=== pipe_hazard_ctrl ===
Figure 1. Congestion heat map (pipe_hazard_ctrl).
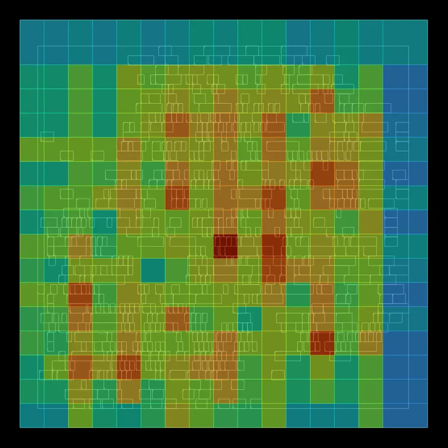
Figure 2. Layout detail (pipe_hazard_ctrl).
Window x 75 to 100, y 75 to 100 um. Cells in grey, sequential cells in the stronger grey; small squares are vias.
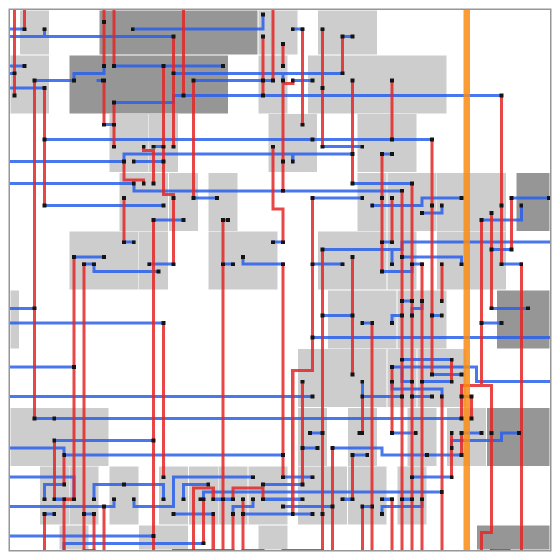
==> src/rtl/pipe_hazard_ctrl.sv <==
// Pipeline stall/flush controller: Tuse/Tnew data hazards, mult/div busy
// sequencing and a saturating stall-cycle counter.
module pipe_hazard_ctrl #(
    parameter int MULT_CYCLES = 5,
    parameter int DIV_CYCLES  = 10,
    parameter int CNT_W       = 4
) (
    input  logic        clk,
    input  logic        reset,
    input  logic        ifReGrf1_Id,
    input  logic        ifReGrf2_Id,
    input  logic [4:0]  grfRa1_Id,
    input  logic [4:0]  grfRa2_Id,
    input  logic [4:0]  tUseRs_Id,
    input  logic [4:0]  tUseRt_Id,
    input  logic        ifWrGrf_Ex,
    input  logic [4:0]  grfWa_Ex,
    input  logic [4:0]  tNew_Ex,
    input  logic        ifWrGrf_Mem,
    input  logic [4:0]  grfWa_Mem,
    input  logic [4:0]  tNew_Mem,
    input  logic        mdUse_Id,
    input  logic        mdStart_Ex,
    input  logic        mdIsDiv_Ex,
    output logic        en_Pc,
    output logic        en_IfToId,
    output logic        clr_IdToEx,
    output logic        mdBusy,
    output logic        mdDone,
    output logic [31:0] stallCnt
);

    typedef enum logic {
        MD_IDLE,
        MD_BUSY
    } md_state_e;

    localparam logic [CNT_W-1:0] MULT_LD = CNT_W'(MULT_CYCLES);
    localparam logic [CNT_W-1:0] DIV_LD  = CNT_W'(DIV_CYCLES);
    localparam logic [CNT_W-1:0] CNT_ONE = CNT_W'(1);

    md_state_e        state_q, state_d;
    logic [CNT_W-1:0] mdCnt_q, mdCnt_d;
    logic [31:0]      stallCnt_q, stallCnt_d;

    logic hazRs, hazRt, hazMd;
    logic busyRaw, doneRaw, stall;

    always_comb begin
        hazRs = ifReGrf1_Id && (grfRa1_Id != 5'd0) &&
                ((ifWrGrf_Ex && (grfWa_Ex == grfRa1_Id) &&
                  (tUseRs_Id < tNew_Ex)) ||
                 (ifWrGrf_Mem && (grfWa_Mem == grfRa1_Id) &&
                  (tUseRs_Id < tNew_Mem)));
        hazRt = ifReGrf2_Id && (grfRa2_Id != 5'd0) &&
                ((ifWrGrf_Ex && (grfWa_Ex == grfRa2_Id) &&
                  (tUseRt_Id < tNew_Ex)) ||
                 (ifWrGrf_Mem && (grfWa_Mem == grfRa2_Id) &&
                  (tUseRt_Id < tNew_Mem)));
    end

    // The issue cycle already counts as busy, before the FSM has moved.
    assign busyRaw = (state_q == MD_BUSY) || mdStart_Ex;
    assign hazMd   = mdUse_Id && busyRaw;
    assign stall   = !reset && (hazRs || hazRt || hazMd);

    always_comb begin
        state_d = state_q;
        mdCnt_d = mdCnt_q;
        doneRaw = 1'b0;
        unique case (state_q)
            MD_IDLE: begin
                if (mdStart_Ex) begin
                    mdCnt_d = mdIsDiv_Ex ? DIV_LD : MULT_LD;
                    state_d = MD_BUSY;
                end
            end
            MD_BUSY: begin
                if (mdCnt_q <= CNT_ONE) begin
                    doneRaw = 1'b1;
                    mdCnt_d = '0;
                    state_d = MD_IDLE;
                end else begin
                    mdCnt_d = mdCnt_q - CNT_ONE;
                end
            end
            default: begin
                state_d = MD_IDLE;
                mdCnt_d = '0;
            end
        endcase
    end

    always_comb begin
        stallCnt_d = stallCnt_q;
        if (stall && (stallCnt_q != 32'hFFFF_FFFF)) begin
            stallCnt_d = stallCnt_q + 32'd1;
        end
    end

    always_ff @(posedge clk) begin
        if (reset) begin
            state_q    <= MD_IDLE;
            mdCnt_q    <= '0;
            stallCnt_q <= '0;
        end else begin
            state_q    <= state_d;
            mdCnt_q    <= mdCnt_d;
            stallCnt_q <= stallCnt_d;
        end
    end

    assign en_Pc      = !stall;
    assign en_IfToId  = !stall;
    assign clr_IdToEx = stall;
    assign mdBusy     = !reset && busyRaw;
    assign mdDone     = !reset && doneRaw;
    assign stallCnt   = stallCnt_q;

endmodule

==> config.mk <==
export PLATFORM = sky130hd
export DESIGN_NAME = pipe_hazard_ctrl
export DESIGN_NICKNAME = d
export VERILOG_FILES = /design/src/rtl/pipe_hazard_ctrl.sv
export SDC_FILE = /design/constraint.sdc
export NUM_CORES = 1
export LEC_CHECK = 0
export ABC_AREA = 1
export CORE_MARGIN = 5
export CORE_UTILIZATION = 30
export CTS_CLUSTER_SIZE = 40
export DETAILED_ROUTE_END_ITERATION = 10
export PLACE_DENSITY_LB_ADDON = 0.15
export SYNTH_ARGS = -nofsm -noshare
export SYNTH_HDL_FRONTEND = slang
export SYNTH_SLANG_ARGS = --single-unit
==> constraint.sdc <==
create_clock -name clk -period 3.7 [get_ports clk]
set_input_delay 1.11 -clock clk [delete_from_list [all_inputs] [get_ports clk]]
set_output_delay 1.11 -clock clk [all_outputs]
set_load 0.05 [all_outputs]
==> impl_metrics.yaml <==
# synthesis and place-and-route metrics
setup_path:
  critPathBufInv: 5
  worst-endpoint-arrival_ps: 2480
  critical_path.cell_chain: "dlygate4sd2_1, inv_2, ha_2, nand2_1, inv_1, nand2_1, nand2_1, nand2_2, nand2_2, nand3_4, nand2_8, clkinvlp_4, buf_8"
  critPathCaptureType: "primary output"
drt:
  detail_route.wirelength_um: 10530
cells_and_area:
  filler_cell_count: 1204
  final_net_count: 718
  drive_above_1_share_pct: 14.90
sta:
  worst_clock_skew_ps: 3.487
  slew-limit-headroom_pct: 61.52
  setup_total_negative_slack_ps: 0
hold_path:
  timing.hold.worst.start: "stallCnt[31]"
  hold_path_end: "stallCnt[31]"
die:
  die_height_um: 116.3
  floorplanUtilization_pct: 30.97
yosys:
  synth.net_count: 637
  synth_sequential_area_ratio_pct: 21.87
  post_synth_inst_count: 569
clocking:
  post_cts.repair.setup_buffers: 0
placement:
  dpl_worst_slack_ps: -345.6
outcome:
  status: "finished, final reports clean"
job:
  drv.max_cap_violation_count: 0
power_and_ir_drop:
  power.group.top: "the clock network"
grt:
  busiest_layer: "met2"
## Picture notes: Figure 1
final core occ: 42.92%
Routed wire per std cell: 13.31 um

## Picture notes: Figure 2
Orange marks M4. Red marks M2. Blue marks M1.
Most frequent: nand2_1 (10), nand4_1 (7), inv_1 (6). Sequential cells in the window: 2. 43 logic cells have their middle in the window. Netlist names of flops here include `stallCnt` (2).

[area by class of cell]
class	instances	area share [%]
clock inverter	1	0.6398
inverter	88	7.118
timing repair buffer	92	18.66
multi-input combinational	426	51.03
sequential	37	15.78
clock buffer	7	3.039
tap	140	3.732
[through the flow]
step | cell area (sq um) | power [mW]
5_1_grt | 4693 | 1.249
2_1_floorplan | 3417 | 0.5791
3_3_place_gp | 4413 | 0.6855
3_5_place_dp | 4413 | 0.6889
6_report | 4693 | 1.189
4_1_cts | 4664 | 1.200
[sequential cells by signal (all words and copies together) (netlist names)]
register	flops
mdCnt_q	4
state_q	1
stallCnt	32

=== somador_serial_ctrl ===
$ cat src/rtl/somador_serial_ctrl_pkg.sv
// ----------------------------------------------------------------------------
// somador_serial_ctrl_pkg
//
// Shared definitions for the multi-cycle datapath controllers. The state
// encoding below is common to every controller that follows the
// start -> run -> done handshake, so the encodings must stay fixed:
//   IDLE = 2'b00  waiting for start
//   RUN  = 2'b01  multi-cycle operation in progress (busy)
//   DONE = 2'b10  single-cycle completion pulse (done)
// ----------------------------------------------------------------------------
package somador_serial_ctrl_pkg;

  typedef enum logic [1:0] {
    IDLE = 2'b00,
    RUN  = 2'b01,
    DONE = 2'b10
  } mc_state_e;

endpackage : somador_serial_ctrl_pkg

$ cat src/rtl/somador_bit.sv
// ----------------------------------------------------------------------------
// somador_bit
//
// Structural 1-bit full adder built from gate primitives. It is the only
// arithmetic cell of the bit-serial adder/subtractor.
//
// Ports:
//   a, b  in   operand bits
//   cin   in   carry in
//   s     out  sum bit        = a ^ b ^ cin
//   cout  out  carry out      = a&b | (a^b)&cin
// ----------------------------------------------------------------------------
module somador_bit (
  input  logic a,
  input  logic b,
  input  logic cin,
  output logic s,
  output logic cout
);

  logic prop;   // a ^ b
  logic gen;    // a & b
  logic pass;   // (a ^ b) & cin

  xor u_x_prop (prop, a, b);
  xor u_x_sum  (s, prop, cin);
  and u_a_gen  (gen, a, b);
  and u_a_pass (pass, prop, cin);
  or  u_o_cout (cout, gen, pass);

endmodule : somador_bit

$ cat src/rtl/somador_serial_ctrl.sv
// ----------------------------------------------------------------------------
// somador_serial_ctrl
//
// Bit-serial add/subtract unit. One full-adder cell (somador_bit) is walked
// over WIDTH clock cycles, LSB first, with a registered carry. Subtraction is
// a + ~b + 1: B is inverted at load time and the carry flop is preset to 1.
//
// Parameters:
//   WIDTH     operand width in bits, legal range 2..64
//
// Ports:
//   clk       in   clock, rising edge
//   rst_n     in   asynchronous active-low reset
//   start     in   request; sampled only in IDLE
//   sub       in   0 = a+b, 1 = a-b; sampled with start
//   a, b      in   operands; sampled with start
//   busy      out  high while in RUN
//   done      out  one-cycle pulse; result/cout/overflow valid
//   result    out  sum/difference
//   cout      out  carry out of MSB (sub: 1 = no borrow, a >= b unsigned)
//   overflow  out  signed overflow (carry into MSB ^ carry out of MSB)
//
// Timing: start sampled at E0, bits 0..WIDTH-1 processed at E1..E_WIDTH,
// done in the cycle after E_WIDTH. One op per WIDTH+2 cycles.
// ----------------------------------------------------------------------------
module somador_serial_ctrl
  import somador_serial_ctrl_pkg::*;
#(
  parameter int unsigned WIDTH = 32
) (
  input  logic             clk,
  input  logic             rst_n,
  input  logic             start,
  input  logic             sub,
  input  logic [WIDTH-1:0] a,
  input  logic [WIDTH-1:0] b,
  output logic             busy,
  output logic             done,
  output logic [WIDTH-1:0] result,
  output logic             cout,
  output logic             overflow
);

  localparam int unsigned      CNT_W = $clog2(WIDTH);
  // The counter exits at WIDTH-1, so it never needs to represent WIDTH.
  localparam logic [CNT_W-1:0] LAST  = CNT_W'(WIDTH - 1);

  // --------------------------------------------------------------------------
  // State
  // --------------------------------------------------------------------------
  mc_state_e        state_q,  state_d;
  logic [WIDTH-1:0] a_q,      a_d;       // operand A shift register
  logic [WIDTH-1:0] b_q,      b_d;       // operand B (pre-inverted for sub)
  logic [WIDTH-1:0] result_q, result_d;  // sum fills from the MSB side
  logic [CNT_W-1:0] count_q,  count_d;   // bit index being processed
  logic             carry_q,  carry_d;   // carry into the current bit
  logic             cout_q,   cout_d;
  logic             ovf_q,    ovf_d;

  // Full-adder cell outputs for the current bit.
  logic fa_s;
  logic fa_co;

  somador_bit u_bit (
    .a    (a_q[0]),
    .b    (b_q[0]),
    .cin  (carry_q),
    .s    (fa_s),
    .cout (fa_co)
  );

  // --------------------------------------------------------------------------
  // Next-state logic
  // --------------------------------------------------------------------------
  always_comb begin
    // NOTE: every variable gets a default before the case so that paths
    // which do not assign it hold state instead of inferring a latch.
    state_d  = state_q;
    a_d      = a_q;
    b_d      = b_q;
    result_d = result_q;
    count_d  = count_q;
    carry_d  = carry_q;
    cout_d   = cout_q;
    ovf_d    = ovf_q;

    unique case (state_q)
      IDLE: begin
        if (start) begin
          a_d     = a;
          b_d     = sub ? ~b : b;
          carry_d = sub;          // the +1 of two's-complement negation
          count_d = '0;
          state_d = RUN;
        end
      end

      RUN: begin
        // Sum enters at the MSB; after WIDTH shifts bit 0 sits at result[0].
        // Result is only touched here, so it holds between operations.
        result_d = {fa_s, result_q[WIDTH-1:1]};
        a_d      = a_q >> 1;
        b_d      = b_q >> 1;
        carry_d  = fa_co;
        if (count_q == LAST) begin
          // carry_q is the carry into the MSB on this final step.
          cout_d  = fa_co;
          ovf_d   = carry_q ^ fa_co;
          count_d = '0;
          state_d = DONE;
        end else begin
          count_d = count_q + CNT_W'(1);
        end
      end

      DONE: begin
        // Start is ignored here; the next request is taken in IDLE.
        state_d = IDLE;
      end

      default: begin
        state_d = IDLE;
      end
    endcase
  end

  // --------------------------------------------------------------------------
  // State registers
  // --------------------------------------------------------------------------
  // NOTE: sequential state uses non-blocking assignments so every flop
  // samples the pre-edge values of the others, independent of statement order.
  // NOTE: the datapath registers are reset along with the FSM so that an
  // aborted operation leaves visibly cleared result and flags.
  always_ff @(posedge clk or negedge rst_n) begin
    if (!rst_n) begin
      state_q  <= IDLE;
      a_q      <= '0;
      b_q      <= '0;
      result_q <= '0;
      count_q  <= '0;
      carry_q  <= 1'b0;
      cout_q   <= 1'b0;
      ovf_q    <= 1'b0;
    end else begin
      state_q  <= state_d;
      a_q      <= a_d;
      b_q      <= b_d;
      result_q <= result_d;
      count_q  <= count_d;
      carry_q  <= carry_d;
      cout_q   <= cout_d;
      ovf_q    <= ovf_d;
    end
  end

  // --------------------------------------------------------------------------
  // Outputs: decoded straight from registers, no input-to-output paths.
  // --------------------------------------------------------------------------
  assign busy     = (state_q == RUN);
  assign done     = (state_q == DONE);
  assign result   = result_q;
  assign cout     = cout_q;
  assign overflow = ovf_q;

endmodule : somador_serial_ctrl

$ cat config.mk
export PLATFORM = sky130hd
export DESIGN_NAME = somador_serial_ctrl
export DESIGN_NICKNAME = d
export VERILOG_FILES = /design/src/rtl/somador_serial_ctrl_pkg.sv /design/src/rtl/somador_bit.sv /design/src/rtl/somador_serial_ctrl.sv
export SDC_FILE = /design/constraint.sdc
export NUM_CORES = 1
export LEC_CHECK = 0
export CORE_MARGIN = 2
export CORE_UTILIZATION = 57
export CTS_BUF_LIST = sky130_fd_sc_hd__clkbuf_2
export DETAILED_ROUTE_END_ITERATION = 12
export PLACE_DENSITY = 0.87
export SETUP_SLACK_MARGIN = 0.15
export SYNTH_ARGS = -nofsm -noshare
export SYNTH_HDL_FRONTEND = slang
export SYNTH_SLANG_ARGS = --single-unit
$ cat constraint.sdc
create_clock -name clk -period 4.3 [get_ports clk]
set_input_delay 0.43 -clock clk [delete_from_list [all_inputs] [get_ports clk]]
set_output_delay 0.43 -clock clk [all_outputs]
set_load 0.005 [all_outputs]
==> impl_metrics.yaml <==
# synthesis and place-and-route metrics
placement:
  dp.cells: 647
clocking:
  post_cts.repair.setup_buffers: 0
  clock_tree.root_cell: "clkbuf_2"
  cts_hold_repair.buffers: 1
yosys:
  yosys.area_share.simple_pct: 9.810
  mux_share_pct: 7.321
  synthTopCellsByCount: "dfrtp_1 (106), nand2_1 (50), a21oi_1 (38)"
  synthesis_stage_register_bit_count: 106
grt:
  grt_antenna_before_repair: 0
setup_path:
  critPathCaptureType: "primary output"
  critical_path.slowest_cell: "dfrtp_2"
cells_and_area:
  final_net_count: 622
sta:
  layout_setup_ws_ps: 1768
  timing_hold_violations_final: 0
power_and_ir_drop:
  power.group.top: "sequential cells"
outcome:
  status: "finished, final reports clean"
[layout make-up]
cell class                      count  area [sq um]
Fill cell                         629          2469
Sequential cell                   106          2655
Tap cell                          108         135.1
Timing Repair Buffer              110          1079
Clock buffer                       10         50.05
Clock inverter                      6         63.81
Inverter                            6         22.52
Multi-Input combinational cell    318          2205
[routing by layer]
metal,GRT usage (%),part of all wire (%),vias up
met1,35.25,44,1964
li1,-,-,1846
met2,36.16,48,155
met4,6.006,1.3,0
met5,0,0,-
met3,4.009,6.3,15
Figure 3. Sequential cells grouped by signal name (somador_serial_ctrl).
(4 px per um) Other sequential cells in the stronger grey, the rest of the logic in the fainter grey.
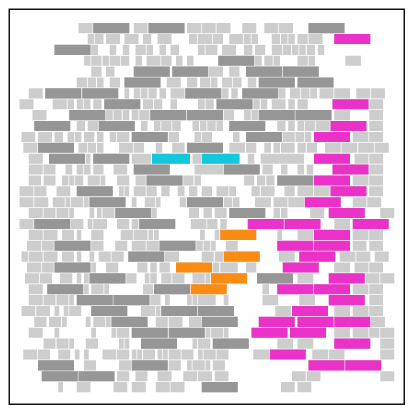
Magenta marks `result`, flops 32. Cyan marks `state_q`, flops 2. Orange marks `count_q`, flops 5.
Another 67 sequential cells are not coloured.
sequential cell area: 2655 sq um
final core occ: 71.55%
sequential logic power: 1.66 mW
sequential fraction of total cell area: 42.76%


=== mem_arbiter_flat ===
**config.mk**
```make
export PLATFORM = sky130hd
export DESIGN_NAME = mem_arbiter_flat
export DESIGN_NICKNAME = d
export VERILOG_FILES = /design/src/rtl/mem_arbiter_pkg.sv /design/src/rtl/mem_arbiter_if.sv /design/src/rtl/mem_arbiter_rr_arb2.sv /design/src/rtl/mem_arbiter.sv /design/src/flat_wrapper.sv
export SDC_FILE = /design/constraint.sdc
export NUM_CORES = 1
export LEC_CHECK = 0
export CAP_MARGIN = 40
export CORE_ASPECT_RATIO = 0.8
export CORE_MARGIN = 2
export CORE_UTILIZATION = 23
export DETAILED_ROUTE_END_ITERATION = 8
export GPL_TIMING_DRIVEN = 0
export PLACE_DENSITY = 0.83
export REMOVE_ABC_BUFFERS = 1
export SYNTH_ARGS = -nofsm -noshare
export SYNTH_HDL_FRONTEND = slang
export SYNTH_SLANG_ARGS = --single-unit
```
**constraint.sdc**
```tcl
create_clock -name clock -period 3.9 [get_ports clock]
set_clock_uncertainty 0.2 [all_clocks]
set_input_delay 0.39 -clock clock [delete_from_list [all_inputs] [get_ports clock]]
set_output_delay 0.39 -clock clock [all_outputs]
set_load 0.01 [all_outputs]
```
**src/rtl/mem_arbiter_pkg.sv**
```systemverilog
// Shared constants and types for the dual-port RAM arbiter.
// Master ids, default bus widths and the read-return tag layout.
package mem_arbiter_pkg;

    localparam int unsigned AW_DEF = 16;
    localparam int unsigned DW_DEF = 8;

    localparam logic MID_M0 = 1'b0;
    localparam logic MID_M1 = 1'b1;

    // Identifies which master owns the read data returning this cycle.
    typedef struct packed {
        logic valid;
        logic id;
    } rd_tag_t;

endpackage

```
**src/rtl/mem_arbiter_if.sv**
```systemverilog
// One master's read and write handshake onto the shared RAM.
// The master modport is the requester side; the slave modport is the arbiter side.
interface mem_arbiter_if #(
    parameter int unsigned AW = 16,
    parameter int unsigned DW = 8
);
    logic          ren;
    logic [AW-1:0] raddr;
    logic          rgnt;
    logic          rvalid;
    logic [DW-1:0] rdata;
    logic          wen;
    logic [AW-1:0] waddr;
    logic [DW-1:0] wdata;
    logic          wgnt;

    modport master (
        output ren, raddr, wen, waddr, wdata,
        input  rgnt, rvalid, rdata, wgnt
    );

    modport slave (
        input  ren, raddr, wen, waddr, wdata,
        output rgnt, rvalid, rdata, wgnt
    );
endinterface

```
**src/rtl/mem_arbiter_rr_arb2.sv**
```systemverilog
// Two-way round-robin arbiter: grant is combinational, one-hot or zero,
// and the last-winner flop makes the other master win the next contention.
module rr_arb2
    import mem_arbiter_pkg::*;
(
    input  logic       clock,
    input  logic       reset_n,
    input  logic [1:0] req,
    output logic [1:0] gnt
);

    logic last_q;
    logic last_d;

    // No grant while reset is held, so the RAM sees no access during reset.
    always_comb begin
        gnt    = 2'b00;
        last_d = last_q;
        if (reset_n) begin
            if (req == 2'b11) begin
                gnt = (last_q == MID_M0) ? 2'b10 : 2'b01;
            end else begin
                gnt = req;
            end
        end
        if (gnt[1]) begin
            last_d = MID_M1;
        end else if (gnt[0]) begin
            last_d = MID_M0;
        end
    end

    always_ff @(posedge clock) begin
        if (!reset_n) begin
            last_q <= MID_M1;
        end else begin
            last_q <= last_d;
        end
    end

endmodule

```
**src/rtl/mem_arbiter.sv**
```systemverilog
// Shares a dual-port byte RAM between two masters with independent read/write arbitration.
// Define MEM_ARB_FWD_EN to return same-cycle write data to a colliding read.
module mem_arbiter
    import mem_arbiter_pkg::*;
#(
    parameter int unsigned AW = AW_DEF,
    parameter int unsigned DW = DW_DEF
) (
    input  logic           clock,
    input  logic           reset_n,
    mem_arbiter_if.slave   m0,
    mem_arbiter_if.slave   m1,
    output logic           ram_ren,
    output logic [AW-1:0]  ram_raddr,
    input  logic [DW-1:0]  ram_rdata,
    output logic           ram_wen,
    output logic [AW-1:0]  ram_waddr,
    output logic [DW-1:0]  ram_wdata
);

    logic [1:0]    rgnt_c;
    logic [1:0]    wgnt_c;
    logic [DW-1:0] rdata_c;
    rd_tag_t       rd_tag_q;
    rd_tag_t       rd_tag_d;

    rr_arb2 u_rd_arb (
        .clock   (clock),
        .reset_n (reset_n),
        .req     ({m1.ren, m0.ren}),
        .gnt     (rgnt_c)
    );

    rr_arb2 u_wr_arb (
        .clock   (clock),
        .reset_n (reset_n),
        .req     ({m1.wen, m0.wen}),
        .gnt     (wgnt_c)
    );

    // Muxes default to M0 so the RAM pins never float to X on an idle port.
    always_comb begin
        ram_ren   = |rgnt_c;
        ram_raddr = rgnt_c[1] ? m1.raddr : m0.raddr;
        ram_wen   = |wgnt_c;
        ram_waddr = wgnt_c[1] ? m1.waddr : m0.waddr;
        ram_wdata = wgnt_c[1] ? m1.wdata : m0.wdata;
        rd_tag_d  = '{valid: ram_ren, id: rgnt_c[1]};
    end

    always_ff @(posedge clock) begin
        if (!reset_n) begin
            rd_tag_q <= '{valid: 1'b0, id: MID_M0};
        end else begin
            rd_tag_q <= rd_tag_d;
        end
    end

`ifdef MEM_ARB_FWD_EN
    logic          fwd_hit_q;
    logic          fwd_hit_d;
    logic [DW-1:0] fwd_data_q;
    logic [DW-1:0] fwd_data_d;

    always_comb begin
        fwd_hit_d  = ram_ren && ram_wen && (ram_raddr == ram_waddr);
        fwd_data_d = ram_wdata;
    end

    always_ff @(posedge clock) begin
        if (!reset_n) begin
            fwd_hit_q  <= 1'b0;
            fwd_data_q <= '0;
        end else begin
            fwd_hit_q  <= fwd_hit_d;
            fwd_data_q <= fwd_data_d;
        end
    end

    assign rdata_c = fwd_hit_q ? fwd_data_q : ram_rdata;
`else
    assign rdata_c = ram_rdata;
`endif

    assign m0.rgnt = rgnt_c[0];
    assign m1.rgnt = rgnt_c[1];
    assign m0.wgnt = wgnt_c[0];
    assign m1.wgnt = wgnt_c[1];

    // Gating with reset_n drops a pending return the moment reset asserts.
    assign m0.rvalid = reset_n && rd_tag_q.valid && (rd_tag_q.id == MID_M0);
    assign m1.rvalid = reset_n && rd_tag_q.valid && (rd_tag_q.id == MID_M1);
    assign m0.rdata  = rdata_c;
    assign m1.rdata  = rdata_c;

endmodule

```
**src/flat_wrapper.sv**
```systemverilog
// flat-port wrapper written by rule: the top's interface ports become plain ports
module mem_arbiter_flat import mem_arbiter_pkg::*;
#(
    parameter int unsigned AW = AW_DEF,
    parameter int unsigned DW = DW_DEF
)
  (clock, reset_n, ram_ren, ram_raddr, ram_rdata, ram_wen, ram_waddr, ram_wdata, m0_ren, m0_raddr, m0_wen, m0_waddr, m0_wdata, m0_rgnt, m0_rvalid, m0_rdata, m0_wgnt, m1_ren, m1_raddr, m1_wen, m1_waddr, m1_wdata, m1_rgnt, m1_rvalid, m1_rdata, m1_wgnt);
  mem_arbiter_if #(.AW(AW), .DW(DW)) m0_i ();
  mem_arbiter_if #(.AW(AW), .DW(DW)) m1_i ();
  input  logic clock;
  input  logic reset_n;
  output logic ram_ren;
  output logic [AW-1:0] ram_raddr;
  input  logic [DW-1:0] ram_rdata;
  output logic ram_wen;
  output logic [AW-1:0] ram_waddr;
  output logic [DW-1:0] ram_wdata;
  input wire logic [$bits(m0_i.ren)-1:0] m0_ren;
  input wire logic [$bits(m0_i.raddr)-1:0] m0_raddr;
  input wire logic [$bits(m0_i.wen)-1:0] m0_wen;
  input wire logic [$bits(m0_i.waddr)-1:0] m0_waddr;
  input wire logic [$bits(m0_i.wdata)-1:0] m0_wdata;
  output wire logic [$bits(m0_i.rgnt)-1:0] m0_rgnt;
  output wire logic [$bits(m0_i.rvalid)-1:0] m0_rvalid;
  output wire logic [$bits(m0_i.rdata)-1:0] m0_rdata;
  output wire logic [$bits(m0_i.wgnt)-1:0] m0_wgnt;
  input wire logic [$bits(m1_i.ren)-1:0] m1_ren;
  input wire logic [$bits(m1_i.raddr)-1:0] m1_raddr;
  input wire logic [$bits(m1_i.wen)-1:0] m1_wen;
  input wire logic [$bits(m1_i.waddr)-1:0] m1_waddr;
  input wire logic [$bits(m1_i.wdata)-1:0] m1_wdata;
  output wire logic [$bits(m1_i.rgnt)-1:0] m1_rgnt;
  output wire logic [$bits(m1_i.rvalid)-1:0] m1_rvalid;
  output wire logic [$bits(m1_i.rdata)-1:0] m1_rdata;
  output wire logic [$bits(m1_i.wgnt)-1:0] m1_wgnt;
  assign m0_i.ren = m0_ren;
  assign m0_i.raddr = m0_raddr;
  assign m0_i.wen = m0_wen;
  assign m0_i.waddr = m0_waddr;
  assign m0_i.wdata = m0_wdata;
  assign m0_rgnt = m0_i.rgnt;
  assign m0_rvalid = m0_i.rvalid;
  assign m0_rdata = m0_i.rdata;
  assign m0_wgnt = m0_i.wgnt;
  assign m1_i.ren = m1_ren;
  assign m1_i.raddr = m1_raddr;
  assign m1_i.wen = m1_wen;
  assign m1_i.waddr = m1_waddr;
  assign m1_i.wdata = m1_wdata;
  assign m1_rgnt = m1_i.rgnt;
  assign m1_rvalid = m1_i.rvalid;
  assign m1_rdata = m1_i.rdata;
  assign m1_wgnt = m1_i.wgnt;
  mem_arbiter #(.AW(AW), .DW(DW)) u_core (.clock(clock), .reset_n(reset_n), .m0(m0_i), .m1(m1_i), .ram_ren(ram_ren), .ram_raddr(ram_raddr), .ram_rdata(ram_rdata), .ram_wen(ram_wen), .ram_waddr(ram_waddr), .ram_wdata(ram_wdata));
endmodule
```
Figure 4. Congestion heat map (mem_arbiter_flat).
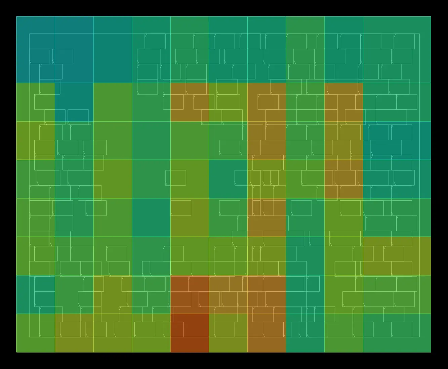
final core occ: 57.57%
global-route met1 utilization: 14.96%
Routed wire per std cell: 13.48 um

==> impl_metrics.yaml <==
# synthesis and place-and-route metrics
clocking:
  clock_tree.root_cell: "clkbuf_8"
  clock_tree.buffer_depth: 2
  numClockSinks: 4
  cts_repair_resize_count: 0
placement:
  dp.final_hpwl_um: 3020
  dp.cells: 255
  dpl_worst_slack_ps: 603.2
yosys:
  synth.largest_area_cell: "mux2_4"
  yosys.area_share.simple_pct: 8.402
  synth_largest_type_area_fraction_pct: 31.40
  postSynth.asyncResetShare_pct: 0
  synthTopCellsByCount: "mux2_2 (21), mux2_4 (19), buf_4 (18)"
  ys_cells: 86
  synthMostInstantiatedCell: "mux2_2"
die:
  die.size.x_um: 74.26
  placement_rows: 20
  die_area_sq_um: 4471
power_and_ir_drop:
  share_comb_of_total_power_pct: 64.9
  leakagePower_nw: 0.8857
  total_power_uw: 377.7
  netSwitchingFraction_pct: 24.09
  pg_clk_uw: 87.0
  p_int_uw: 286.7
drt:
  drt-initial-drc-count: 9
  final_antenna_net_count: 0
  route.detailed.drc: 0
outcome:
  status: "finished, final reports clean"
grt:
  grt_max_degree: 19
  grt_pass1_wl_um: 4795
  global_route.overflow_total: 0
setup_path:
  timing.critical_path.from: "reset_n"
  worst_path_largest_cell_delay_ps: 710
sta:
  final_layout_worst_hold_slack_ps: 307.3
  setup-violations-final: 0
  timing_hold_violations_final: 0
  slew-limit-headroom_pct: 68.19
  timing.final.crit_share_pct: 84.15
cells_and_area:
  nNonClkInverters: 3
  largest_class: "buffers"
  final_cell_mix: "clkdlybuf4s50_1 (133), mux2_2 (21), mux2_4 (19)"
  filler_cell_count: 364
  clkCellAreaFrac_pct: 1.886
Figure 5. Signal wires on met1 (mem_arbiter_flat).
(4 px per um)
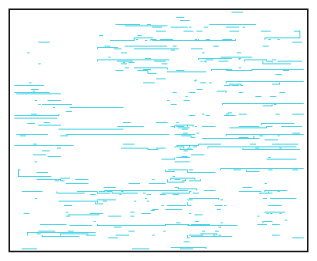
The layer carries 1220 um of wire. The wires run mostly horizontal. The layer holds 35% of the routed length.

==> sequential cells by signal (all words and copies together), names as in the netlist <==
register	flops
u_core.rd_tag_q	2
u_core.u_rd_arb.last_q	1
u_core.u_wr_arb.last_q	1
==> worst max-delay path: cells and delay by family <==
| family | cells | cell delay, ps |
|---|---|---|
| and+or+nand+nor | 1 | 530 |
| muxes | 1 | 350 |
| buffers and inverters | 3 | 1420 |
==> routing by layer <==
metal	up-vias	track usage (%)	part of all wire, %
met2	89	25.89	51
met1	490	14.96	35
met4	0	3.827	0.83
li1	522	-	-
met3	4	6.239	14
met5	-	0	0

=== tnoc_flit_if_fifo_flat ===
Figure 6. Congestion heat map (tnoc_flit_if_fifo_flat).
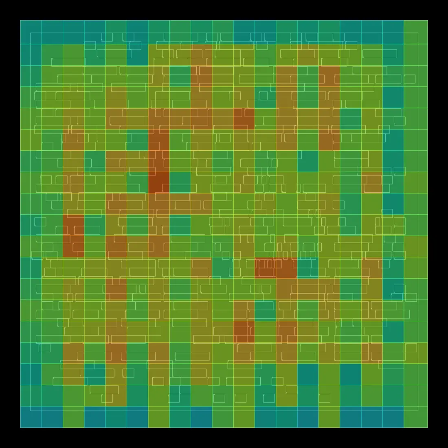
Figure 7. Sequential cells grouped by signal name (tnoc_flit_if_fifo_flat).
(4 px per um) Other sequential cells in the stronger grey, the rest of the logic in the fainter grey.
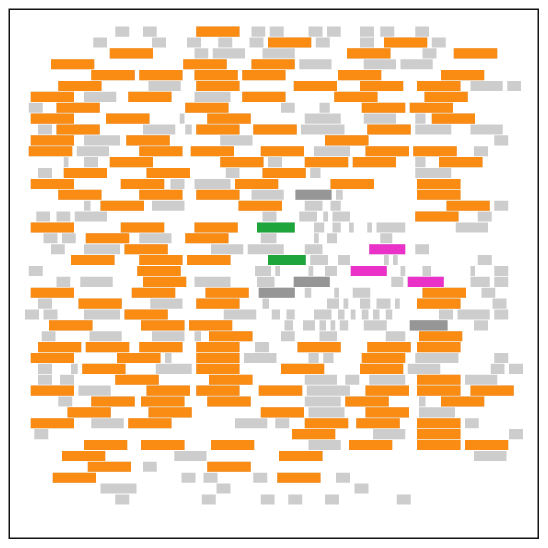
Figure 8. Signal wires on met1 (tnoc_flit_if_fifo_flat).
(2 px per um)
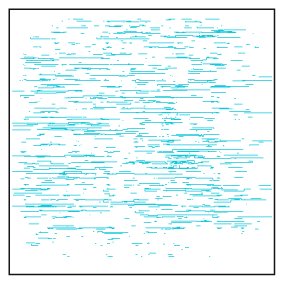
==> src/rtl/tnoc_flit_if_fifo_pkg.sv <==
// Shared NoC configuration and flit types used by the flit interface FIFO.
// Also holds the output FSM state encoding and the flit-width helper.
package tnoc_flit_if_fifo_pkg;

  localparam int TNOC_DATA_WIDTH      = 32;
  localparam int TNOC_FLIT_CTRL_WIDTH = 4;

  typedef struct packed {
    int data_width;
  } tnoc_config;

  localparam tnoc_config TNOC_DEFAULT_CONFIG = '{data_width: TNOC_DATA_WIDTH};

  typedef enum logic [1:0] {
    TNOC_REQUEST  = 2'd0,
    TNOC_RESPONSE = 2'd1,
    TNOC_POSTED   = 2'd2,
    TNOC_CONTROL  = 2'd3
  } tnoc_flit_type;

  typedef struct packed {
    logic                       head;
    logic                       tail;
    tnoc_flit_type              flit_type;
    logic [TNOC_DATA_WIDTH-1:0] data;
  } tnoc_flit;

  typedef enum logic {
    IDLE      = 1'b0,
    IN_PACKET = 1'b1
  } tnoc_out_state;

  function automatic int tnoc_flit_width(tnoc_config cfg);
    return cfg.data_width + TNOC_FLIT_CTRL_WIDTH;
  endfunction

endpackage

==> src/rtl/tnoc_flit_if_fifo_if.sv <==
// Flit handshake bundle: valid/ready per flit plus a per-packet VC credit.
// master drives flits downstream; slave accepts them and returns credit.
interface tnoc_flit_if_fifo_if;
  import tnoc_flit_if_fifo_pkg::*;

  logic     valid;
  logic     ready;
  logic     vc_available;
  tnoc_flit flit;

  modport master (output valid, output flit, input ready, input vc_available);
  modport slave  (input valid, input flit, output ready, output vc_available);

endinterface

==> src/rtl/tnoc_fifo.sv <==
// Circular flit store with wrap-around pointers valid for any DEPTH >= 2.
// Read data is the entry at the read pointer; storage is never reset.
module tnoc_fifo #(
  parameter int DATA_WIDTH = 36,
  parameter int DEPTH      = 4,
  localparam int COUNT_W   = $clog2(DEPTH + 1),
  localparam int PTR_W     = $clog2(DEPTH)
) (
  input  logic                  clk,
  input  logic                  rst_n,
  input  logic                  push,
  input  logic                  pop,
  input  logic [DATA_WIDTH-1:0] wdata,
  output logic [DATA_WIDTH-1:0] rdata,
  output logic [COUNT_W-1:0]    count,
  output logic                  empty,
  output logic                  full
);

  logic [DATA_WIDTH-1:0] mem [DEPTH];
  logic [PTR_W-1:0]      wptr;
  logic [PTR_W-1:0]      rptr;

  function automatic logic [PTR_W-1:0] ptr_next(logic [PTR_W-1:0] ptr);
    return (ptr == PTR_W'(DEPTH - 1)) ? '0 : ptr + 1'b1;
  endfunction

  always_ff @(posedge clk) begin
    if (push) mem[wptr] <= wdata;
  end

  always_ff @(posedge clk or negedge rst_n) begin
    if (!rst_n) begin
      wptr  <= '0;
      rptr  <= '0;
      count <= '0;
    end else begin
      if (push) wptr <= ptr_next(wptr);
      if (pop)  rptr <= ptr_next(rptr);
      case ({push, pop})
        2'b10:   count <= count + 1'b1;
        2'b01:   count <= count - 1'b1;
        default: count <= count;
      endcase
    end
  end

  assign rdata = mem[rptr];
  assign empty = (count == '0);
  assign full  = (count == COUNT_W'(DEPTH));

endmodule

==> src/rtl/tnoc_flit_if_fifo.sv <==
// Flit FIFO between two NoC flit interfaces; gates packet starts on the
// downstream VC credit and advertises its own credit from free space.
module tnoc_flit_if_fifo
  import tnoc_flit_if_fifo_pkg::*;
#(
  parameter tnoc_config CONFIG       = TNOC_DEFAULT_CONFIG,
  parameter int         DEPTH        = 4,
  parameter int         VC_THRESHOLD = 2
) (
  input  logic                 clk,
  input  logic                 rst_n,
  tnoc_flit_if_fifo_if.slave   flit_in_if,
  tnoc_flit_if_fifo_if.master  flit_out_if
);

  localparam int FLIT_WIDTH = tnoc_flit_width(CONFIG);
  localparam int COUNT_W    = $clog2(DEPTH + 1);

  if (FLIT_WIDTH != $bits(tnoc_flit)) begin : g_width_check
    $error("CONFIG flit width does not match tnoc_flit");
  end

  logic               push;
  logic               pop;
  logic               empty;
  logic               full;
  logic [COUNT_W-1:0] count;
  logic [COUNT_W-1:0] next_count;
  logic               vc_available_q;
  tnoc_flit           front;
  tnoc_out_state      state_q;
  tnoc_out_state      state_d;

  // Ready looks only at count, so a full FIFO never writes through on a pop.
  assign flit_in_if.ready        = !full;
  assign flit_in_if.vc_available = vc_available_q;
  assign push                    = flit_in_if.valid && !full;
  assign pop                     = flit_out_if.valid && flit_out_if.ready;
  assign flit_out_if.flit        = front;

  tnoc_fifo #(
    .DATA_WIDTH (FLIT_WIDTH),
    .DEPTH      (DEPTH)
  ) u_fifo (
    .clk   (clk),
    .rst_n (rst_n),
    .push  (push),
    .pop   (pop),
    .wdata (flit_in_if.flit),
    .rdata (front),
    .count (count),
    .empty (empty),
    .full  (full)
  );

  always_comb begin
    next_count = count;
    if (push && !pop) next_count = count + 1'b1;
    if (pop && !push) next_count = count - 1'b1;
  end

  always_ff @(posedge clk or negedge rst_n) begin
    if (!rst_n) vc_available_q <= 1'b1;
    else        vc_available_q <= (DEPTH - int'(next_count)) >= VC_THRESHOLD;
  end

  always_ff @(posedge clk or negedge rst_n) begin
    if (!rst_n) state_q <= IDLE;
    else        state_q <= state_d;
  end

  // A packet may only start with downstream credit; once started it runs to its tail.
  always_comb begin
    state_d           = state_q;
    flit_out_if.valid = 1'b0;
    case (state_q)
      IDLE: begin
        flit_out_if.valid = !empty && flit_out_if.vc_available;
        if (flit_out_if.valid && flit_out_if.ready && front.head && !front.tail)
          state_d = IN_PACKET;
      end
      IN_PACKET: begin
        flit_out_if.valid = !empty;
        if (flit_out_if.valid && flit_out_if.ready && front.tail)
          state_d = IDLE;
      end
      default: state_d = IDLE;
    endcase
  end

`ifndef SYNTHESIS
  head_expected_in_idle: assert property (
    @(posedge clk) disable iff (!rst_n)
    (state_q == IDLE && flit_out_if.valid) |-> front.head
  );
`endif

endmodule
==> src/flat_wrapper.sv <==
// flat-port wrapper written by rule: the top's interface ports become plain ports
module tnoc_flit_if_fifo_flat import tnoc_flit_if_fifo_pkg::*;
#(
  parameter tnoc_config CONFIG       = TNOC_DEFAULT_CONFIG,
  parameter int         DEPTH        = 4,
  parameter int         VC_THRESHOLD = 2
)
  (clk, rst_n, flit_in_if_valid, flit_in_if_flit, flit_in_if_ready, flit_in_if_vc_available, flit_out_if_valid, flit_out_if_flit, flit_out_if_ready, flit_out_if_vc_available);
  tnoc_flit_if_fifo_if flit_in_if_i ();
  tnoc_flit_if_fifo_if flit_out_if_i ();
  input  logic clk;
  input  logic rst_n;
  input wire logic [$bits(flit_in_if_i.valid)-1:0] flit_in_if_valid;
  input wire logic [$bits(flit_in_if_i.flit)-1:0] flit_in_if_flit;
  output wire logic [$bits(flit_in_if_i.ready)-1:0] flit_in_if_ready;
  output wire logic [$bits(flit_in_if_i.vc_available)-1:0] flit_in_if_vc_available;
  output wire logic [$bits(flit_out_if_i.valid)-1:0] flit_out_if_valid;
  output wire logic [$bits(flit_out_if_i.flit)-1:0] flit_out_if_flit;
  input wire logic [$bits(flit_out_if_i.ready)-1:0] flit_out_if_ready;
  input wire logic [$bits(flit_out_if_i.vc_available)-1:0] flit_out_if_vc_available;
  assign flit_in_if_i.valid = flit_in_if_valid;
  assign flit_in_if_i.flit = flit_in_if_flit;
  assign flit_in_if_ready = flit_in_if_i.ready;
  assign flit_in_if_vc_available = flit_in_if_i.vc_available;
  assign flit_out_if_valid = flit_out_if_i.valid;
  assign flit_out_if_flit = flit_out_if_i.flit;
  assign flit_out_if_i.ready = flit_out_if_ready;
  assign flit_out_if_i.vc_available = flit_out_if_vc_available;
  tnoc_flit_if_fifo #(.CONFIG(CONFIG), .DEPTH(DEPTH), .VC_THRESHOLD(VC_THRESHOLD)) u_core (.clk(clk), .rst_n(rst_n), .flit_in_if(flit_in_if_i), .flit_out_if(flit_out_if_i));
endmodule
==> config.mk <==
export PLATFORM = sky130hd
export DESIGN_NAME = tnoc_flit_if_fifo_flat
export DESIGN_NICKNAME = d
export VERILOG_FILES = /design/src/rtl/tnoc_flit_if_fifo_pkg.sv /design/src/rtl/tnoc_flit_if_fifo_if.sv /design/src/rtl/tnoc_fifo.sv /design/src/rtl/tnoc_flit_if_fifo.sv /design/src/flat_wrapper.sv
export SDC_FILE = /design/constraint.sdc
export NUM_CORES = 1
export LEC_CHECK = 0
export CAP_MARGIN = 20
export CELL_PAD_IN_SITES_DETAIL_PLACEMENT = 1
export CELL_PAD_IN_SITES_GLOBAL_PLACEMENT = 1
export CORE_MARGIN = 3
export CORE_UTILIZATION = 37
export DETAILED_ROUTE_END_ITERATION = 8
export PLACE_DENSITY = 0.62
export SETUP_SLACK_MARGIN = 0.15
export SLEW_MARGIN = 20
export SYNTH_ARGS = -nofsm -noshare
export SYNTH_HDL_FRONTEND = slang
export SYNTH_HIERARCHICAL = 1
export SYNTH_SLANG_ARGS = --single-unit
export TNS_END_PERCENT = 20
==> constraint.sdc <==
create_clock -name clk -period 4.8 [get_ports clk]
set_input_delay 0.72 -clock clk [delete_from_list [all_inputs] [get_ports clk]]
set_output_delay 0.72 -clock clk [all_outputs]
set_load 0.05 [all_outputs]
==> impl_metrics.yaml <==
# synthesis and place-and-route metrics
outcome:
  status: "finished, final reports clean"
setup_path:
  worst_r2r_endpoint: "u_core/u_fifo/mem[3][32]"
  setup.worst_path.class: "reg -> out"
grt:
  grt_max_degree: 39
  busiest_layer: "met2"
  grt_antenna_before_repair: 0
hold_path:
  timing.hold.worst.start: "u_core/u_fifo/count[2]"
  worstHoldPathCells: 1
drt:
  first_pass_iters: 4
  final_antenna_net_count: 0
yosys:
  synth_sequential_area_ratio_pct: 77.61
  synth_area_per_cell_sq_um: 23.17
  mux_share_pct: 14.38
  synthTopCellsByCount: "edfxtp_1 (144), mux4_2 (36), inv_1 (9)"
  synth_largest_type_area_fraction_pct: 73.75
  synthDistinctLibCells: 37
  yosysChipArea_sq_um: 5863
sta:
  final_layout_worst_hold_slack_ps: 542.3
  slew-limit-headroom_pct: 29.68
  worst_clock_skew_ps: 7.036
  fin_crit_ps: 3694
cells_and_area:
  nNonClkInverters: 10
  final_cell_mix: "edfxtp_1 (144), clkdlybuf4s50_1 (79), mux4_2 (36)"
  final_net_count: 395
  layout.cells.most_common: "edfxtp_1"
  num-nonclk-buffers: 81
  num_antenna_cells: 0
job:
  log.warning_count: 30
clocking:
  clock_tree.buffer_depth: 2
die:
  floorplanUtilization_pct: 38.14
Notes on Figure 6 above:
met2 usage in global routing: 22.38%
final core occ: 48.48%
Routed wire per std cell: 19.03 um

Notes on Figure 7 above:
Orange marks `u_core/u_fifo/mem`, flops 144, where widely spread. Magenta marks `u_core/u_fifo/count`, flops 3. Green marks `u_core/u_fifo/rptr`, flops 2.
sequential logic power: 1.98 mW
sequential cell area: 4553 sq um

Notes on Figure 8 above:
362 nets have wire on it. The layer holds 42% of the routed length. The wires run mostly horizontal. The longest straight run is 49.2 um. The layer carries 4550 um of wire.
global-route met1 utilization: 15.85%
final routed wirelength across all metal layers: 10830 um
routed via count: 2700

[where the power goes]
| part | total (mW) | leakage, nW | internal (mW) | switching, mW |
|---|---|---|---|---|
| Sequential | 1.98 | 1.42 | 1.77 | 0.212 |
| Combinational | 2.02 | 0.765 | 0.801 | 1.22 |
| Clock | 1.31 | 0.283 | 0.810 | 0.502 |
[worst max-delay path, cell delays in order (launching register included)]
cell             delay (ps)
dfrtp_2                 960
buf_4                   340
mux4_2                  530
clkdlybuf4s50_1         720

=== block_emitter_flat ===
Figure 9. Signal wires on met1 (block_emitter_flat).
(3 px per um)
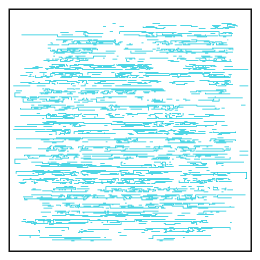
Figure 10. Congestion heat map (block_emitter_flat).
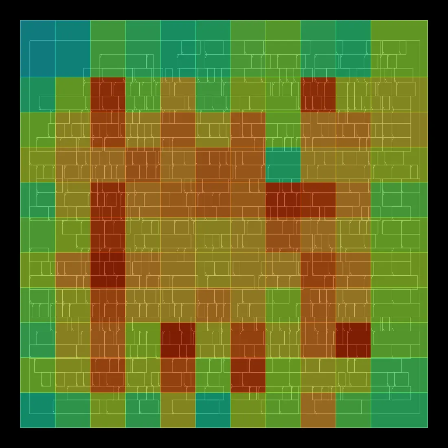
<file path="src/rtl/block_pkg.sv">
// Shared definitions for block_emitter: command codes, FSM state encoding,
// ASCII constants and the length of each emitted word (trailing space included).
package block_pkg;

  typedef enum logic [1:0] {
    CMD_BEGIN = 2'b00,
    CMD_END   = 2'b01,
    CMD_OTHER = 2'b10,
    CMD_RSVD  = 2'b11
  } cmd_e;

  localparam logic [0:0] ST_IDLE = 1'b0;
  localparam logic [0:0] ST_EMIT = 1'b1;

  localparam int IDX_W = 3;

  localparam logic [IDX_W-1:0] LEN_BEGIN = 3'd6;
  localparam logic [IDX_W-1:0] LEN_END   = 3'd4;
  localparam logic [IDX_W-1:0] LEN_OTHER = 3'd2;

  localparam logic [7:0] ASCII_SPACE    = 8'h20;
  localparam logic [7:0] ASCII_B        = 8'h62;
  localparam logic [7:0] ASCII_D        = 8'h64;
  localparam logic [7:0] ASCII_E        = 8'h65;
  localparam logic [7:0] ASCII_G        = 8'h67;
  localparam logic [7:0] ASCII_I        = 8'h69;
  localparam logic [7:0] ASCII_N        = 8'h6E;
  localparam logic [7:0] ASCII_X        = 8'h78;
  localparam logic [7:0] ASCII_CASE_OFS = 8'h20;

endpackage

</file>
<file path="src/rtl/block_emitter_if.sv">
// Command handshake and 8-bit character stream of block_emitter.
// The emitter itself is the slave side; its driver/consumer is the master.
interface block_emitter_if;
  logic       cmd_valid;
  logic [1:0] cmd;
  logic       cmd_ready;
  logic [7:0] out;
  logic       out_valid;
  logic       out_ready;

  modport master (
    output cmd_valid, cmd, out_ready,
    input  cmd_ready, out, out_valid
  );

  modport slave (
    input  cmd_valid, cmd, out_ready,
    output cmd_ready, out, out_valid
  );
endinterface

</file>
<file path="src/rtl/block_emitter_rom.sv">
// Character ROM: (token, idx) -> (ch, last). Define UPPERCASE_EN to emit
// "BEGIN ", "END ", "X " instead of the lowercase words.
module block_emitter_rom
  import block_pkg::*;
(
  input  cmd_e             token,
  input  logic [IDX_W-1:0] idx,
  output logic [7:0]       ch,
  output logic             last
);

  logic [7:0]       letter;
  logic [IDX_W-1:0] len;

  always_comb begin
    letter = ASCII_SPACE;
    len    = LEN_OTHER;
    case (token)
      CMD_BEGIN: begin
        len = LEN_BEGIN;
        case (idx)
          3'd0:    letter = ASCII_B;
          3'd1:    letter = ASCII_E;
          3'd2:    letter = ASCII_G;
          3'd3:    letter = ASCII_I;
          3'd4:    letter = ASCII_N;
          default: letter = ASCII_SPACE;
        endcase
      end
      CMD_END: begin
        len = LEN_END;
        case (idx)
          3'd0:    letter = ASCII_E;
          3'd1:    letter = ASCII_N;
          3'd2:    letter = ASCII_D;
          default: letter = ASCII_SPACE;
        endcase
      end
      default: begin
        len    = LEN_OTHER;
        letter = (idx == 3'd0) ? ASCII_X : ASCII_SPACE;
      end
    endcase

    last = (idx == len - IDX_W'(1));

`ifdef UPPERCASE_EN
    // Every letter used is lowercase a-z, so a fixed offset folds the case.
    ch = (letter == ASCII_SPACE) ? letter : letter - ASCII_CASE_OFS;
`else
    ch = letter;
`endif
  end

endmodule

</file>
<file path="src/rtl/block_emitter.sv">
// Serialises BEGIN/END/OTHER commands as space-terminated ASCII words while
// keeping the nesting depth legal. Word case selected by UPPERCASE_EN.
module block_emitter
  import block_pkg::*;
#(
  parameter int DEPTH_W = 32
) (
  input  logic               clk,
  input  logic               reset,
  block_emitter_if.slave     bus,
  output logic               err,
  output logic [DEPTH_W-1:0] depth,
  output logic               balanced
);

  localparam logic [DEPTH_W-1:0] DEPTH_MAX = '1;

  logic [0:0]       state;
  cmd_e             token;
  logic [IDX_W-1:0] idx;
  logic [7:0]       rom_ch;
  logic             rom_last;
  logic             accept;
  logic             legal;
  logic             out_hs;

  block_emitter_rom u_rom (
    .token (token),
    .idx   (idx),
    .ch    (rom_ch),
    .last  (rom_last)
  );

  assign bus.cmd_ready = (state == ST_IDLE);
  assign bus.out_valid = (state == ST_EMIT);
  assign bus.out       = bus.out_valid ? rom_ch : 8'h00;
  assign balanced      = (depth == '0) && (state == ST_IDLE);
  assign accept        = bus.cmd_valid && bus.cmd_ready;
  assign out_hs        = bus.out_valid && bus.out_ready;

  // Rejection keeps the stream balanced and the depth counter from wrapping.
  always_comb begin
    legal = 1'b0;
    case (cmd_e'(bus.cmd))
      CMD_BEGIN: legal = (depth != DEPTH_MAX);
      CMD_END:   legal = (depth != '0);
      CMD_OTHER: legal = 1'b1;
      default:   legal = 1'b0;
    endcase
  end

  always_ff @(posedge clk or posedge reset) begin
    if (reset) begin
      state <= ST_IDLE;
      token <= CMD_OTHER;
      idx   <= '0;
      depth <= '0;
      err   <= 1'b0;
    end else begin
      err <= accept && !legal;
      if (accept && legal) begin
        state <= ST_EMIT;
        token <= cmd_e'(bus.cmd);
        idx   <= '0;
        if (bus.cmd == CMD_BEGIN)
          depth <= depth + DEPTH_W'(1);
        else if (bus.cmd == CMD_END)
          depth <= depth - DEPTH_W'(1);
      end else if (out_hs) begin
        if (rom_last) begin
          state <= ST_IDLE;
          idx   <= '0;
        end else begin
          idx <= idx + IDX_W'(1);
        end
      end
    end
  end

endmodule

</file>
<file path="src/flat_wrapper.sv">
// flat-port wrapper written by rule: the top's interface ports become plain ports
module block_emitter_flat import block_pkg::*;
#(
  parameter int DEPTH_W = 32
)
  (clk, reset, err, depth, balanced, bus_cmd_valid, bus_cmd, bus_out_ready, bus_cmd_ready, bus_out, bus_out_valid);
  block_emitter_if bus_i ();
  input  logic clk;
  input  logic reset;
  output logic err;
  output logic [DEPTH_W-1:0] depth;
  output logic balanced;
  input wire logic [$bits(bus_i.cmd_valid)-1:0] bus_cmd_valid;
  input wire logic [$bits(bus_i.cmd)-1:0] bus_cmd;
  input wire logic [$bits(bus_i.out_ready)-1:0] bus_out_ready;
  output wire logic [$bits(bus_i.cmd_ready)-1:0] bus_cmd_ready;
  output wire logic [$bits(bus_i.out)-1:0] bus_out;
  output wire logic [$bits(bus_i.out_valid)-1:0] bus_out_valid;
  assign bus_i.cmd_valid = bus_cmd_valid;
  assign bus_i.cmd = bus_cmd;
  assign bus_i.out_ready = bus_out_ready;
  assign bus_cmd_ready = bus_i.cmd_ready;
  assign bus_out = bus_i.out;
  assign bus_out_valid = bus_i.out_valid;
  block_emitter #(.DEPTH_W(DEPTH_W)) u_core (.clk(clk), .reset(reset), .bus(bus_i), .err(err), .depth(depth), .balanced(balanced));
endmodule
</file>
<file path="config.mk">
export PLATFORM = sky130hd
export DESIGN_NAME = block_emitter_flat
export DESIGN_NICKNAME = d
export VERILOG_FILES = /design/src/rtl/block_pkg.sv /design/src/rtl/block_emitter_if.sv /design/src/rtl/block_emitter_rom.sv /design/src/rtl/block_emitter.sv /design/src/flat_wrapper.sv
export SDC_FILE = /design/constraint.sdc
export NUM_CORES = 1
export LEC_CHECK = 0
export CAP_MARGIN = 20
export CORE_MARGIN = 1.5
export CORE_UTILIZATION = 60
export DETAILED_ROUTE_END_ITERATION = 6
export GPL_TIMING_DRIVEN = 0
export PLACE_DENSITY = 0.86
export SYNTH_ARGS = -nofsm -noshare
export SYNTH_HDL_FRONTEND = slang
export SYNTH_SLANG_ARGS = --single-unit
</file>
<file path="constraint.sdc">
create_clock -name clk -period 5 [get_ports clk]
set_clock_uncertainty 0.1 [all_clocks]
set_input_delay 0.75 -clock clk [delete_from_list [all_inputs] [get_ports clk]]
set_output_delay 0.75 -clock clk [all_outputs]
set_load 0.01 [all_outputs]
</file>
==> impl_metrics.yaml <==
# synthesis and place-and-route metrics
setup_path:
  critical-path-top-delay-family: "AND-OR/OR-AND gates"
  regToRegSetupSlack_ps: 1840
  critPathBufInv: 4
  worst-endpoint-arrival_ps: 4600
  worst_path_largest_cell_delay_ps: 570
yosys:
  synthAdderAreaFrac_pct: 13.87
  yosys-dominant-comb-family: "AND-OR/OR-AND gates"
  synth_sequential_area_ratio_pct: 27.36
  yosysChipArea_sq_um: 3572
  synth.largest_area_cell: "dfrtp_1"
  synth_area_per_cell_sq_um: 7.956
  synthTopCellsByCount: "nand2_1 (67), o21ai_0 (53), dfrtp_1 (38), ha_1 (38), a21oi_1 (37)"
  postSynth.asyncResetShare_pct: 100.0
  syn_area_sq_um: 3572
cells_and_area:
  clkCellAreaFrac_pct: 2.743
  drive_above_1_share_pct: 4.941
  nNonClkInverters: 21
  signal_buffer_area_fraction_pct: 14.04
  reg.largest.list: "u_core.depth: 32 flops, u_core.idx: 3 flops, u_core.token: 2 flops"
  largest_reg_flops: 32
  num-nonclk-buffers: 65
sta:
  timing_max_transition_violations_final: 0
  setup-violations-final: 0
drt:
  maxUsedRoutingLayer: "met4"
  detail_route.wirelength.met1_um: 4219
  met2WireLength_um: 4394
placement:
  gp_weighted_congestion: 0.9805
power_and_ir_drop:
  p_per_area_nw_per_um2: 702.0
outcome:
  status: "finished, final reports clean"
grt:
  grt_antenna_before_repair: 0
die:
  die_area_sq_um: 6426
## Picture notes: Figure 9
The wires run mostly horizontal. The layer holds 45% of the routed length. The longest straight run is 25.8 um.
routed via count: 3622
final routed wirelength across all metal layers: 9382 um
global-route met1 utilization: 42.07%

## Picture notes: Figure 10
Routed wire per std cell: 16.23 um
Global Route met3 Usage: 4.091%
met2 usage in global routing: 50.59%
final core occ: 76.00%
layer with the highest usage: met2

[per-stage QoR]
step / cell area (sq um) / worst slack [ps] / TNS [ps]
after floorplan: 3572 / 1262 / 0
after global placement: 4143 / -124.6 / -334.0
after detailed placement: 4170 / 321.1 / 0
after CTS: 4288 / 570.0 / 0
after global routing: 4288 / 241.5 / 0
final: 4288 / 511.0 / 0
[power by group]
part / switching, mW / internal (mW) / leakage [nW] / total, mW
Sequential: 0.211 / 0.455 / 0.485 / 0.666
Combinational: 1.10 / 0.965 / 1.34 / 2.07
Clock: 0.116 / 0.162 / 0.0612 / 0.278

=== not_not_round_ctrl ===
Figure 11. Sequential cells grouped by signal name (not_not_round_ctrl).
(6 px per um) Other sequential cells in the stronger grey, the rest of the logic in the fainter grey.
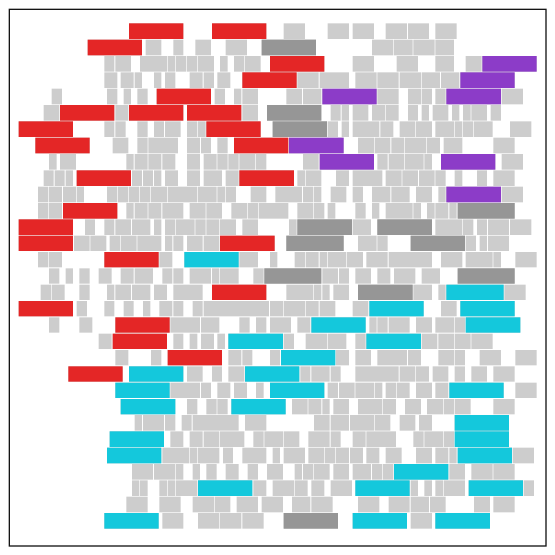
Figure 12. Layout detail (not_not_round_ctrl).
Window x 54 to 79, y 54 to 79 um. Cells in grey, sequential cells in the stronger grey; small squares are vias.
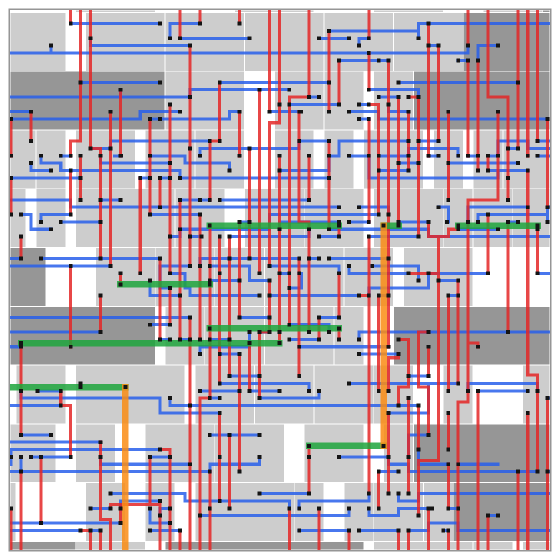
==> src/rtl/not_not_round_ctrl.sv <==
// not_not_round_ctrl: round sequencer for the Not Not game.
// Draws a prompt, times the answer window, judges the switches against
// the datapath's expected mask, and tracks score, lives and game over.
// Optional feature macro: SPEEDUP_EN. It shrinks the answer window after
// each correct answer, down to a floor.
// State encoding on state_out: IDLE=0, LOAD=1, SHOW=2, JUDGE=3, RESULT=4, GAME_OVER=5.
// Handshake: none. start is a level and submit is edge-detected internally.
// Only a fresh rising edge of submit while in SHOW counts as an answer.
module not_not_round_ctrl #(
    parameter int TIMEOUT_CYCLES = 150_000_000,
    parameter int RESULT_CYCLES  = 50_000_000,
    parameter int LIVES          = 3,
    parameter int SCORE_W        = 8,
    parameter int TIMER_W        = 28,
    parameter int TIMEOUT_STEP   = 10_000_000,
    parameter int TIMEOUT_MIN    = 25_000_000
) (
    input  logic               clock,
    input  logic               resetn,
    input  logic               start,
    input  logic               submit,
    input  logic [3:0]         player_sw,
    input  logic [3:0]         expected,
    output logic               prompt_next,
    output logic               prompt_visible,
    output logic [TIMER_W-1:0] timer,
    output logic [SCORE_W-1:0] score,
    output logic [2:0]         lives,
    output logic               correct,
    output logic               wrong,
    output logic               game_over,
    output logic [2:0]         state_out
);

    typedef enum logic [2:0] {
        ST_IDLE      = 3'd0,
        ST_LOAD      = 3'd1,
        ST_SHOW      = 3'd2,
        ST_JUDGE     = 3'd3,
        ST_RESULT    = 3'd4,
        ST_GAME_OVER = 3'd5
    } state_t;

    localparam int                 RES_W      = (RESULT_CYCLES > 1) ? $clog2(RESULT_CYCLES) : 1;
    localparam logic [RES_W-1:0]   RES_LAST   = RES_W'(RESULT_CYCLES - 1);
    localparam logic [TIMER_W-1:0] WIN_MAX_M1 = TIMER_W'(TIMEOUT_CYCLES - 1);
    localparam logic [2:0]         LIVES_INIT = 3'(LIVES);
    localparam logic [SCORE_W-1:0] SCORE_MAX  = '1;

    state_t             state_q, state_d;
    logic [TIMER_W-1:0] timer_q, timer_d;
    logic [SCORE_W-1:0] score_q, score_d;
    logic [2:0]         lives_q, lives_d;
    logic               correct_q, correct_d;
    logic               wrong_q, wrong_d;
    logic [RES_W-1:0]   res_cnt_q, res_cnt_d;
    logic               submit_q, submit_d;
    logic               prompt_next_q, prompt_next_d;
    logic               prompt_visible_q, prompt_visible_d;
    logic               game_over_q, game_over_d;

    logic               submit_edge;
    logic               match;
    logic [TIMER_W-1:0] load_m1;

    assign submit_edge = submit & ~submit_q;
    assign match       = (player_sw == expected);

`ifdef SPEEDUP_EN
    // Window is stored as (length - 1) so it loads straight into the timer.
    localparam logic [TIMER_W-1:0] WIN_MIN_M1 = TIMER_W'(TIMEOUT_MIN - 1);
    localparam logic [TIMER_W-1:0] WIN_STEP   = TIMER_W'(TIMEOUT_STEP);
    localparam logic [TIMER_W:0]   WIN_FLOOR  = (TIMER_W + 1)'(TIMEOUT_MIN - 1 + TIMEOUT_STEP);

    logic [TIMER_W-1:0] window_m1_q, window_m1_d;
    logic               game_start;
    logic               judge_ok;

    assign game_start = ((state_q == ST_IDLE) || (state_q == ST_GAME_OVER)) && start;
    assign judge_ok   = (state_q == ST_JUDGE) && match;
    assign load_m1    = window_m1_q;

    // Window length: full at game start, shrinks by one step per correct answer down to the floor.
    always_comb begin
        window_m1_d = window_m1_q;
        if (game_start) begin
            window_m1_d = WIN_MAX_M1;
        end else if (judge_ok) begin
            window_m1_d = ({1'b0, window_m1_q} >= WIN_FLOOR) ? (window_m1_q - WIN_STEP) : WIN_MIN_M1;
        end
    end

    // Window register.
    always_ff @(posedge clock or negedge resetn) begin
        if (!resetn) begin
            window_m1_q <= WIN_MAX_M1;
        end else begin
            window_m1_q <= window_m1_d;
        end
    end
`else
    assign load_m1 = WIN_MAX_M1;
`endif

    // Next-state and datapath updates for the round sequencer.
    always_comb begin
        state_d   = state_q;
        timer_d   = timer_q;
        score_d   = score_q;
        lives_d   = lives_q;
        correct_d = correct_q;
        wrong_d   = wrong_q;
        res_cnt_d = res_cnt_q;
        submit_d  = submit;
        case (state_q)
            ST_IDLE, ST_GAME_OVER: begin
                if (start) begin
                    score_d = '0;
                    lives_d = LIVES_INIT;
                    state_d = ST_LOAD;
                end
            end
            ST_LOAD: begin
                timer_d = load_m1;
                state_d = ST_SHOW;
            end
            ST_SHOW: begin
                // An answer and expiry in the same cycle still yield one judgement.
                if (submit_edge || (timer_q == '0)) begin
                    state_d = ST_JUDGE;
                end else begin
                    timer_d = timer_q - 1'b1;
                end
            end
            ST_JUDGE: begin
                res_cnt_d = '0;
                state_d   = ST_RESULT;
                if (match) begin
                    correct_d = 1'b1;
                    if (score_q != SCORE_MAX) begin
                        score_d = score_q + 1'b1;
                    end
                end else begin
                    wrong_d = 1'b1;
                    if (lives_q != 3'd0) begin
                        lives_d = lives_q - 1'b1;
                    end
                end
            end
            ST_RESULT: begin
                if (res_cnt_q == RES_LAST) begin
                    correct_d = 1'b0;
                    wrong_d   = 1'b0;
                    state_d   = (lives_q == 3'd0) ? ST_GAME_OVER : ST_LOAD;
                end else begin
                    res_cnt_d = res_cnt_q + 1'b1;
                end
            end
            default: begin
                state_d = ST_IDLE;
            end
        endcase
    end

    // Registered status outputs follow the state being entered.
    always_comb begin
        prompt_next_d    = (state_d == ST_LOAD);
        prompt_visible_d = (state_d == ST_SHOW);
        game_over_d      = (state_d == ST_GAME_OVER);
    end

    // State and output registers.
    always_ff @(posedge clock or negedge resetn) begin
        if (!resetn) begin
            state_q          <= ST_IDLE;
            timer_q          <= '0;
            score_q          <= '0;
            lives_q          <= LIVES_INIT;
            correct_q        <= 1'b0;
            wrong_q          <= 1'b0;
            res_cnt_q        <= '0;
            submit_q         <= 1'b0;
            prompt_next_q    <= 1'b0;
            prompt_visible_q <= 1'b0;
            game_over_q      <= 1'b0;
        end else begin
            state_q          <= state_d;
            timer_q          <= timer_d;
            score_q          <= score_d;
            lives_q          <= lives_d;
            correct_q        <= correct_d;
            wrong_q          <= wrong_d;
            res_cnt_q        <= res_cnt_d;
            submit_q         <= submit_d;
            prompt_next_q    <= prompt_next_d;
            prompt_visible_q <= prompt_visible_d;
            game_over_q      <= game_over_d;
        end
    end

    assign prompt_next    = prompt_next_q;
    assign prompt_visible = prompt_visible_q;
    assign timer          = timer_q;
    assign score          = score_q;
    assign lives          = lives_q;
    assign correct        = correct_q;
    assign wrong          = wrong_q;
    assign game_over      = game_over_q;
    assign state_out      = state_q;

endmodule

==> config.mk <==
export PLATFORM = sky130hd
export DESIGN_NAME = not_not_round_ctrl
export DESIGN_NICKNAME = d
export VERILOG_FILES = /design/src/rtl/not_not_round_ctrl.sv
export SDC_FILE = /design/constraint.sdc
export NUM_CORES = 1
export LEC_CHECK = 0
export ABC_CLOCK_PERIOD_IN_PS = 2400
export CAP_MARGIN = 20
export CORE_MARGIN = 1
export CORE_UTILIZATION = 55
export DETAILED_ROUTE_END_ITERATION = 7
export PLACE_DENSITY = 0.87
export SYNTH_ARGS = -nofsm -noshare
export SYNTH_HDL_FRONTEND = slang
export SYNTH_SLANG_ARGS = --single-unit
==> constraint.sdc <==
create_clock -name clock -period 2.4 [get_ports clock]
set_input_delay 0.48 -clock clock [delete_from_list [all_inputs] [get_ports clock]]
set_output_delay 0.48 -clock clock [all_outputs]
set_load 0.05 [all_outputs]
==> impl_metrics.yaml <==
# synthesis and place-and-route metrics
outcome:
  status: "finished, final reports clean"
clocking:
  htree_levels: 3
  clock_tree.root_cell: "clkbuf_8"
sta:
  max_clock_freq_mhz: 437.4
  slew-limit-headroom_pct: 55.69
grt:
  global_route.usage.total_pct: 27.82
  grt_use_met3_pct: 3.970
  global_route.overflow_total: 0
yosys:
  synthAdderAreaFrac_pct: 1.495
  synth.cellmix.xorXnorShare_pct: 2.512
  synth-edff-count: 0
power_and_ir_drop:
  leakagePower_nw: 2.024
  power.sequential.fraction_pct: 40.1
setup_path:
  regToRegSetupSlack_ps: 110
  worst_path_largest_cell_delay_ps: 660
cells_and_area:
  drive_above_1_share_pct: 14.10
  final_net_count: 544
  largest_class: "logic gates"
die:
  taps: 99
  die_height_um: 89.22
## Picture notes: Figure 11
Cyan marks `timer`, flops 28. Red marks `res_cnt_q`, flops 26. Purple marks `score`, flops 8, where upper right.
Another 12 sequential cells are not coloured.

## Picture notes: Figure 12
Red marks M2. Orange marks M4. Blue marks M1. Green marks M3.
66 logic cells have their middle in the window. Sequential cells in the window: 5. Most frequent: nor2_1 (7), nand2_1 (5), dfrtp_1 (5). Netlist names of flops here include `score` (5).

-- what timing repair did --
action | CTS | global route
setup endpoints to repair | 0 | 3
buffers inserted | 0 | 0
resized | 0 | 3
-- worst max-delay path, delay by kind of cell, from the launching register on --
family	cells	cell delay (ps)
AND-OR/OR-AND	1	150
flip-flops	1	450
AND/OR/NAND/NOR	4	1620

=== mxn_logic_pipe ===
Figure 13. Layout detail (mxn_logic_pipe).
Window x 43 to 68, y 43 to 68 um. Cells in grey, sequential cells in the stronger grey; small squares are vias.
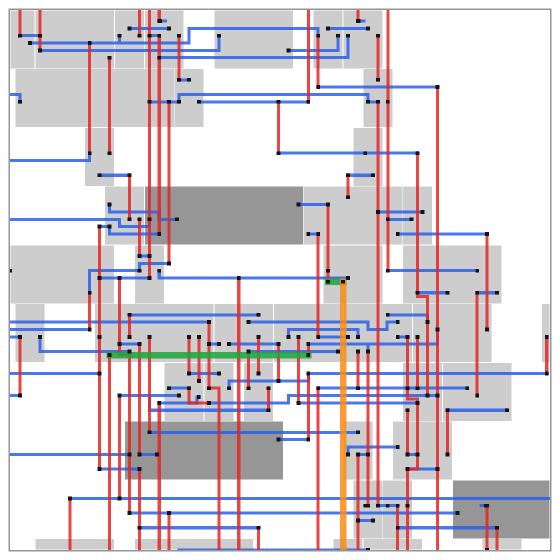
Figure 14. Congestion heat map (mxn_logic_pipe).
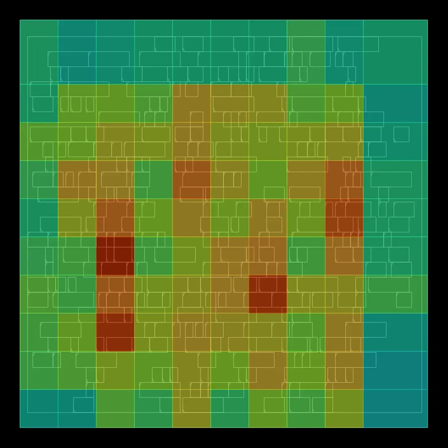
Figure 15. Sequential cells grouped by signal name (mxn_logic_pipe).
(6 px per um) Other sequential cells in the stronger grey, the rest of the logic in the fainter grey.
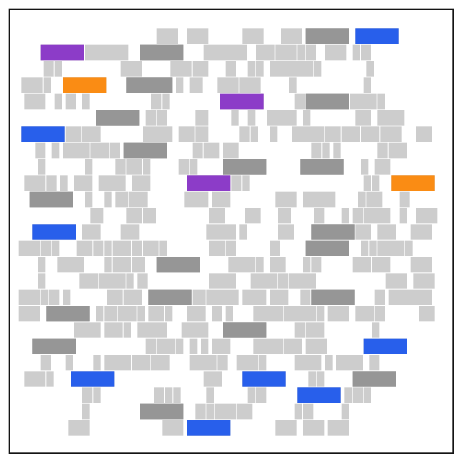
--- config.mk ---
export PLATFORM = sky130hd
export DESIGN_NAME = mxn_logic_pipe
export DESIGN_NICKNAME = d
export VERILOG_FILES = /design/src/rtl/mxn_logic_pkg.sv /design/src/rtl/mxn_logic_lane.sv /design/src/rtl/mxn_logic_pipe.sv
export SDC_FILE = /design/constraint.sdc
export NUM_CORES = 1
export LEC_CHECK = 0
export CAP_MARGIN = 20
export CORE_UTILIZATION = 40
export DETAILED_ROUTE_END_ITERATION = 8
export PLACE_DENSITY_LB_ADDON = 0.1
export SYNTH_ARGS = -nofsm -noshare
export SYNTH_HDL_FRONTEND = slang
export SYNTH_SLANG_ARGS = --single-unit
--- constraint.sdc ---
create_clock -name clk -period 1.8 [get_ports clk]
set_input_delay 0.27 -clock clk [delete_from_list [all_inputs] [get_ports clk]]
set_output_delay 0.27 -clock clk [all_outputs]
set_load 0.05 [all_outputs]
--- src/rtl/mxn_logic_pkg.sv ---
// Shared opcode encoding for the mXn logic-unit datapath.
// Imported by the lane compute cell and the pipeline top.
package mxn_logic_pkg;

   localparam int OP_W = 3;

   typedef logic [OP_W-1:0] op_t;

   localparam op_t OP_NOT     = 3'd0;
   localparam op_t OP_AND     = 3'd1;
   localparam op_t OP_OR      = 3'd2;
   localparam op_t OP_NAND    = 3'd3;
   localparam op_t OP_NOR     = 3'd4;
   localparam op_t OP_XOR     = 3'd5;
   localparam op_t OP_XNOR    = 3'd6;
   localparam op_t OP_ILLEGAL = 3'd7;

   function automatic logic op_is_illegal(input op_t op);
      return op == OP_ILLEGAL;
   endfunction

endpackage

--- src/rtl/mxn_logic_lane.sv ---
// One WIDTH-bit lane of the logic unit: selects a bitwise gate by opcode.
// Purely combinational; disabled lanes forward operand a, illegal op forces zero.
module mxn_logic_lane
   import mxn_logic_pkg::*;
#(
   parameter int WIDTH = 4
) (
   input  logic [OP_W-1:0]  op,
   input  logic             en,
   input  logic [WIDTH-1:0] a,
   input  logic [WIDTH-1:0] b,
   output logic [WIDTH-1:0] y
);

   logic [WIDTH-1:0] w_gate;

   always_comb begin
      w_gate = '0;
      case (op)
         OP_NOT:  w_gate = ~a;
         OP_AND:  w_gate = a & b;
         OP_OR:   w_gate = a | b;
         OP_NAND: w_gate = ~(a & b);
         OP_NOR:  w_gate = ~(a | b);
         OP_XOR:  w_gate = a ^ b;
         OP_XNOR: w_gate = ~(a ^ b);
         default: w_gate = '0;
      endcase
   end

   // Illegal opcode wins over the enable so an error result is always all-zero.
   always_comb begin
      y = w_gate;
      if (op_is_illegal(op)) begin
         y = '0;
      end else if (!en) begin
         y = a;
      end
   end

endmodule

--- src/rtl/mxn_logic_pipe.sv ---
// Two-stage valid/ready bitwise logic unit over SETS lanes; optional MXN_LOGIC_ZFLAG_EN adds per-lane zero flags.
// Latency 2 cycles, 1/cycle throughput; in_ready is a combinational chain from out_ready (no skid buffer).
module mxn_logic_pipe
   import mxn_logic_pkg::*;
#(
   parameter int WIDTH = 4,
   parameter int SETS  = 2
) (
   input  logic                  clk,
   input  logic                  rst,
   input  logic                  in_valid,
   output logic                  in_ready,
   input  logic [OP_W-1:0]       op,
   input  logic [SETS-1:0]       lane_en,
   input  logic [SETS*WIDTH-1:0] in1_packed,
   input  logic [SETS*WIDTH-1:0] in2_packed,
   output logic                  out_valid,
   input  logic                  out_ready,
   output logic [SETS*WIDTH-1:0] out_packed,
`ifdef MXN_LOGIC_ZFLAG_EN
   output logic [SETS-1:0]       zero_flags,
`endif
   output logic                  op_err
);

   logic                  r_s1_vld;
   logic [OP_W-1:0]       r_s1_op;
   logic [SETS-1:0]       r_s1_en;
   logic [SETS*WIDTH-1:0] r_s1_a;
   logic [SETS*WIDTH-1:0] r_s1_b;

   logic                  r_s2_vld;
   logic [SETS*WIDTH-1:0] r_s2_dat;
   logic                  r_s2_err;

   logic                  w_s1_adv;
   logic                  w_s2_adv;
   logic                  w_acc;
   logic [SETS*WIDTH-1:0] w_res;
   logic                  w_err;

   assign w_s2_adv = !r_s2_vld || out_ready;
   assign w_s1_adv = !r_s1_vld || w_s2_adv;
   assign in_ready = w_s1_adv;
   assign w_acc    = in_valid && w_s1_adv;

   always_ff @(posedge clk) begin
      if (rst) begin
         r_s1_vld <= 1'b0;
         r_s1_op  <= '0;
         r_s1_en  <= '0;
         r_s1_a   <= '0;
         r_s1_b   <= '0;
      end else if (w_s1_adv) begin
         r_s1_vld <= in_valid;
         if (w_acc) begin
            r_s1_op <= op;
            r_s1_en <= lane_en;
            r_s1_a  <= in1_packed;
            r_s1_b  <= in2_packed;
         end
      end
   end

   for (genvar g = 0; g < SETS; g++) begin : g_lane
      mxn_logic_lane #(
         .WIDTH (WIDTH)
      ) u_lane (
         .op (r_s1_op),
         .en (r_s1_en[g]),
         .a  (r_s1_a[g*WIDTH +: WIDTH]),
         .b  (r_s1_b[g*WIDTH +: WIDTH]),
         .y  (w_res[g*WIDTH +: WIDTH])
      );
   end

   assign w_err = op_is_illegal(r_s1_op);

   // S2 payload only changes when it advances, so outputs stay put under stall.
   always_ff @(posedge clk) begin
      if (rst) begin
         r_s2_vld <= 1'b0;
         r_s2_dat <= '0;
         r_s2_err <= 1'b0;
      end else if (w_s2_adv) begin
         r_s2_vld <= r_s1_vld;
         if (r_s1_vld) begin
            r_s2_dat <= w_res;
            r_s2_err <= w_err;
         end
      end
   end

`ifdef MXN_LOGIC_ZFLAG_EN
   logic [SETS-1:0] w_zf;
   logic [SETS-1:0] r_s2_zf;

   for (genvar z = 0; z < SETS; z++) begin : g_zf
      assign w_zf[z] = ~|w_res[z*WIDTH +: WIDTH];
   end

   always_ff @(posedge clk) begin
      if (rst) begin
         r_s2_zf <= '0;
      end else if (w_s2_adv && r_s1_vld) begin
         r_s2_zf <= w_zf;
      end
   end

   assign zero_flags = r_s2_zf;
`endif

   assign out_valid  = r_s2_vld;
   assign out_packed = r_s2_dat;
   assign op_err     = r_s2_err;

endmodule
==> impl_metrics.yaml <==
# synthesis and place-and-route metrics
clocking:
  htree_levels: 2
  worst_setup_hold_path_clk_slew_ps: 70
grt:
  first_global_vias: 1666
  busiest_layer: "met2"
cells_and_area:
  clock_buffers: 8
  signal_buffer_area_fraction_pct: 17.81
  num_antenna_cells: 0
  logic_gate_count: 185
  sequential_fraction_of_total_cell_area_pct: 24.96
  area.sequential_sq_um: 641.9
  largest_class: "logic gates"
  flow.area_growth_from_synthesis_pct: 24.92
setup_path:
  worst_r2r_endpoint: "out_packed[6]"
  critPathRequiredTime_ps: 1530
  worst-r2r-cell-count: 6
  worst_path_largest_cell_delay_ps: 810
  timing.critical_path.from: "out_packed[5]"
placement:
  dpl_worst_slack_ps: -46.00
  gp_weighted_congestion: 0.7461
  dp.final_hpwl_um: 3132
  buffers_on_ports: 35
yosys:
  synth.cellmix.xorXnorShare_pct: 3.404
  top_cells_by_area: "dfxtp_1 (31%), nand2_1 (11%), ha_1 (9.7%), a21oi_1 (6.6%), inv_1 (3.6%)"
  ys_cells: 259
  yosysWarningCount: 0
  synth_sequential_area_ratio_pct: 31.12
  postSynth.asyncResetShare_pct: 0
die:
  core_area_sq_um: 4848
  die_height_um: 73.73
sta:
  fin_crit_ps: 1712
  final_layout_worst_hold_slack_ps: 477.4
  layout_setup_ws_ps: 87.90
drt:
  detail_route.wirelength.met1_um: 2247
  dr_total_vias: 1847
  met3_length_um: 171
  final_antenna_net_count: 0
hold_path:
  hp-class: "reg -> reg"
power_and_ir_drop:
  clockPowerShare_pct: 32.8
  p_int_mw: 1.243
outcome:
  status: "finished, final reports clean"
## Picture notes: Figure 13
Green marks M3. Blue marks M1. Red marks M2. Orange marks M4.
36 logic cells have their middle in the window. Sequential cells in the window: 3. Most frequent: nand2_1 (10).

## Picture notes: Figure 14
Global Route met3 Usage: 3.978%
Routed wire per std cell: 13.17 um

## Picture notes: Figure 15
Purple marks `r_s1_op`, flops 3. Blue marks `r_s1_b`, flops 8, where widely spread. Orange marks `r_s1_en`, flops 2.
Another 19 sequential cells are not coloured.

[registers in the layout, summed over array words and instances, names as in the netlist]
| signal | cells |
|---|---|
| out_packed | 8 |
| op_err | 1 |
| r_s1_op | 3 |
| r_s1_b | 8 |
| r_s1_en | 2 |
| out_valid | 1 |
| r_s1_a | 8 |
| r_s1_vld | 1 |
[stage by stage]
stage	cell area [sq um]	TNS (ps)	instances
6_report	2571	0	357
5_1_grt	2571	0	357
3_5_place_dp	2481	-134.9	349
4_1_cts	2571	0	357
2_1_floorplan	2063	0	259
3_3_place_gp	2481	-12.88	349

=== fir_packet_sequencer ===
--- src/rtl/fir_packet_sequencer.sv ---
// Packet sequencer between the data SPI slave and the FIR core: unpacks samples, launches the filter,
// captures results into a TX pipeline and flags overruns. Define FIR_PKT_SATURATE_EN to clamp results.
module fir_packet_sequencer #(
    parameter int SAMPLES_NUM = 8,
    parameter int IN_WIDTH    = 16,
    parameter int OUT_WIDTH   = 32,
    parameter int ACC_WIDTH   = 40,
    parameter int TX_STAGES   = 1,
    localparam int PACKET_BITS = SAMPLES_NUM * OUT_WIDTH
) (
    input  logic                             clk,
    input  logic                             nResetIn,
    input  logic                             rxValidIn,
    input  logic [PACKET_BITS-1:0]           rxDataIn,
    output logic                             startOut,
    output logic [SAMPLES_NUM*IN_WIDTH-1:0]  samplesOut,
    input  logic                             doneIn,
    input  logic [SAMPLES_NUM*ACC_WIDTH-1:0] resultIn,
    output logic [PACKET_BITS-1:0]           txDataOut,
    output logic                             overrunOut,
    input  logic                             clearIn,
    output logic                             busyOut,
    output logic [15:0]                      packetCountOut
);

    localparam int USED_RX_BITS = SAMPLES_NUM * IN_WIDTH;

    typedef enum logic [1:0] {IDLE, START, WAIT} state_t;

    state_t                    state, stateNext;
    logic                      acceptEn, dropEn, captureEn;
    logic [USED_RX_BITS-1:0]   rxSamples;
    logic [PACKET_BITS-1:0]    capWord;
    logic [PACKET_BITS-1:0]    resultReg;
    logic [PACKET_BITS-1:0]    txPipe [TX_STAGES];
    logic [USED_RX_BITS-1:0]   samplesReg;
    logic [15:0]               packetCount;
    logic                      overrun;

`ifdef FIR_PKT_SATURATE_EN
    function automatic logic [OUT_WIDTH-1:0] satAcc(input logic signed [ACC_WIDTH-1:0] acc);
        logic signed [ACC_WIDTH-1:0] maxVal;
        logic signed [ACC_WIDTH-1:0] minVal;
        maxVal = {{(ACC_WIDTH-OUT_WIDTH+1){1'b0}}, {(OUT_WIDTH-1){1'b1}}};
        minVal = ~maxVal;
        if (acc > maxVal)
            satAcc = {1'b0, {(OUT_WIDTH-1){1'b1}}};
        else if (acc < minVal)
            satAcc = {1'b1, {(OUT_WIDTH-1){1'b0}}};
        else
            satAcc = acc[OUT_WIDTH-1:0];
    endfunction
`endif

    // Sample k sits at the MSB end of the packet but at the LSB end of the filter vector.
    for (genvar k = 0; k < SAMPLES_NUM; k++) begin : gLane
        assign rxSamples[IN_WIDTH*k +: IN_WIDTH] = rxDataIn[PACKET_BITS-1-IN_WIDTH*k -: IN_WIDTH];
`ifdef FIR_PKT_SATURATE_EN
        assign capWord[PACKET_BITS-1-OUT_WIDTH*k -: OUT_WIDTH] = satAcc(resultIn[ACC_WIDTH*k +: ACC_WIDTH]);
`else
        assign capWord[PACKET_BITS-1-OUT_WIDTH*k -: OUT_WIDTH] = resultIn[ACC_WIDTH*k +: OUT_WIDTH];
        if (ACC_WIDTH > OUT_WIDTH) begin : gTrunc
            logic unusedAccBits;
            assign unusedAccBits = ^resultIn[ACC_WIDTH*k+OUT_WIDTH +: ACC_WIDTH-OUT_WIDTH];
        end
`endif
    end

    if (PACKET_BITS > USED_RX_BITS) begin : gRxPad
        logic unusedRxBits;
        assign unusedRxBits = ^rxDataIn[PACKET_BITS-USED_RX_BITS-1:0];
    end

    always_comb begin
        stateNext = state;
        acceptEn  = 1'b0;
        dropEn    = 1'b0;
        captureEn = 1'b0;
        case (state)
            IDLE: begin
                if (rxValidIn) begin
                    acceptEn  = 1'b1;
                    stateNext = START;
                end
            end
            START: begin
                dropEn    = rxValidIn;
                stateNext = WAIT;
            end
            WAIT: begin
                if (doneIn) begin
                    captureEn = 1'b1;
                    if (rxValidIn) begin
                        acceptEn  = 1'b1;
                        stateNext = START;
                    end else begin
                        stateNext = IDLE;
                    end
                end else begin
                    dropEn = rxValidIn;
                end
            end
            default: stateNext = IDLE;
        endcase
    end

    always_ff @(posedge clk or negedge nResetIn) begin
        if (!nResetIn) begin
            state       <= IDLE;
            samplesReg  <= '0;
            packetCount <= '0;
            overrun     <= 1'b0;
            resultReg   <= '0;
        end else begin
            state <= stateNext;
            if (acceptEn) begin
                samplesReg  <= rxSamples;
                packetCount <= packetCount + 16'd1;
            end
            if (dropEn)
                overrun <= 1'b1;
            else if (clearIn)
                overrun <= 1'b0;
            if (captureEn)
                resultReg <= capWord;
        end
    end

    // TX pipeline advances on every strobe; it sees resultReg before any same-edge capture.
    always_ff @(posedge clk or negedge nResetIn) begin
        if (!nResetIn) begin
            for (int i = 0; i < TX_STAGES; i++)
                txPipe[i] <= '0;
        end else if (rxValidIn) begin
            txPipe[0] <= resultReg;
            for (int i = 1; i < TX_STAGES; i++)
                txPipe[i] <= txPipe[i-1];
        end
    end

    assign startOut       = (state == START);
    assign busyOut        = (state != IDLE);
    assign samplesOut     = samplesReg;
    assign packetCountOut = packetCount;
    assign overrunOut     = overrun;
    assign txDataOut      = txPipe[TX_STAGES-1];

endmodule

--- config.mk ---
export PLATFORM = sky130hd
export DESIGN_NAME = fir_packet_sequencer
export DESIGN_NICKNAME = d
export VERILOG_FILES = /design/src/rtl/fir_packet_sequencer.sv
export SDC_FILE = /design/constraint.sdc
export NUM_CORES = 1
export LEC_CHECK = 0
export CAP_MARGIN = 20
export CORE_AREA = 10 10 371 373
export CTS_BUF_LIST = sky130_fd_sc_hd__clkbuf_16
export DETAILED_ROUTE_END_ITERATION = 10
export DIE_AREA = 0 0 381 383
export DONT_BUFFER_PORTS = 1
export PLACE_DENSITY = 0.41
export SLEW_MARGIN = 20
export SYNTH_ARGS = -nofsm -noshare
export SYNTH_HDL_FRONTEND = slang
export SYNTH_SLANG_ARGS = --single-unit
--- constraint.sdc ---
create_clock -name clk -period 4.2 [get_ports clk]
set_input_delay 0.42 -clock clk [delete_from_list [all_inputs] [get_ports clk]]
set_output_delay 0.42 -clock clk [all_outputs]
set_load 0.05 [all_outputs]
==> impl_metrics.yaml <==
# synthesis and place-and-route metrics
cells_and_area:
  stdcell_area_sq_um: 33310
  logic_gate_count: 958
  signal_buffer_area_fraction_pct: 12.79
  nFlopsAndLatches: 659
  num-nonclk-buffers: 414
yosys:
  synth_top_flop_cell: "dfrtp_1"
  synthDistinctLibCells: 27
  mux_share_pct: 23.52
  yosys.area_share.simple_pct: 6.672
  yosys-dominant-comb-family: "multiplexers"
  yosysWarningCount: 0
  synthAdderAreaFrac_pct: 0.3056
  top_cells_by_area: "dfrtp_1 (67%), mux2_2 (24%), nand2_1 (6.0%), buf_2 (1.3%), xnor2_1 (0.32%)"
job:
  log.warning_count: 236
power_and_ir_drop:
  vdd.ir_drop.worst_mv: 0.5898
clocking:
  numClockSinks: 659
  worst_setup_hold_path_clk_slew_ps: 60
  htree_levels: 3
setup_path:
  setup.worst_path.class: "reg -> reg"
  critPathCaptureType: "flop"
  critical_path.cell_chain: "inv_1, ha_1, a21o_1, and2_4, buf_4, nand2_1, nand2_1"
  worst-endpoint-arrival_ps: 3250
  worst_path_largest_cell_delay_ps: 790
sta:
  slew-limit-headroom_pct: 25.94
  final_layout_worst_hold_slack_ps: 90.76
  timing.final.crit_share_pct: 63.22
  slew_at_the_pin_closest_to_its_max_slew_limit_ps: 1111
placement:
  dpl_worst_slack_ps: 1511
  buffers_on_ports: 0
grt:
  grt_antenna_before_repair: 18
  grt_use_met3_pct: 5.295
  grt_max_degree: 660
  first_global_vias: 16938
hold_path:
  hp-class: "in -> reg"
drt:
  avgRoutedWirePerCell_um: 21.30
outcome:
  status: "finished, final reports clean"
[how the worst min path moves through the flow]
stage                     endpoint  slack, ps  cells past startpoint
detailed placement  samplesOut[47]        150                      0
global route         samplesOut[0]         50                      2
CTS                 samplesOut[47]       -610                      0
global placement    samplesOut[47]        160                      0
finish               samplesOut[5]         90                      2
floorplan               overrunOut        120                      0
[power breakdown]
group	leakage [nW]	switching (mW)	internal, mW
clock network	1.31	2.85	4.01
registers	7.94	9.47	9.34
logic	5.32	1.92	2.74
[what timing repair did]
action                                 4_1_cts  5_1_grt
setup endpoints to repair                    0        0
endpoints found under the hold margin     1098      382
hold buffers                               390        2
Figure 16. Congestion heat map (fir_packet_sequencer).
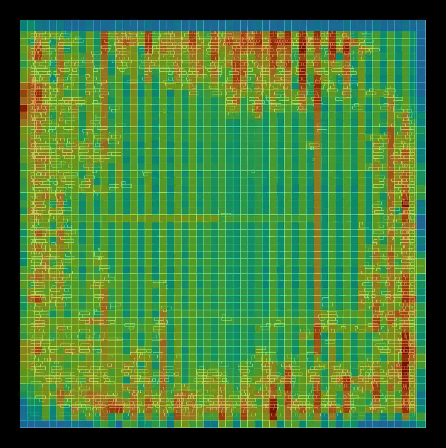
global-route usage over all layers: 11.15%
final core occ: 25.53%

Figure 17. Sequential cells grouped by signal name (fir_packet_sequencer).
(1 px per um) Other sequential cells in the stronger grey, the rest of the logic in the fainter grey.
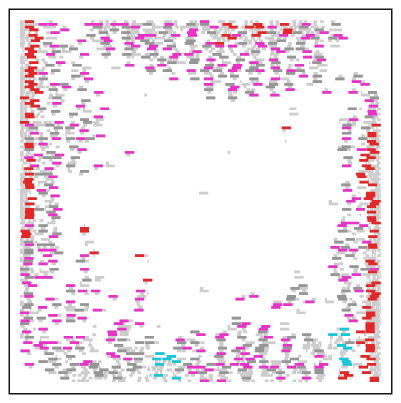
Magenta marks `txDataOut`, flops 256, where widely spread. Red marks `samplesOut`, flops 128, where widely spread. Cyan marks `packetCountOut`, flops 16.
Another 259 sequential cells are not coloured.


=== alu_sequencer_flat ===
Figure 18. Sequential cells grouped by signal name (alu_sequencer_flat).
(4 px per um) Other sequential cells in the stronger grey, the rest of the logic in the fainter grey.
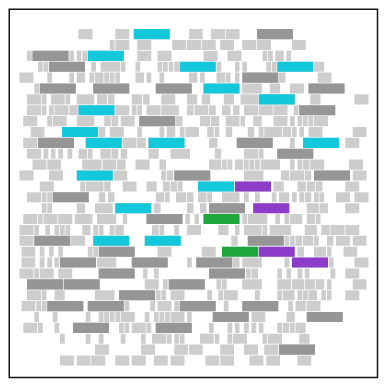
Figure 19. Signal wires on met1 (alu_sequencer_flat).
(3 px per um)
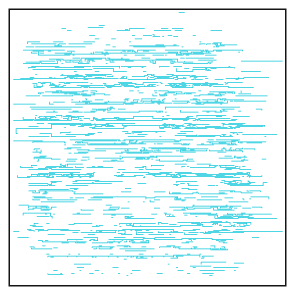
$ cat src/rtl/alu_pkg.sv
// rtl/alu_pkg.sv - opcode, ALU control and FSM state types for the ALU sequencer
package alu_pkg;

  typedef enum logic [3:0] {
    ADD  = 4'd0,
    ADC  = 4'd1,
    SUB  = 4'd2,
    SBC  = 4'd3,
    AND  = 4'd4,
    OR   = 4'd5,
    XOR  = 4'd6,
    NOTA = 4'd7,
    LSR  = 4'd8,
    ASR  = 4'd9,
    CMP  = 4'd10
  } op_e;

  typedef struct packed {
    logic ci;
    logic nb;
    logic ic;
    logic na;
    logic xo;
    logic no;
    logic sr;
    logic ss;
  } alu_ctrl_t;

  typedef enum logic [1:0] {
    IDLE,
    EXEC,
    DONE
  } state_e;

  function automatic logic is_shift(input logic [3:0] code);
    return (code == LSR) || (code == ASR);
  endfunction

  function automatic logic is_arith(input logic [3:0] code);
    return (code == ADD) || (code == ADC) || (code == SUB) || (code == SBC) || (code == CMP);
  endfunction

  function automatic logic is_legal(input logic [3:0] code);
    return code <= CMP;
  endfunction

endpackage

$ cat src/rtl/alu_sequencer_if.sv
// rtl/alu_sequencer_if.sv - op request, ALU drive and result bundle of the sequencer
interface alu_sequencer_if #(
  parameter int BYTES = 2
);
  localparam int WIDTH = 8 * BYTES;

  logic             op_valid;
  logic             op_ready;
  logic [3:0]       op_code;
  logic [WIDTH-1:0] op_a;
  logic [WIDTH-1:0] op_b;

  logic [7:0]       alu_a;
  logic [7:0]       alu_b;
  logic [7:0]       alu_ctrl;
  logic [7:0]       alu_out;
  logic             alu_cf;

  logic             res_valid;
  logic             res_ready;
  logic [WIDTH-1:0] res_data;
  logic             res_cf;
  logic             res_zf;
  logic             res_err;

  modport master (
    input  op_valid, op_code, op_a, op_b, alu_out, alu_cf, res_ready,
    output op_ready, alu_a, alu_b, alu_ctrl, res_valid, res_data, res_cf, res_zf, res_err
  );

  modport slave (
    output op_valid, op_code, op_a, op_b, alu_out, alu_cf, res_ready,
    input  op_ready, alu_a, alu_b, alu_ctrl, res_valid, res_data, res_cf, res_zf, res_err
  );

endinterface

$ cat src/rtl/alu_ctrl_decode.sv
// rtl/alu_ctrl_decode.sv - maps opcode and byte position to the ALU control word
module alu_ctrl_decode
  import alu_pkg::*;
(
  input  logic [3:0] op_code_i,
  input  logic       first_i,
  input  logic       top_i,
  input  logic       carry_i,
  input  logic       flag_cf_i,
  output alu_ctrl_t  ctrl_o,
  output logic       b_zero_o
);

  always_comb begin
    ctrl_o    = '0;
    ctrl_o.ic = 1'b1;
    b_zero_o  = 1'b0;
    case (op_code_i)
      ADD: begin
        ctrl_o.ic = 1'b0;
        ctrl_o.ci = first_i ? 1'b0 : carry_i;
      end
      ADC: begin
        ctrl_o.ic = 1'b0;
        ctrl_o.ci = first_i ? flag_cf_i : carry_i;
      end
      SUB, CMP: begin
        ctrl_o.ic = 1'b0;
        ctrl_o.nb = 1'b1;
        ctrl_o.ci = first_i ? 1'b1 : carry_i;
      end
      SBC: begin
        ctrl_o.ic = 1'b0;
        ctrl_o.nb = 1'b1;
        ctrl_o.ci = first_i ? flag_cf_i : carry_i;
      end
      AND: begin
        ctrl_o.na = 1'b1;
        ctrl_o.nb = 1'b1;
        ctrl_o.xo = 1'b1;
        ctrl_o.no = 1'b1;
      end
      OR:  ctrl_o.xo = 1'b1;
      XOR: ctrl_o.ic = 1'b1;
      NOTA: begin
        ctrl_o.na = 1'b1;
        b_zero_o  = 1'b1;
      end
      LSR: begin
        ctrl_o.sr = 1'b1;
        b_zero_o  = 1'b1;
      end
      ASR: begin
        ctrl_o.sr = 1'b1;
        ctrl_o.ss = top_i;
        b_zero_o  = 1'b1;
      end
      default: ctrl_o = '0;
    endcase
  end

endmodule

$ cat src/rtl/alu_sequencer.sv
// rtl/alu_sequencer.sv - runs one WIDTH-bit op through the external 8-bit ALU a byte per cycle
module alu_sequencer
  import alu_pkg::*;
#(
  parameter int BYTES = 2
) (
  input logic              clk,
  input logic              rst,
  alu_sequencer_if.master  bus
);

  localparam int CW = $clog2(BYTES + 1);
  localparam int IW = (BYTES > 1) ? $clog2(BYTES) : 1;
  localparam logic [CW-1:0] LAST = CW'(BYTES - 1);

  state_e                 state_q, state_d;
  logic [CW-1:0]          cnt_q, cnt_d;
  logic [3:0]             code_q, code_d;
  logic [BYTES-1:0][7:0]  a_q, a_d;
  logic [BYTES-1:0][7:0]  b_q, b_d;
  logic [BYTES-1:0][7:0]  res_q, res_d;
  logic                   carry_q, carry_d;
  logic                   shin_q, shin_d;
  logic                   cf_q, cf_d;
  logic                   zf_q, zf_d;
  logic                   err_q, err_d;

  logic                   exec;
  logic                   shift;
  logic [IW-1:0]          idx;
  logic                   first;
  logic                   top;
  alu_ctrl_t              ctrl;
  logic                   b_zero;
  logic [7:0]             res_byte;

  // Shifts walk from the top byte down so each byte can borrow bit0 of the one above.
  assign exec  = (state_q == EXEC);
  assign shift = is_shift(code_q);
  assign idx   = shift ? IW'(LAST - cnt_q) : IW'(cnt_q);
  assign first = (cnt_q == '0);
  assign top   = (idx == IW'(BYTES - 1));

  alu_ctrl_decode u_decode (
    .op_code_i (code_q),
    .first_i   (first),
    .top_i     (top),
    .carry_i   (carry_q),
    .flag_cf_i (cf_q),
    .ctrl_o    (ctrl),
    .b_zero_o  (b_zero)
  );

  assign bus.alu_ctrl  = exec ? ctrl : '0;
  assign bus.alu_a     = exec ? a_q[idx] : '0;
  assign bus.alu_b     = (exec && !b_zero) ? b_q[idx] : '0;
  assign bus.op_ready  = (state_q == IDLE);
  assign bus.res_valid = (state_q == DONE);
  assign bus.res_data  = res_q;
  assign bus.res_cf    = cf_q;
  assign bus.res_zf    = zf_q;
  assign bus.res_err   = err_q;

  always_comb begin
    state_d  = state_q;
    cnt_d    = cnt_q;
    code_d   = code_q;
    a_d      = a_q;
    b_d      = b_q;
    res_d    = res_q;
    carry_d  = carry_q;
    shin_d   = shin_q;
    cf_d     = cf_q;
    zf_d     = zf_q;
    err_d    = err_q;
    res_byte = (shift && !top) ? {shin_q, bus.alu_out[6:0]} : bus.alu_out;

    case (state_q)
      IDLE: begin
        if (bus.op_valid) begin
          code_d = bus.op_code;
          a_d    = bus.op_a;
          b_d    = bus.op_b;
          cnt_d  = '0;
          err_d  = 1'b0;
          if (is_legal(bus.op_code)) begin
            state_d = EXEC;
          end else begin
            state_d = DONE;
            res_d   = bus.op_a;
            err_d   = 1'b1;
          end
        end
      end
      EXEC: begin
        res_d[idx] = res_byte;
        carry_d    = bus.alu_cf;
        shin_d     = a_q[idx][0];
        cnt_d      = cnt_q + CW'(1);
        if (cnt_q == LAST) begin
          state_d = DONE;
          zf_d    = (res_d == '0);
          if (is_arith(code_q)) begin
            cf_d = bus.alu_cf;
          end else if (shift) begin
            cf_d = a_q[0][0];
          end
          // CMP reports flags of the subtraction but hands A back unchanged.
          if (code_q == CMP) begin
            res_d = a_q;
          end
        end
      end
      DONE: begin
        if (bus.res_ready) begin
          state_d = IDLE;
        end
      end
      default: state_d = IDLE;
    endcase
  end

  always_ff @(posedge clk or posedge rst) begin
    if (rst) begin
      state_q <= IDLE;
      cnt_q   <= '0;
      code_q  <= '0;
      a_q     <= '0;
      b_q     <= '0;
      res_q   <= '0;
      carry_q <= 1'b0;
      shin_q  <= 1'b0;
      cf_q    <= 1'b0;
      zf_q    <= 1'b0;
      err_q   <= 1'b0;
    end else begin
      state_q <= state_d;
      cnt_q   <= cnt_d;
      code_q  <= code_d;
      a_q     <= a_d;
      b_q     <= b_d;
      res_q   <= res_d;
      carry_q <= carry_d;
      shin_q  <= shin_d;
      cf_q    <= cf_d;
      zf_q    <= zf_d;
      err_q   <= err_d;
    end
  end

endmodule

$ cat src/flat_wrapper.sv
// flat-port wrapper written by rule: the top's interface ports become plain ports
module alu_sequencer_flat import alu_pkg::*;
#(
  parameter int BYTES = 2
)
  (clk, rst, bus_op_valid, bus_op_code, bus_op_a, bus_op_b, bus_alu_out, bus_alu_cf, bus_res_ready, bus_op_ready, bus_alu_a, bus_alu_b, bus_alu_ctrl, bus_res_valid, bus_res_data, bus_res_cf, bus_res_zf, bus_res_err);
  alu_sequencer_if #(.BYTES(BYTES)) bus_i ();
  input logic clk;
  input logic rst;
  input wire logic [$bits(bus_i.op_valid)-1:0] bus_op_valid;
  input wire logic [$bits(bus_i.op_code)-1:0] bus_op_code;
  input wire logic [$bits(bus_i.op_a)-1:0] bus_op_a;
  input wire logic [$bits(bus_i.op_b)-1:0] bus_op_b;
  input wire logic [$bits(bus_i.alu_out)-1:0] bus_alu_out;
  input wire logic [$bits(bus_i.alu_cf)-1:0] bus_alu_cf;
  input wire logic [$bits(bus_i.res_ready)-1:0] bus_res_ready;
  output wire logic [$bits(bus_i.op_ready)-1:0] bus_op_ready;
  output wire logic [$bits(bus_i.alu_a)-1:0] bus_alu_a;
  output wire logic [$bits(bus_i.alu_b)-1:0] bus_alu_b;
  output wire logic [$bits(bus_i.alu_ctrl)-1:0] bus_alu_ctrl;
  output wire logic [$bits(bus_i.res_valid)-1:0] bus_res_valid;
  output wire logic [$bits(bus_i.res_data)-1:0] bus_res_data;
  output wire logic [$bits(bus_i.res_cf)-1:0] bus_res_cf;
  output wire logic [$bits(bus_i.res_zf)-1:0] bus_res_zf;
  output wire logic [$bits(bus_i.res_err)-1:0] bus_res_err;
  assign bus_i.op_valid = bus_op_valid;
  assign bus_i.op_code = bus_op_code;
  assign bus_i.op_a = bus_op_a;
  assign bus_i.op_b = bus_op_b;
  assign bus_i.alu_out = bus_alu_out;
  assign bus_i.alu_cf = bus_alu_cf;
  assign bus_i.res_ready = bus_res_ready;
  assign bus_op_ready = bus_i.op_ready;
  assign bus_alu_a = bus_i.alu_a;
  assign bus_alu_b = bus_i.alu_b;
  assign bus_alu_ctrl = bus_i.alu_ctrl;
  assign bus_res_valid = bus_i.res_valid;
  assign bus_res_data = bus_i.res_data;
  assign bus_res_cf = bus_i.res_cf;
  assign bus_res_zf = bus_i.res_zf;
  assign bus_res_err = bus_i.res_err;
  alu_sequencer #(.BYTES(BYTES)) u_core (.clk(clk), .rst(rst), .bus(bus_i));
endmodule
$ cat config.mk
export PLATFORM = sky130hd
export DESIGN_NAME = alu_sequencer_flat
export DESIGN_NICKNAME = d
export VERILOG_FILES = /design/src/rtl/alu_pkg.sv /design/src/rtl/alu_sequencer_if.sv /design/src/rtl/alu_ctrl_decode.sv /design/src/rtl/alu_sequencer.sv /design/src/flat_wrapper.sv
export SDC_FILE = /design/constraint.sdc
export NUM_CORES = 1
export LEC_CHECK = 0
export ABC_AREA = 0
export CORE_MARGIN = 2
export CORE_UTILIZATION = 44
export DETAILED_ROUTE_END_ITERATION = 10
export PLACE_DENSITY_LB_ADDON = 0.12
export SYNTH_ARGS = -nofsm -noshare
export SYNTH_HDL_FRONTEND = slang
export SYNTH_SLANG_ARGS = --single-unit
export TNS_END_PERCENT = 5
$ cat constraint.sdc
create_clock -name clk -period 6 [get_ports clk]
set_input_delay 1.2 -clock clk [delete_from_list [all_inputs] [get_ports clk]]
set_output_delay 1.2 -clock clk [all_outputs]
set_load 0.03 [all_outputs]
==> impl_metrics.yaml <==
# synthesis and place-and-route metrics
cells_and_area:
  nFlopsAndLatches: 61
  fin_util_pct: 61.46
  clock_buffers: 14
  final_net_count: 543
  signal_buffer_area_fraction_pct: 21.55
  clkCellAreaFrac_pct: 3.923
  area.sequential_sq_um: 1526
  num-nonclk-buffers: 99
drt:
  maxUsedRoutingLayer: "met4"
  avgRoutedWirePerCell_um: 15.38
  drt-vias-per-instance: 5.367
placement:
  gp_weighted_congestion: 0.9152
  detailed_place.area_sq_um: 4352
power_and_ir_drop:
  comb_power_mw: 1.39
  clockPowerShare_pct: 13.2
  netSwitchingFraction_pct: 46.19
  seq_power_uw: 808
yosys:
  synth.largest_area_cell: "dfrtp_1"
  synth_largest_type_area_fraction_pct: 45.10
  post_synth_inst_count: 410
  ys_cells: 410
  yosysChipArea_sq_um: 3384
  top_cells_by_area: "dfrtp_1 (45%), nand2_1 (15%), mux2i_1 (9.5%), nor2_1 (4.5%), a31oi_1 (3.1%)"
  postSynth.asyncResetShare_pct: 100.0
  synth_area_per_cell_sq_um: 8.255
  syn_area_sq_um: 3384
setup_path:
  worst_path_largest_cell_delay_ps: 700
  critical-path-top-delay-family: "buffers and inverters"
  setup.worst_path.start_class: "flop"
  r2r-start: "u_core.code_q[1]"
  setup.worst_path.class: "reg -> out"
  critPathBufInv: 3
sta:
  max_clock_freq_mhz: 223.7
  timing_max_transition_violations_final: 0
  setup-violations-final: 0
  timing_hold_violations_final: 0
hold_path:
  timing.hold.worst.start: "u_core.b_q[10]"
  hp-class: "reg -> reg"
job:
  log.warning_count: 27
  drv.max_cap_violation_count: 0
grt:
  grtUsageMet2_pct: 36.64
  first_global_vias: 3070
outcome:
  status: "finished, final reports clean"
die:
  taps: 99
  placement_rows: 31
About Figure 18:
Cyan marks `u_core.bus.res_data`, flops 16. Green marks `u_core.cnt_q`, flops 2. Purple marks `u_core.code_q`, flops 4, where middle right.

About Figure 19:
The layer holds 45% of the routed length. The layer carries 4140 um of wire.

[synth_stat cells, types with 2 or more instances]
cell type,number
nand2_1,133
dfrtp_1,61
nor2_1,41
mux2i_1,32
clkbuf_1,19
o21ai_1,19
a31oi_1,17
inv_1,8
o211ai_2,8
a21oi_1,7
o211ai_1,6
buf_2,5
nand3_1,5
o21ai_0,4
o31ai_1,4
buf_6,3
ha_1,3
nor3_1,3
nor4_1,3
a21o_1,2
buf_1,2
inv_2,2
nand2b_1,2
nor2b_1,2
o21a_1,2
o22ai_1,2
or2_1,2
or3_1,2
or3b_1,2

=== operand_fetch ===
### config.mk
export PLATFORM = sky130hd
export DESIGN_NAME = operand_fetch
export DESIGN_NICKNAME = d
export VERILOG_FILES = /design/src/rtl/operand_fetch_pkg.sv /design/src/rtl/fwd_mux.sv /design/src/rtl/operand_fetch.sv
export SDC_FILE = /design/constraint.sdc
export NUM_CORES = 1
export LEC_CHECK = 0
export ABC_AREA = 1
export ABC_CLOCK_PERIOD_IN_PS = 4600
export CAP_MARGIN = 40
export CORE_MARGIN = 3
export CORE_UTILIZATION = 46
export DETAILED_ROUTE_END_ITERATION = 6
export PLACE_DENSITY = 0.87
export SYNTH_ARGS = -nofsm -noshare
export SYNTH_HDL_FRONTEND = slang
export SYNTH_SLANG_ARGS = --single-unit
### constraint.sdc
create_clock -name clk -period 4.6 [get_ports clk]
set_input_delay 0.69 -clock clk [delete_from_list [all_inputs] [get_ports clk]]
set_output_delay 0.69 -clock clk [all_outputs]
set_load 0.02 [all_outputs]
### src/rtl/operand_fetch_pkg.sv
// Shared definitions for the operand fetch stage: widths, register addressing,
// and the ID/EX control payload.
package operand_fetch_pkg;

  localparam int unsigned OF_WORD_SIZE = 16;
  localparam int unsigned NUM_REGS     = 4;
  localparam int unsigned REG_AW       = $clog2(NUM_REGS);
  localparam int unsigned BUBBLE_W     = 16;

  typedef logic [REG_AW-1:0] reg_addr_t;

  typedef struct packed {
    logic      valid;
    logic      reg_write;
    logic      mem_read;
    reg_addr_t dest;
  } idex_ctrl_t;

  // A producer matches a source when it is enabled and targets that register.
  function automatic logic src_hit(input logic en, input reg_addr_t dest, input reg_addr_t src);
    return en && (dest == src);
  endfunction

endpackage

### src/rtl/fwd_mux.sv
// Bypass select for one source operand: EX result, then MEM data, then WB data,
// then register file.
module fwd_mux
  import operand_fetch_pkg::*;
#(
  parameter int unsigned W = OF_WORD_SIZE
) (
  input  logic [REG_AW-1:0] i_src,
  input  logic [W-1:0]      i_rf_data,
  input  logic              i_ex_valid,
  input  logic              i_ex_reg_write,
  input  logic              i_ex_mem_read,
  input  logic [REG_AW-1:0] i_ex_dest,
  input  logic [W-1:0]      i_ex_result,
  input  logic              i_mem_valid,
  input  logic              i_mem_reg_write,
  input  logic [REG_AW-1:0] i_mem_dest,
  input  logic [W-1:0]      i_mem_data,
  input  logic              i_wb_reg_write,
  input  logic [REG_AW-1:0] i_wb_dest,
  input  logic [W-1:0]      i_wb_data,
  output logic [W-1:0]      o_data_c
);

  logic w_ex_hit;
  logic w_mem_hit;
  logic w_wb_hit;

  // A load in EX has no data yet, so it never bypasses from EX.
  assign w_ex_hit  = src_hit(i_ex_valid & i_ex_reg_write & ~i_ex_mem_read, i_ex_dest, i_src);
  assign w_mem_hit = src_hit(i_mem_valid & i_mem_reg_write, i_mem_dest, i_src);
  assign w_wb_hit  = src_hit(i_wb_reg_write, i_wb_dest, i_src);

  always_comb begin
    o_data_c = i_rf_data;
    if (w_ex_hit) begin
      o_data_c = i_ex_result;
    end else if (w_mem_hit) begin
      o_data_c = i_mem_data;
    end else if (w_wb_hit) begin
      o_data_c = i_wb_data;
    end
  end

endmodule

### src/rtl/operand_fetch.sv
// Operand fetch stage: register-file read with EX/MEM/WB bypass, load-use
// bubble insertion and the ID/EX pipeline latch.
module operand_fetch
  import operand_fetch_pkg::*;
#(
  parameter int unsigned WORD_SIZE = OF_WORD_SIZE
) (
  input  logic                 clk,
  input  logic                 reset,
  input  logic                 id_valid,
  input  logic                 id_use_rs,
  input  logic                 id_use_rt,
  input  logic                 id_reg_write,
  input  logic                 id_mem_read,
  input  logic [REG_AW-1:0]    id_rs,
  input  logic [REG_AW-1:0]    id_rt,
  input  logic [REG_AW-1:0]    id_rd,
  input  logic [WORD_SIZE-1:0] id_imm,
  input  logic [WORD_SIZE-1:0] id_pc,
  output logic                 id_ready,
  output logic [REG_AW-1:0]    rf_read_reg1,
  output logic [REG_AW-1:0]    rf_read_reg2,
  input  logic [WORD_SIZE-1:0] rf_read_data1,
  input  logic [WORD_SIZE-1:0] rf_read_data2,
  input  logic                 ex_valid,
  input  logic                 ex_reg_write,
  input  logic                 ex_mem_read,
  input  logic [REG_AW-1:0]    ex_dest,
  input  logic [WORD_SIZE-1:0] ex_result,
  input  logic                 mem_valid,
  input  logic                 mem_reg_write,
  input  logic [REG_AW-1:0]    mem_dest,
  input  logic [WORD_SIZE-1:0] mem_data,
  input  logic                 wb_reg_write,
  input  logic [REG_AW-1:0]    wb_dest,
  input  logic [WORD_SIZE-1:0] wb_data,
  input  logic                 ex_stall,
  input  logic                 flush,
  output logic                 out_valid,
  output logic                 out_reg_write,
  output logic                 out_mem_read,
  output logic [REG_AW-1:0]    out_dest,
  output logic [WORD_SIZE-1:0] out_a,
  output logic [WORD_SIZE-1:0] out_b,
  output logic [WORD_SIZE-1:0] out_imm,
  output logic [WORD_SIZE-1:0] out_pc,
  output logic [BUBBLE_W-1:0]  bubble_count
);

  idex_ctrl_t            r_ctrl;
  logic [WORD_SIZE-1:0]  r_a;
  logic [WORD_SIZE-1:0]  r_b;
  logic [WORD_SIZE-1:0]  r_imm;
  logic [WORD_SIZE-1:0]  r_pc;
  logic [BUBBLE_W-1:0]   r_bubble;

  logic [WORD_SIZE-1:0]  w_opa;
  logic [WORD_SIZE-1:0]  w_opb;
  logic                  w_ex_load;
  logic                  w_load_use;

  assign rf_read_reg1 = id_rs;
  assign rf_read_reg2 = id_rt;

  fwd_mux #(.W(WORD_SIZE)) u_fwd_a (
    .i_src           (id_rs),
    .i_rf_data       (rf_read_data1),
    .i_ex_valid      (ex_valid),
    .i_ex_reg_write  (ex_reg_write),
    .i_ex_mem_read   (ex_mem_read),
    .i_ex_dest       (ex_dest),
    .i_ex_result     (ex_result),
    .i_mem_valid     (mem_valid),
    .i_mem_reg_write (mem_reg_write),
    .i_mem_dest      (mem_dest),
    .i_mem_data      (mem_data),
    .i_wb_reg_write  (wb_reg_write),
    .i_wb_dest       (wb_dest),
    .i_wb_data       (wb_data),
    .o_data_c        (w_opa)
  );

  fwd_mux #(.W(WORD_SIZE)) u_fwd_b (
    .i_src           (id_rt),
    .i_rf_data       (rf_read_data2),
    .i_ex_valid      (ex_valid),
    .i_ex_reg_write  (ex_reg_write),
    .i_ex_mem_read   (ex_mem_read),
    .i_ex_dest       (ex_dest),
    .i_ex_result     (ex_result),
    .i_mem_valid     (mem_valid),
    .i_mem_reg_write (mem_reg_write),
    .i_mem_dest      (mem_dest),
    .i_mem_data      (mem_data),
    .i_wb_reg_write  (wb_reg_write),
    .i_wb_dest       (wb_dest),
    .i_wb_data       (wb_data),
    .o_data_c        (w_opb)
  );

  // A load in EX whose result the decoding instruction needs forces one bubble.
  assign w_ex_load  = ex_valid & ex_mem_read & ex_reg_write;
  assign w_load_use = id_valid & w_ex_load &
                      ((id_use_rs & (ex_dest == id_rs)) | (id_use_rt & (ex_dest == id_rt)));

  // Flush overrides any stall so the front end can redirect immediately.
  assign id_ready = flush | (~ex_stall & ~w_load_use);

  always_ff @(posedge clk) begin
    if (reset) begin
      r_ctrl   <= '0;
      r_a      <= '0;
      r_b      <= '0;
      r_imm    <= '0;
      r_pc     <= '0;
      r_bubble <= '0;
    end else if (flush) begin
      r_ctrl.valid     <= 1'b0;
      r_ctrl.reg_write <= 1'b0;
      r_ctrl.mem_read  <= 1'b0;
    end else if (ex_stall) begin
      r_ctrl <= r_ctrl;
    end else if (w_load_use) begin
      r_ctrl.valid     <= 1'b0;
      r_ctrl.reg_write <= 1'b0;
      r_ctrl.mem_read  <= 1'b0;
      if (r_bubble != {BUBBLE_W{1'b1}}) begin
        r_bubble <= r_bubble + BUBBLE_W'(1);
      end
    end else begin
      r_ctrl.valid     <= id_valid;
      r_ctrl.reg_write <= id_valid & id_reg_write;
      r_ctrl.mem_read  <= id_valid & id_mem_read;
      r_ctrl.dest      <= id_rd;
      r_a              <= w_opa;
      r_b              <= w_opb;
      r_imm            <= id_imm;
      r_pc             <= id_pc;
    end
  end

  assign out_valid     = r_ctrl.valid;
  assign out_reg_write = r_ctrl.reg_write;
  assign out_mem_read  = r_ctrl.mem_read;
  assign out_dest      = r_ctrl.dest;
  assign out_a         = r_a;
  assign out_b         = r_b;
  assign out_imm       = r_imm;
  assign out_pc        = r_pc;
  assign bubble_count  = r_bubble;

endmodule

==> impl_metrics.yaml <==
# synthesis and place-and-route metrics
outcome:
  status: "finished, final reports clean"
die:
  core_area_sq_um: 10510
  floorplanUtilization_pct: 48.23
  die_area_sq_um: 12310
yosys:
  ys_sh_aoi_pct: 8.590
  synthAdderAreaFrac_pct: 0.2469
sta:
  slew_at_the_pin_closest_to_its_max_slew_limit_ps: 893.8
clocking:
  cts_tree: "yes"
power_and_ir_drop:
  share_comb_of_total_power_pct: 26.2
  leakagePower_nw: 3.363
  p_int_mw: 1.299
grt:
  grt_max_degree: 77
cells_and_area:
  final_net_count: 1168
  nNonClkInverters: 115
hold_path:
  hold_path_end: "out_mem_read"
drt:
  drt-initial-drc-count: 426
setup_path:
  worst-endpoint-arrival_ps: 2810
[worst min-delay path: cells and delay by family (launching register included)]
kind             cells  cell delay, ps
AND-OR/OR-AND        1              50
flip-flops           1             320
AND/OR/NAND/NOR      1              50
[layout by cell type, fill, tap and decap left out, types with 6 or more instances in the layout]
cell type / Yosys / routed
buf_4: 9 / 6
clkdlybuf4s50_1: 0 / 227
dfxtp_1: 85 / 85
a21oi_1: 86 / 86
nor2_1: 82 / 82
inv_1: 114 / 114
xnor2_1: 7 / 7
nand3_1: 139 / 139
xor2_1: 11 / 11
nand2_1: 228 / 228
clkbuf_8: 0 / 12
Figure 20. Gate families picked out (operand_fetch).
(2 px per um)
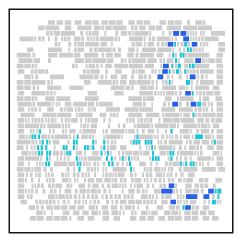
Blue marks xor and xnor cells, cells 20. Cyan marks nor cells, cells 91.

Figure 21. Layout detail (operand_fetch).
Window x 71 to 96, y 71 to 96 um. Cells in grey, sequential cells in the stronger grey; small squares are vias.
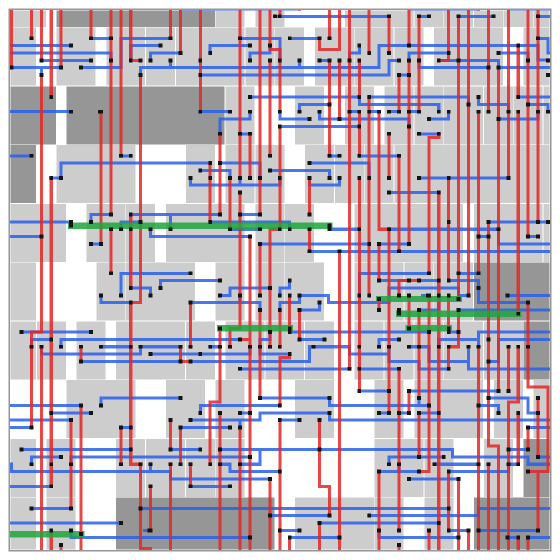
Red marks M2. Green marks M3. Blue marks M1.
Sequential cells in the window: 2. Most frequent: nand2_1 (30), nor2_1 (12), nand3_1 (7). Netlist names of flops here include `bubble_count` (2). 78 logic cells have their middle in the window.

Figure 22. Congestion heat map (operand_fetch).
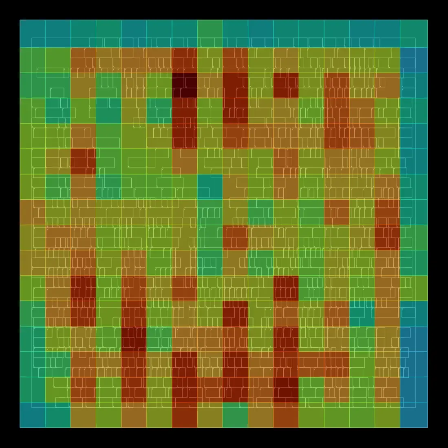
global-route usage over all layers: 25.65%
Global Route met3 Usage: 8.133%


=== dmem_access_controller ===
File: config.mk
export PLATFORM = sky130hd
export DESIGN_NAME = dmem_access_controller
export DESIGN_NICKNAME = d
export VERILOG_FILES = /design/src/rtl/dmem_access_controller.sv
export SDC_FILE = /design/constraint.sdc
export NUM_CORES = 1
export LEC_CHECK = 0
export ABC_AREA = 0
export CORE_ASPECT_RATIO = 1.1
export CORE_UTILIZATION = 43
export DETAILED_ROUTE_END_ITERATION = 12
export GPL_TIMING_DRIVEN = 1
export HOLD_SLACK_MARGIN = 0.03
export PLACE_DENSITY = 0.81
export SYNTH_ARGS = -nofsm -noshare
export SYNTH_HDL_FRONTEND = slang
export SYNTH_SLANG_ARGS = --single-unit
File: constraint.sdc
create_clock -name Clock -period 3.3 [get_ports Clock]
set_clock_uncertainty 0.15 [all_clocks]
set_input_delay 0.66 -clock Clock [delete_from_list [all_inputs] [get_ports Clock]]
set_output_delay 0.66 -clock Clock [all_outputs]
set_load 0.05 [all_outputs]
File: src/rtl/dmem_access_controller.sv
// dmem_access_controller
// Multi-cycle load/store sequencer between the MEM stage and a word-organised
// data memory. It latches one request, stalls the pipeline with Busy, runs a
// byte-enabled request/ready handshake, and returns RV32 extended load data.
// Optional feature macro: MISALIGN_TRAP_EN. When it is defined, misaligned
// half/word accesses are trapped. When it is undefined, the low address bits
// are ignored and the access proceeds normally.

module dmem_access_controller #(
  parameter int ADDR_WIDTH = 10
) (
  input  logic                  Clock,
  input  logic                  Reset,
  input  logic                  Read,
  input  logic                  Write,
  input  logic [31:0]           Address,
  input  logic [31:0]           Write_data,
  input  logic [2:0]            Func3,
  output logic [31:0]           Read_data,
  output logic                  Busy,
  output logic                  Misaligned,
  output logic                  Mem_Read,
  output logic                  Mem_Write,
  output logic [ADDR_WIDTH-1:0] Mem_Address,
  output logic [31:0]           Mem_Write_data,
  output logic [3:0]            Mem_Byte_en,
  input  logic [31:0]           Mem_Read_data,
  input  logic                  Mem_Ready
);

  typedef enum logic [1:0] {IDLE, REQ, DONE} state_t;

  state_t                state;
  logic [ADDR_WIDTH+1:0] addr_q;
  logic [2:0]            func3_q;
  logic                  is_load_q;
  logic                  trap_q;

  logic                  request;
  logic                  legal;
  logic                  misaligned_req;
  logic [3:0]            store_be;
  logic [31:0]           store_data;
  logic [7:0]            load_byte;
  logic [15:0]           load_half;
  logic [31:0]           load_value;
  logic                  unused_addr;

  // Address bits above the memory word range never reach the memory.
  assign unused_addr = ^Address[31:ADDR_WIDTH+2];

  assign request     = Read | Write;
  assign Mem_Address = addr_q[ADDR_WIDTH+1:2];
  assign Misaligned  = trap_q;

  // Busy also covers the IDLE cycle that accepts the request, so the stage stalls at once.
  assign Busy = (state == REQ) || ((state == IDLE) && request);

  // Check that funct3 is legal for the operation kind. Write overrides Read.
  always_comb begin
    legal = 1'b0;
    if (Write)
      legal = (Func3 == 3'b000) || (Func3 == 3'b001) || (Func3 == 3'b010);
    else
      legal = (Func3 == 3'b000) || (Func3 == 3'b001) || (Func3 == 3'b010) ||
              (Func3 == 3'b100) || (Func3 == 3'b101);
  end

`ifdef MISALIGN_TRAP_EN
  // Detect a halfword on an odd address, or a word that is not on a 4-byte boundary.
  always_comb begin
    misaligned_req = ((Func3[1:0] == 2'b01) && Address[0]) ||
                     ((Func3[1:0] == 2'b10) && (Address[1:0] != 2'b00));
  end
`else
  // Misaligned accesses are forced down to alignment and are never trapped.
  always_comb begin
    misaligned_req = 1'b0;
  end
`endif

  // Place store data on its byte lanes and replicate narrow data across the word.
  always_comb begin
    store_be   = 4'b0000;
    store_data = Write_data;
    case (Func3[1:0])
      2'b00: begin
        store_be   = 4'b0001 << Address[1:0];
        store_data = {4{Write_data[7:0]}};
      end
      2'b01: begin
        store_be   = Address[1] ? 4'b1100 : 4'b0011;
        store_data = {2{Write_data[15:0]}};
      end
      default: store_be = 4'b1111;
    endcase
  end

  // Select the addressed byte or half of the returned word, then extend it as funct3 requests.
  always_comb begin
    load_byte  = 8'h00;
    load_half  = addr_q[1] ? Mem_Read_data[31:16] : Mem_Read_data[15:0];
    load_value = 32'h0;
    case (addr_q[1:0])
      2'b00:   load_byte = Mem_Read_data[7:0];
      2'b01:   load_byte = Mem_Read_data[15:8];
      2'b10:   load_byte = Mem_Read_data[23:16];
      default: load_byte = Mem_Read_data[31:24];
    endcase
    case (func3_q)
      3'b000:  load_value = {{24{load_byte[7]}}, load_byte};
      3'b001:  load_value = {{16{load_half[15]}}, load_half};
      3'b010:  load_value = Mem_Read_data;
      3'b100:  load_value = {24'h0, load_byte};
      3'b101:  load_value = {16'h0, load_half};
      default: load_value = 32'h0;
    endcase
  end

  // Sequencer: accept a request, hold the memory request until ready, then spend one DONE cycle.
  always_ff @(posedge Clock or posedge Reset) begin
    if (Reset) begin
      state          <= IDLE;
      addr_q         <= '0;
      func3_q        <= 3'b000;
      is_load_q      <= 1'b0;
      trap_q         <= 1'b0;
      Read_data      <= 32'h0;
      Mem_Read       <= 1'b0;
      Mem_Write      <= 1'b0;
      Mem_Write_data <= 32'h0;
      Mem_Byte_en    <= 4'b0000;
    end else begin
      trap_q <= 1'b0;
      case (state)
        IDLE: begin
          if (request) begin
            addr_q    <= Address[ADDR_WIDTH+1:0];
            func3_q   <= Func3;
            is_load_q <= ~Write;
            if (!legal) begin
              state <= DONE;
              if (!Write)
                Read_data <= 32'h0;
            end else if (misaligned_req) begin
              state  <= DONE;
              trap_q <= 1'b1;
            end else begin
              state     <= REQ;
              Mem_Read  <= ~Write;
              Mem_Write <= Write;
              if (Write) begin
                Mem_Byte_en    <= store_be;
                Mem_Write_data <= store_data;
              end
            end
          end
        end
        REQ: begin
          if (Mem_Ready) begin
            state       <= DONE;
            Mem_Read    <= 1'b0;
            Mem_Write   <= 1'b0;
            Mem_Byte_en <= 4'b0000;
            if (is_load_q)
              Read_data <= load_value;
          end
        end
        DONE:    state <= IDLE;
        default: state <= IDLE;
      endcase
    end
  end

endmodule

Figure 23. Sequential cells grouped by signal name (dmem_access_controller).
(4 px per um) Other sequential cells in the stronger grey, the rest of the logic in the fainter grey.
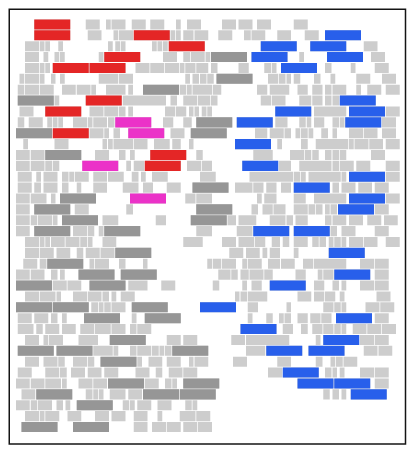
Red marks `addr_q`, flops 12, where upper left. Blue marks `Read_data`, flops 32. Magenta marks `Mem_Byte_en`, flops 4.
final core occ: 64.23%
sequential cell area: 2202 sq um
sequential logic power: 1.96 mW
sequential fraction of total cell area: 34.50%

==> impl_metrics.yaml <==
# synthesis and place-and-route metrics
outcome:
  status: "finished, final reports clean"
sta:
  layout_setup_ws_ps: 655.5
  max_clock_freq_mhz: 378.1
  timing_hold_violations_final: 0
  rsz_0062_raised_after_global_routing: "no"
  final_layout_worst_hold_slack_ps: 331.3
cells_and_area:
  num_antenna_cells: 1
  stdcell_area_sq_um: 6382
  logic_gate_count: 315
  nNonClkInverters: 5
  signal_buffer_area_fraction_pct: 27.68
  final_cell_mix: "clkdlybuf4s50_1 (163), nand2_1 (90), dfrtp_1 (88)"
  filler_cell_count: 799
power_and_ir_drop:
  power.net_switching_mw: 3.316
  power.sequential.fraction_pct: 28.6
  clockPowerShare_pct: 13.7
setup_path:
  timing.critical_path.from: "Write"
  worst-endpoint-arrival_ps: 2710
  worst-r2r-cell-count: 5
  critical_path.cell_chain: "clkdlybuf4s50_1, or4b_4, o31a_1, buf_4, nand2_1, o21ai_0"
  timing.critical_path.fanout_max: 21
yosys:
  syn_area_sq_um: 4419
  synth.largest_area_cell: "dfrtp_1"
die:
  floorplanUtilization_pct: 44.47
clocking:
  clock_tree.root_cell: "clkbuf_8"
  clk-insertion-delay-late_ps: 360
drt:
  route.detailed.drc: 0
  met2WireLength_um: 5806
  maxUsedRoutingLayer: "met4"
  detail_route.wirelength.met1_um: 5126
grt:
  grt_antenna_before_repair: 1
job:
  log.warning_count: 46
placement:
  detailed_place.area_sq_um: 6126
Figure 24. Signal wires on met1 (dmem_access_controller).
(2 px per um)
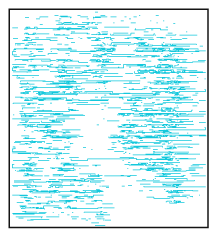
The longest straight run is 39.1 um. The wires run mostly horizontal.
routed via count: 4026
global-route met1 utilization: 29.16%

==> registers in the layout, indices dropped and copies added, names as in the netlist <==
| name | count |
|---|---|
| Mem_Write_data | 32 |
| Read_data | 32 |
| addr_q | 12 |
| Mem_Byte_en | 4 |
| func3_q | 3 |
| state | 2 |
| Mem_Read | 1 |
| Mem_Write | 1 |
| is_load_q | 1 |
==> kinds of logic after synthesis <==
logic type	Yosys count	share of synthesized area [%]
buffers and inverters	49	5.549
AND/OR/NAND/NOR	129	12.34
multiplexers	55	14.67
AND-OR/OR-AND	130	17.53
other	1	0.08486
flip-flops	88	49.83


==> notes/layouts.md <==
Pictures saved along the way, in no particular order.

Clock network drawn from the DEF.
image #1
(1 px per um)
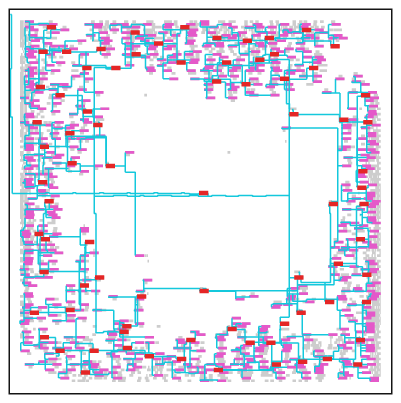
image #2
(4 px per um)
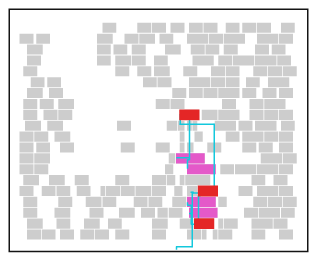
image #3
(2 px per um)
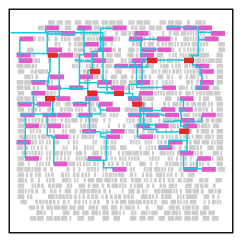
- fir_packet_sequencer = image #1
- mem_arbiter_flat = image #2
- operand_fetch = image #3
- largest die: image #1


==> screenshots <==
Gate families picked out.
Plate I
(3 px per um)
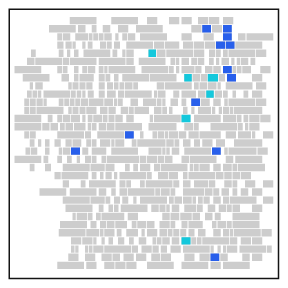
Plate II
(2 px per um)
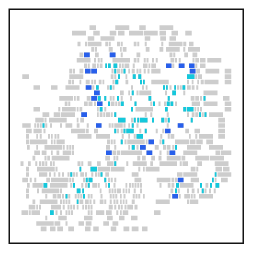
Plate III
(3 px per um)
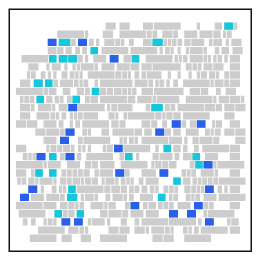
Plate IV
(4 px per um)
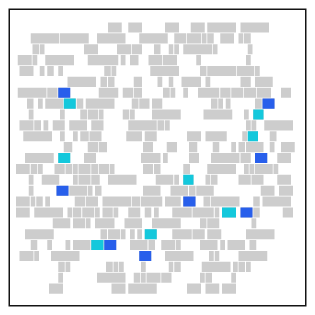
Plate V
(2 px per um)
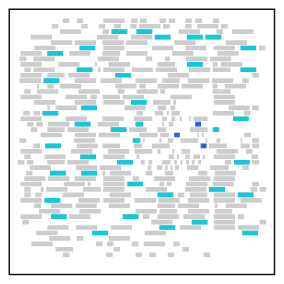
Plate VI
(2 px per um)
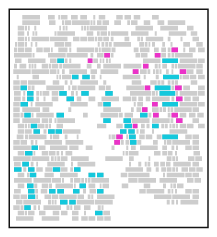
Plate III -> block_emitter_flat
Plate II -> pipe_hazard_ctrl
Plate IV -> mxn_logic_pipe
Plate VI -> dmem_access_controller
Plate V -> tnoc_flit_if_fifo_flat
Plate I -> not_not_round_ctrl
The one with the largest die is Plate V.
The one with the smallest die is Plate IV.

Key to Plate IV:
Cyan marks non-inverting ao/oa cells, cells 8. Blue marks xor and xnor cells, cells 8.

Power is estimated from default activity; no workload was simulated.
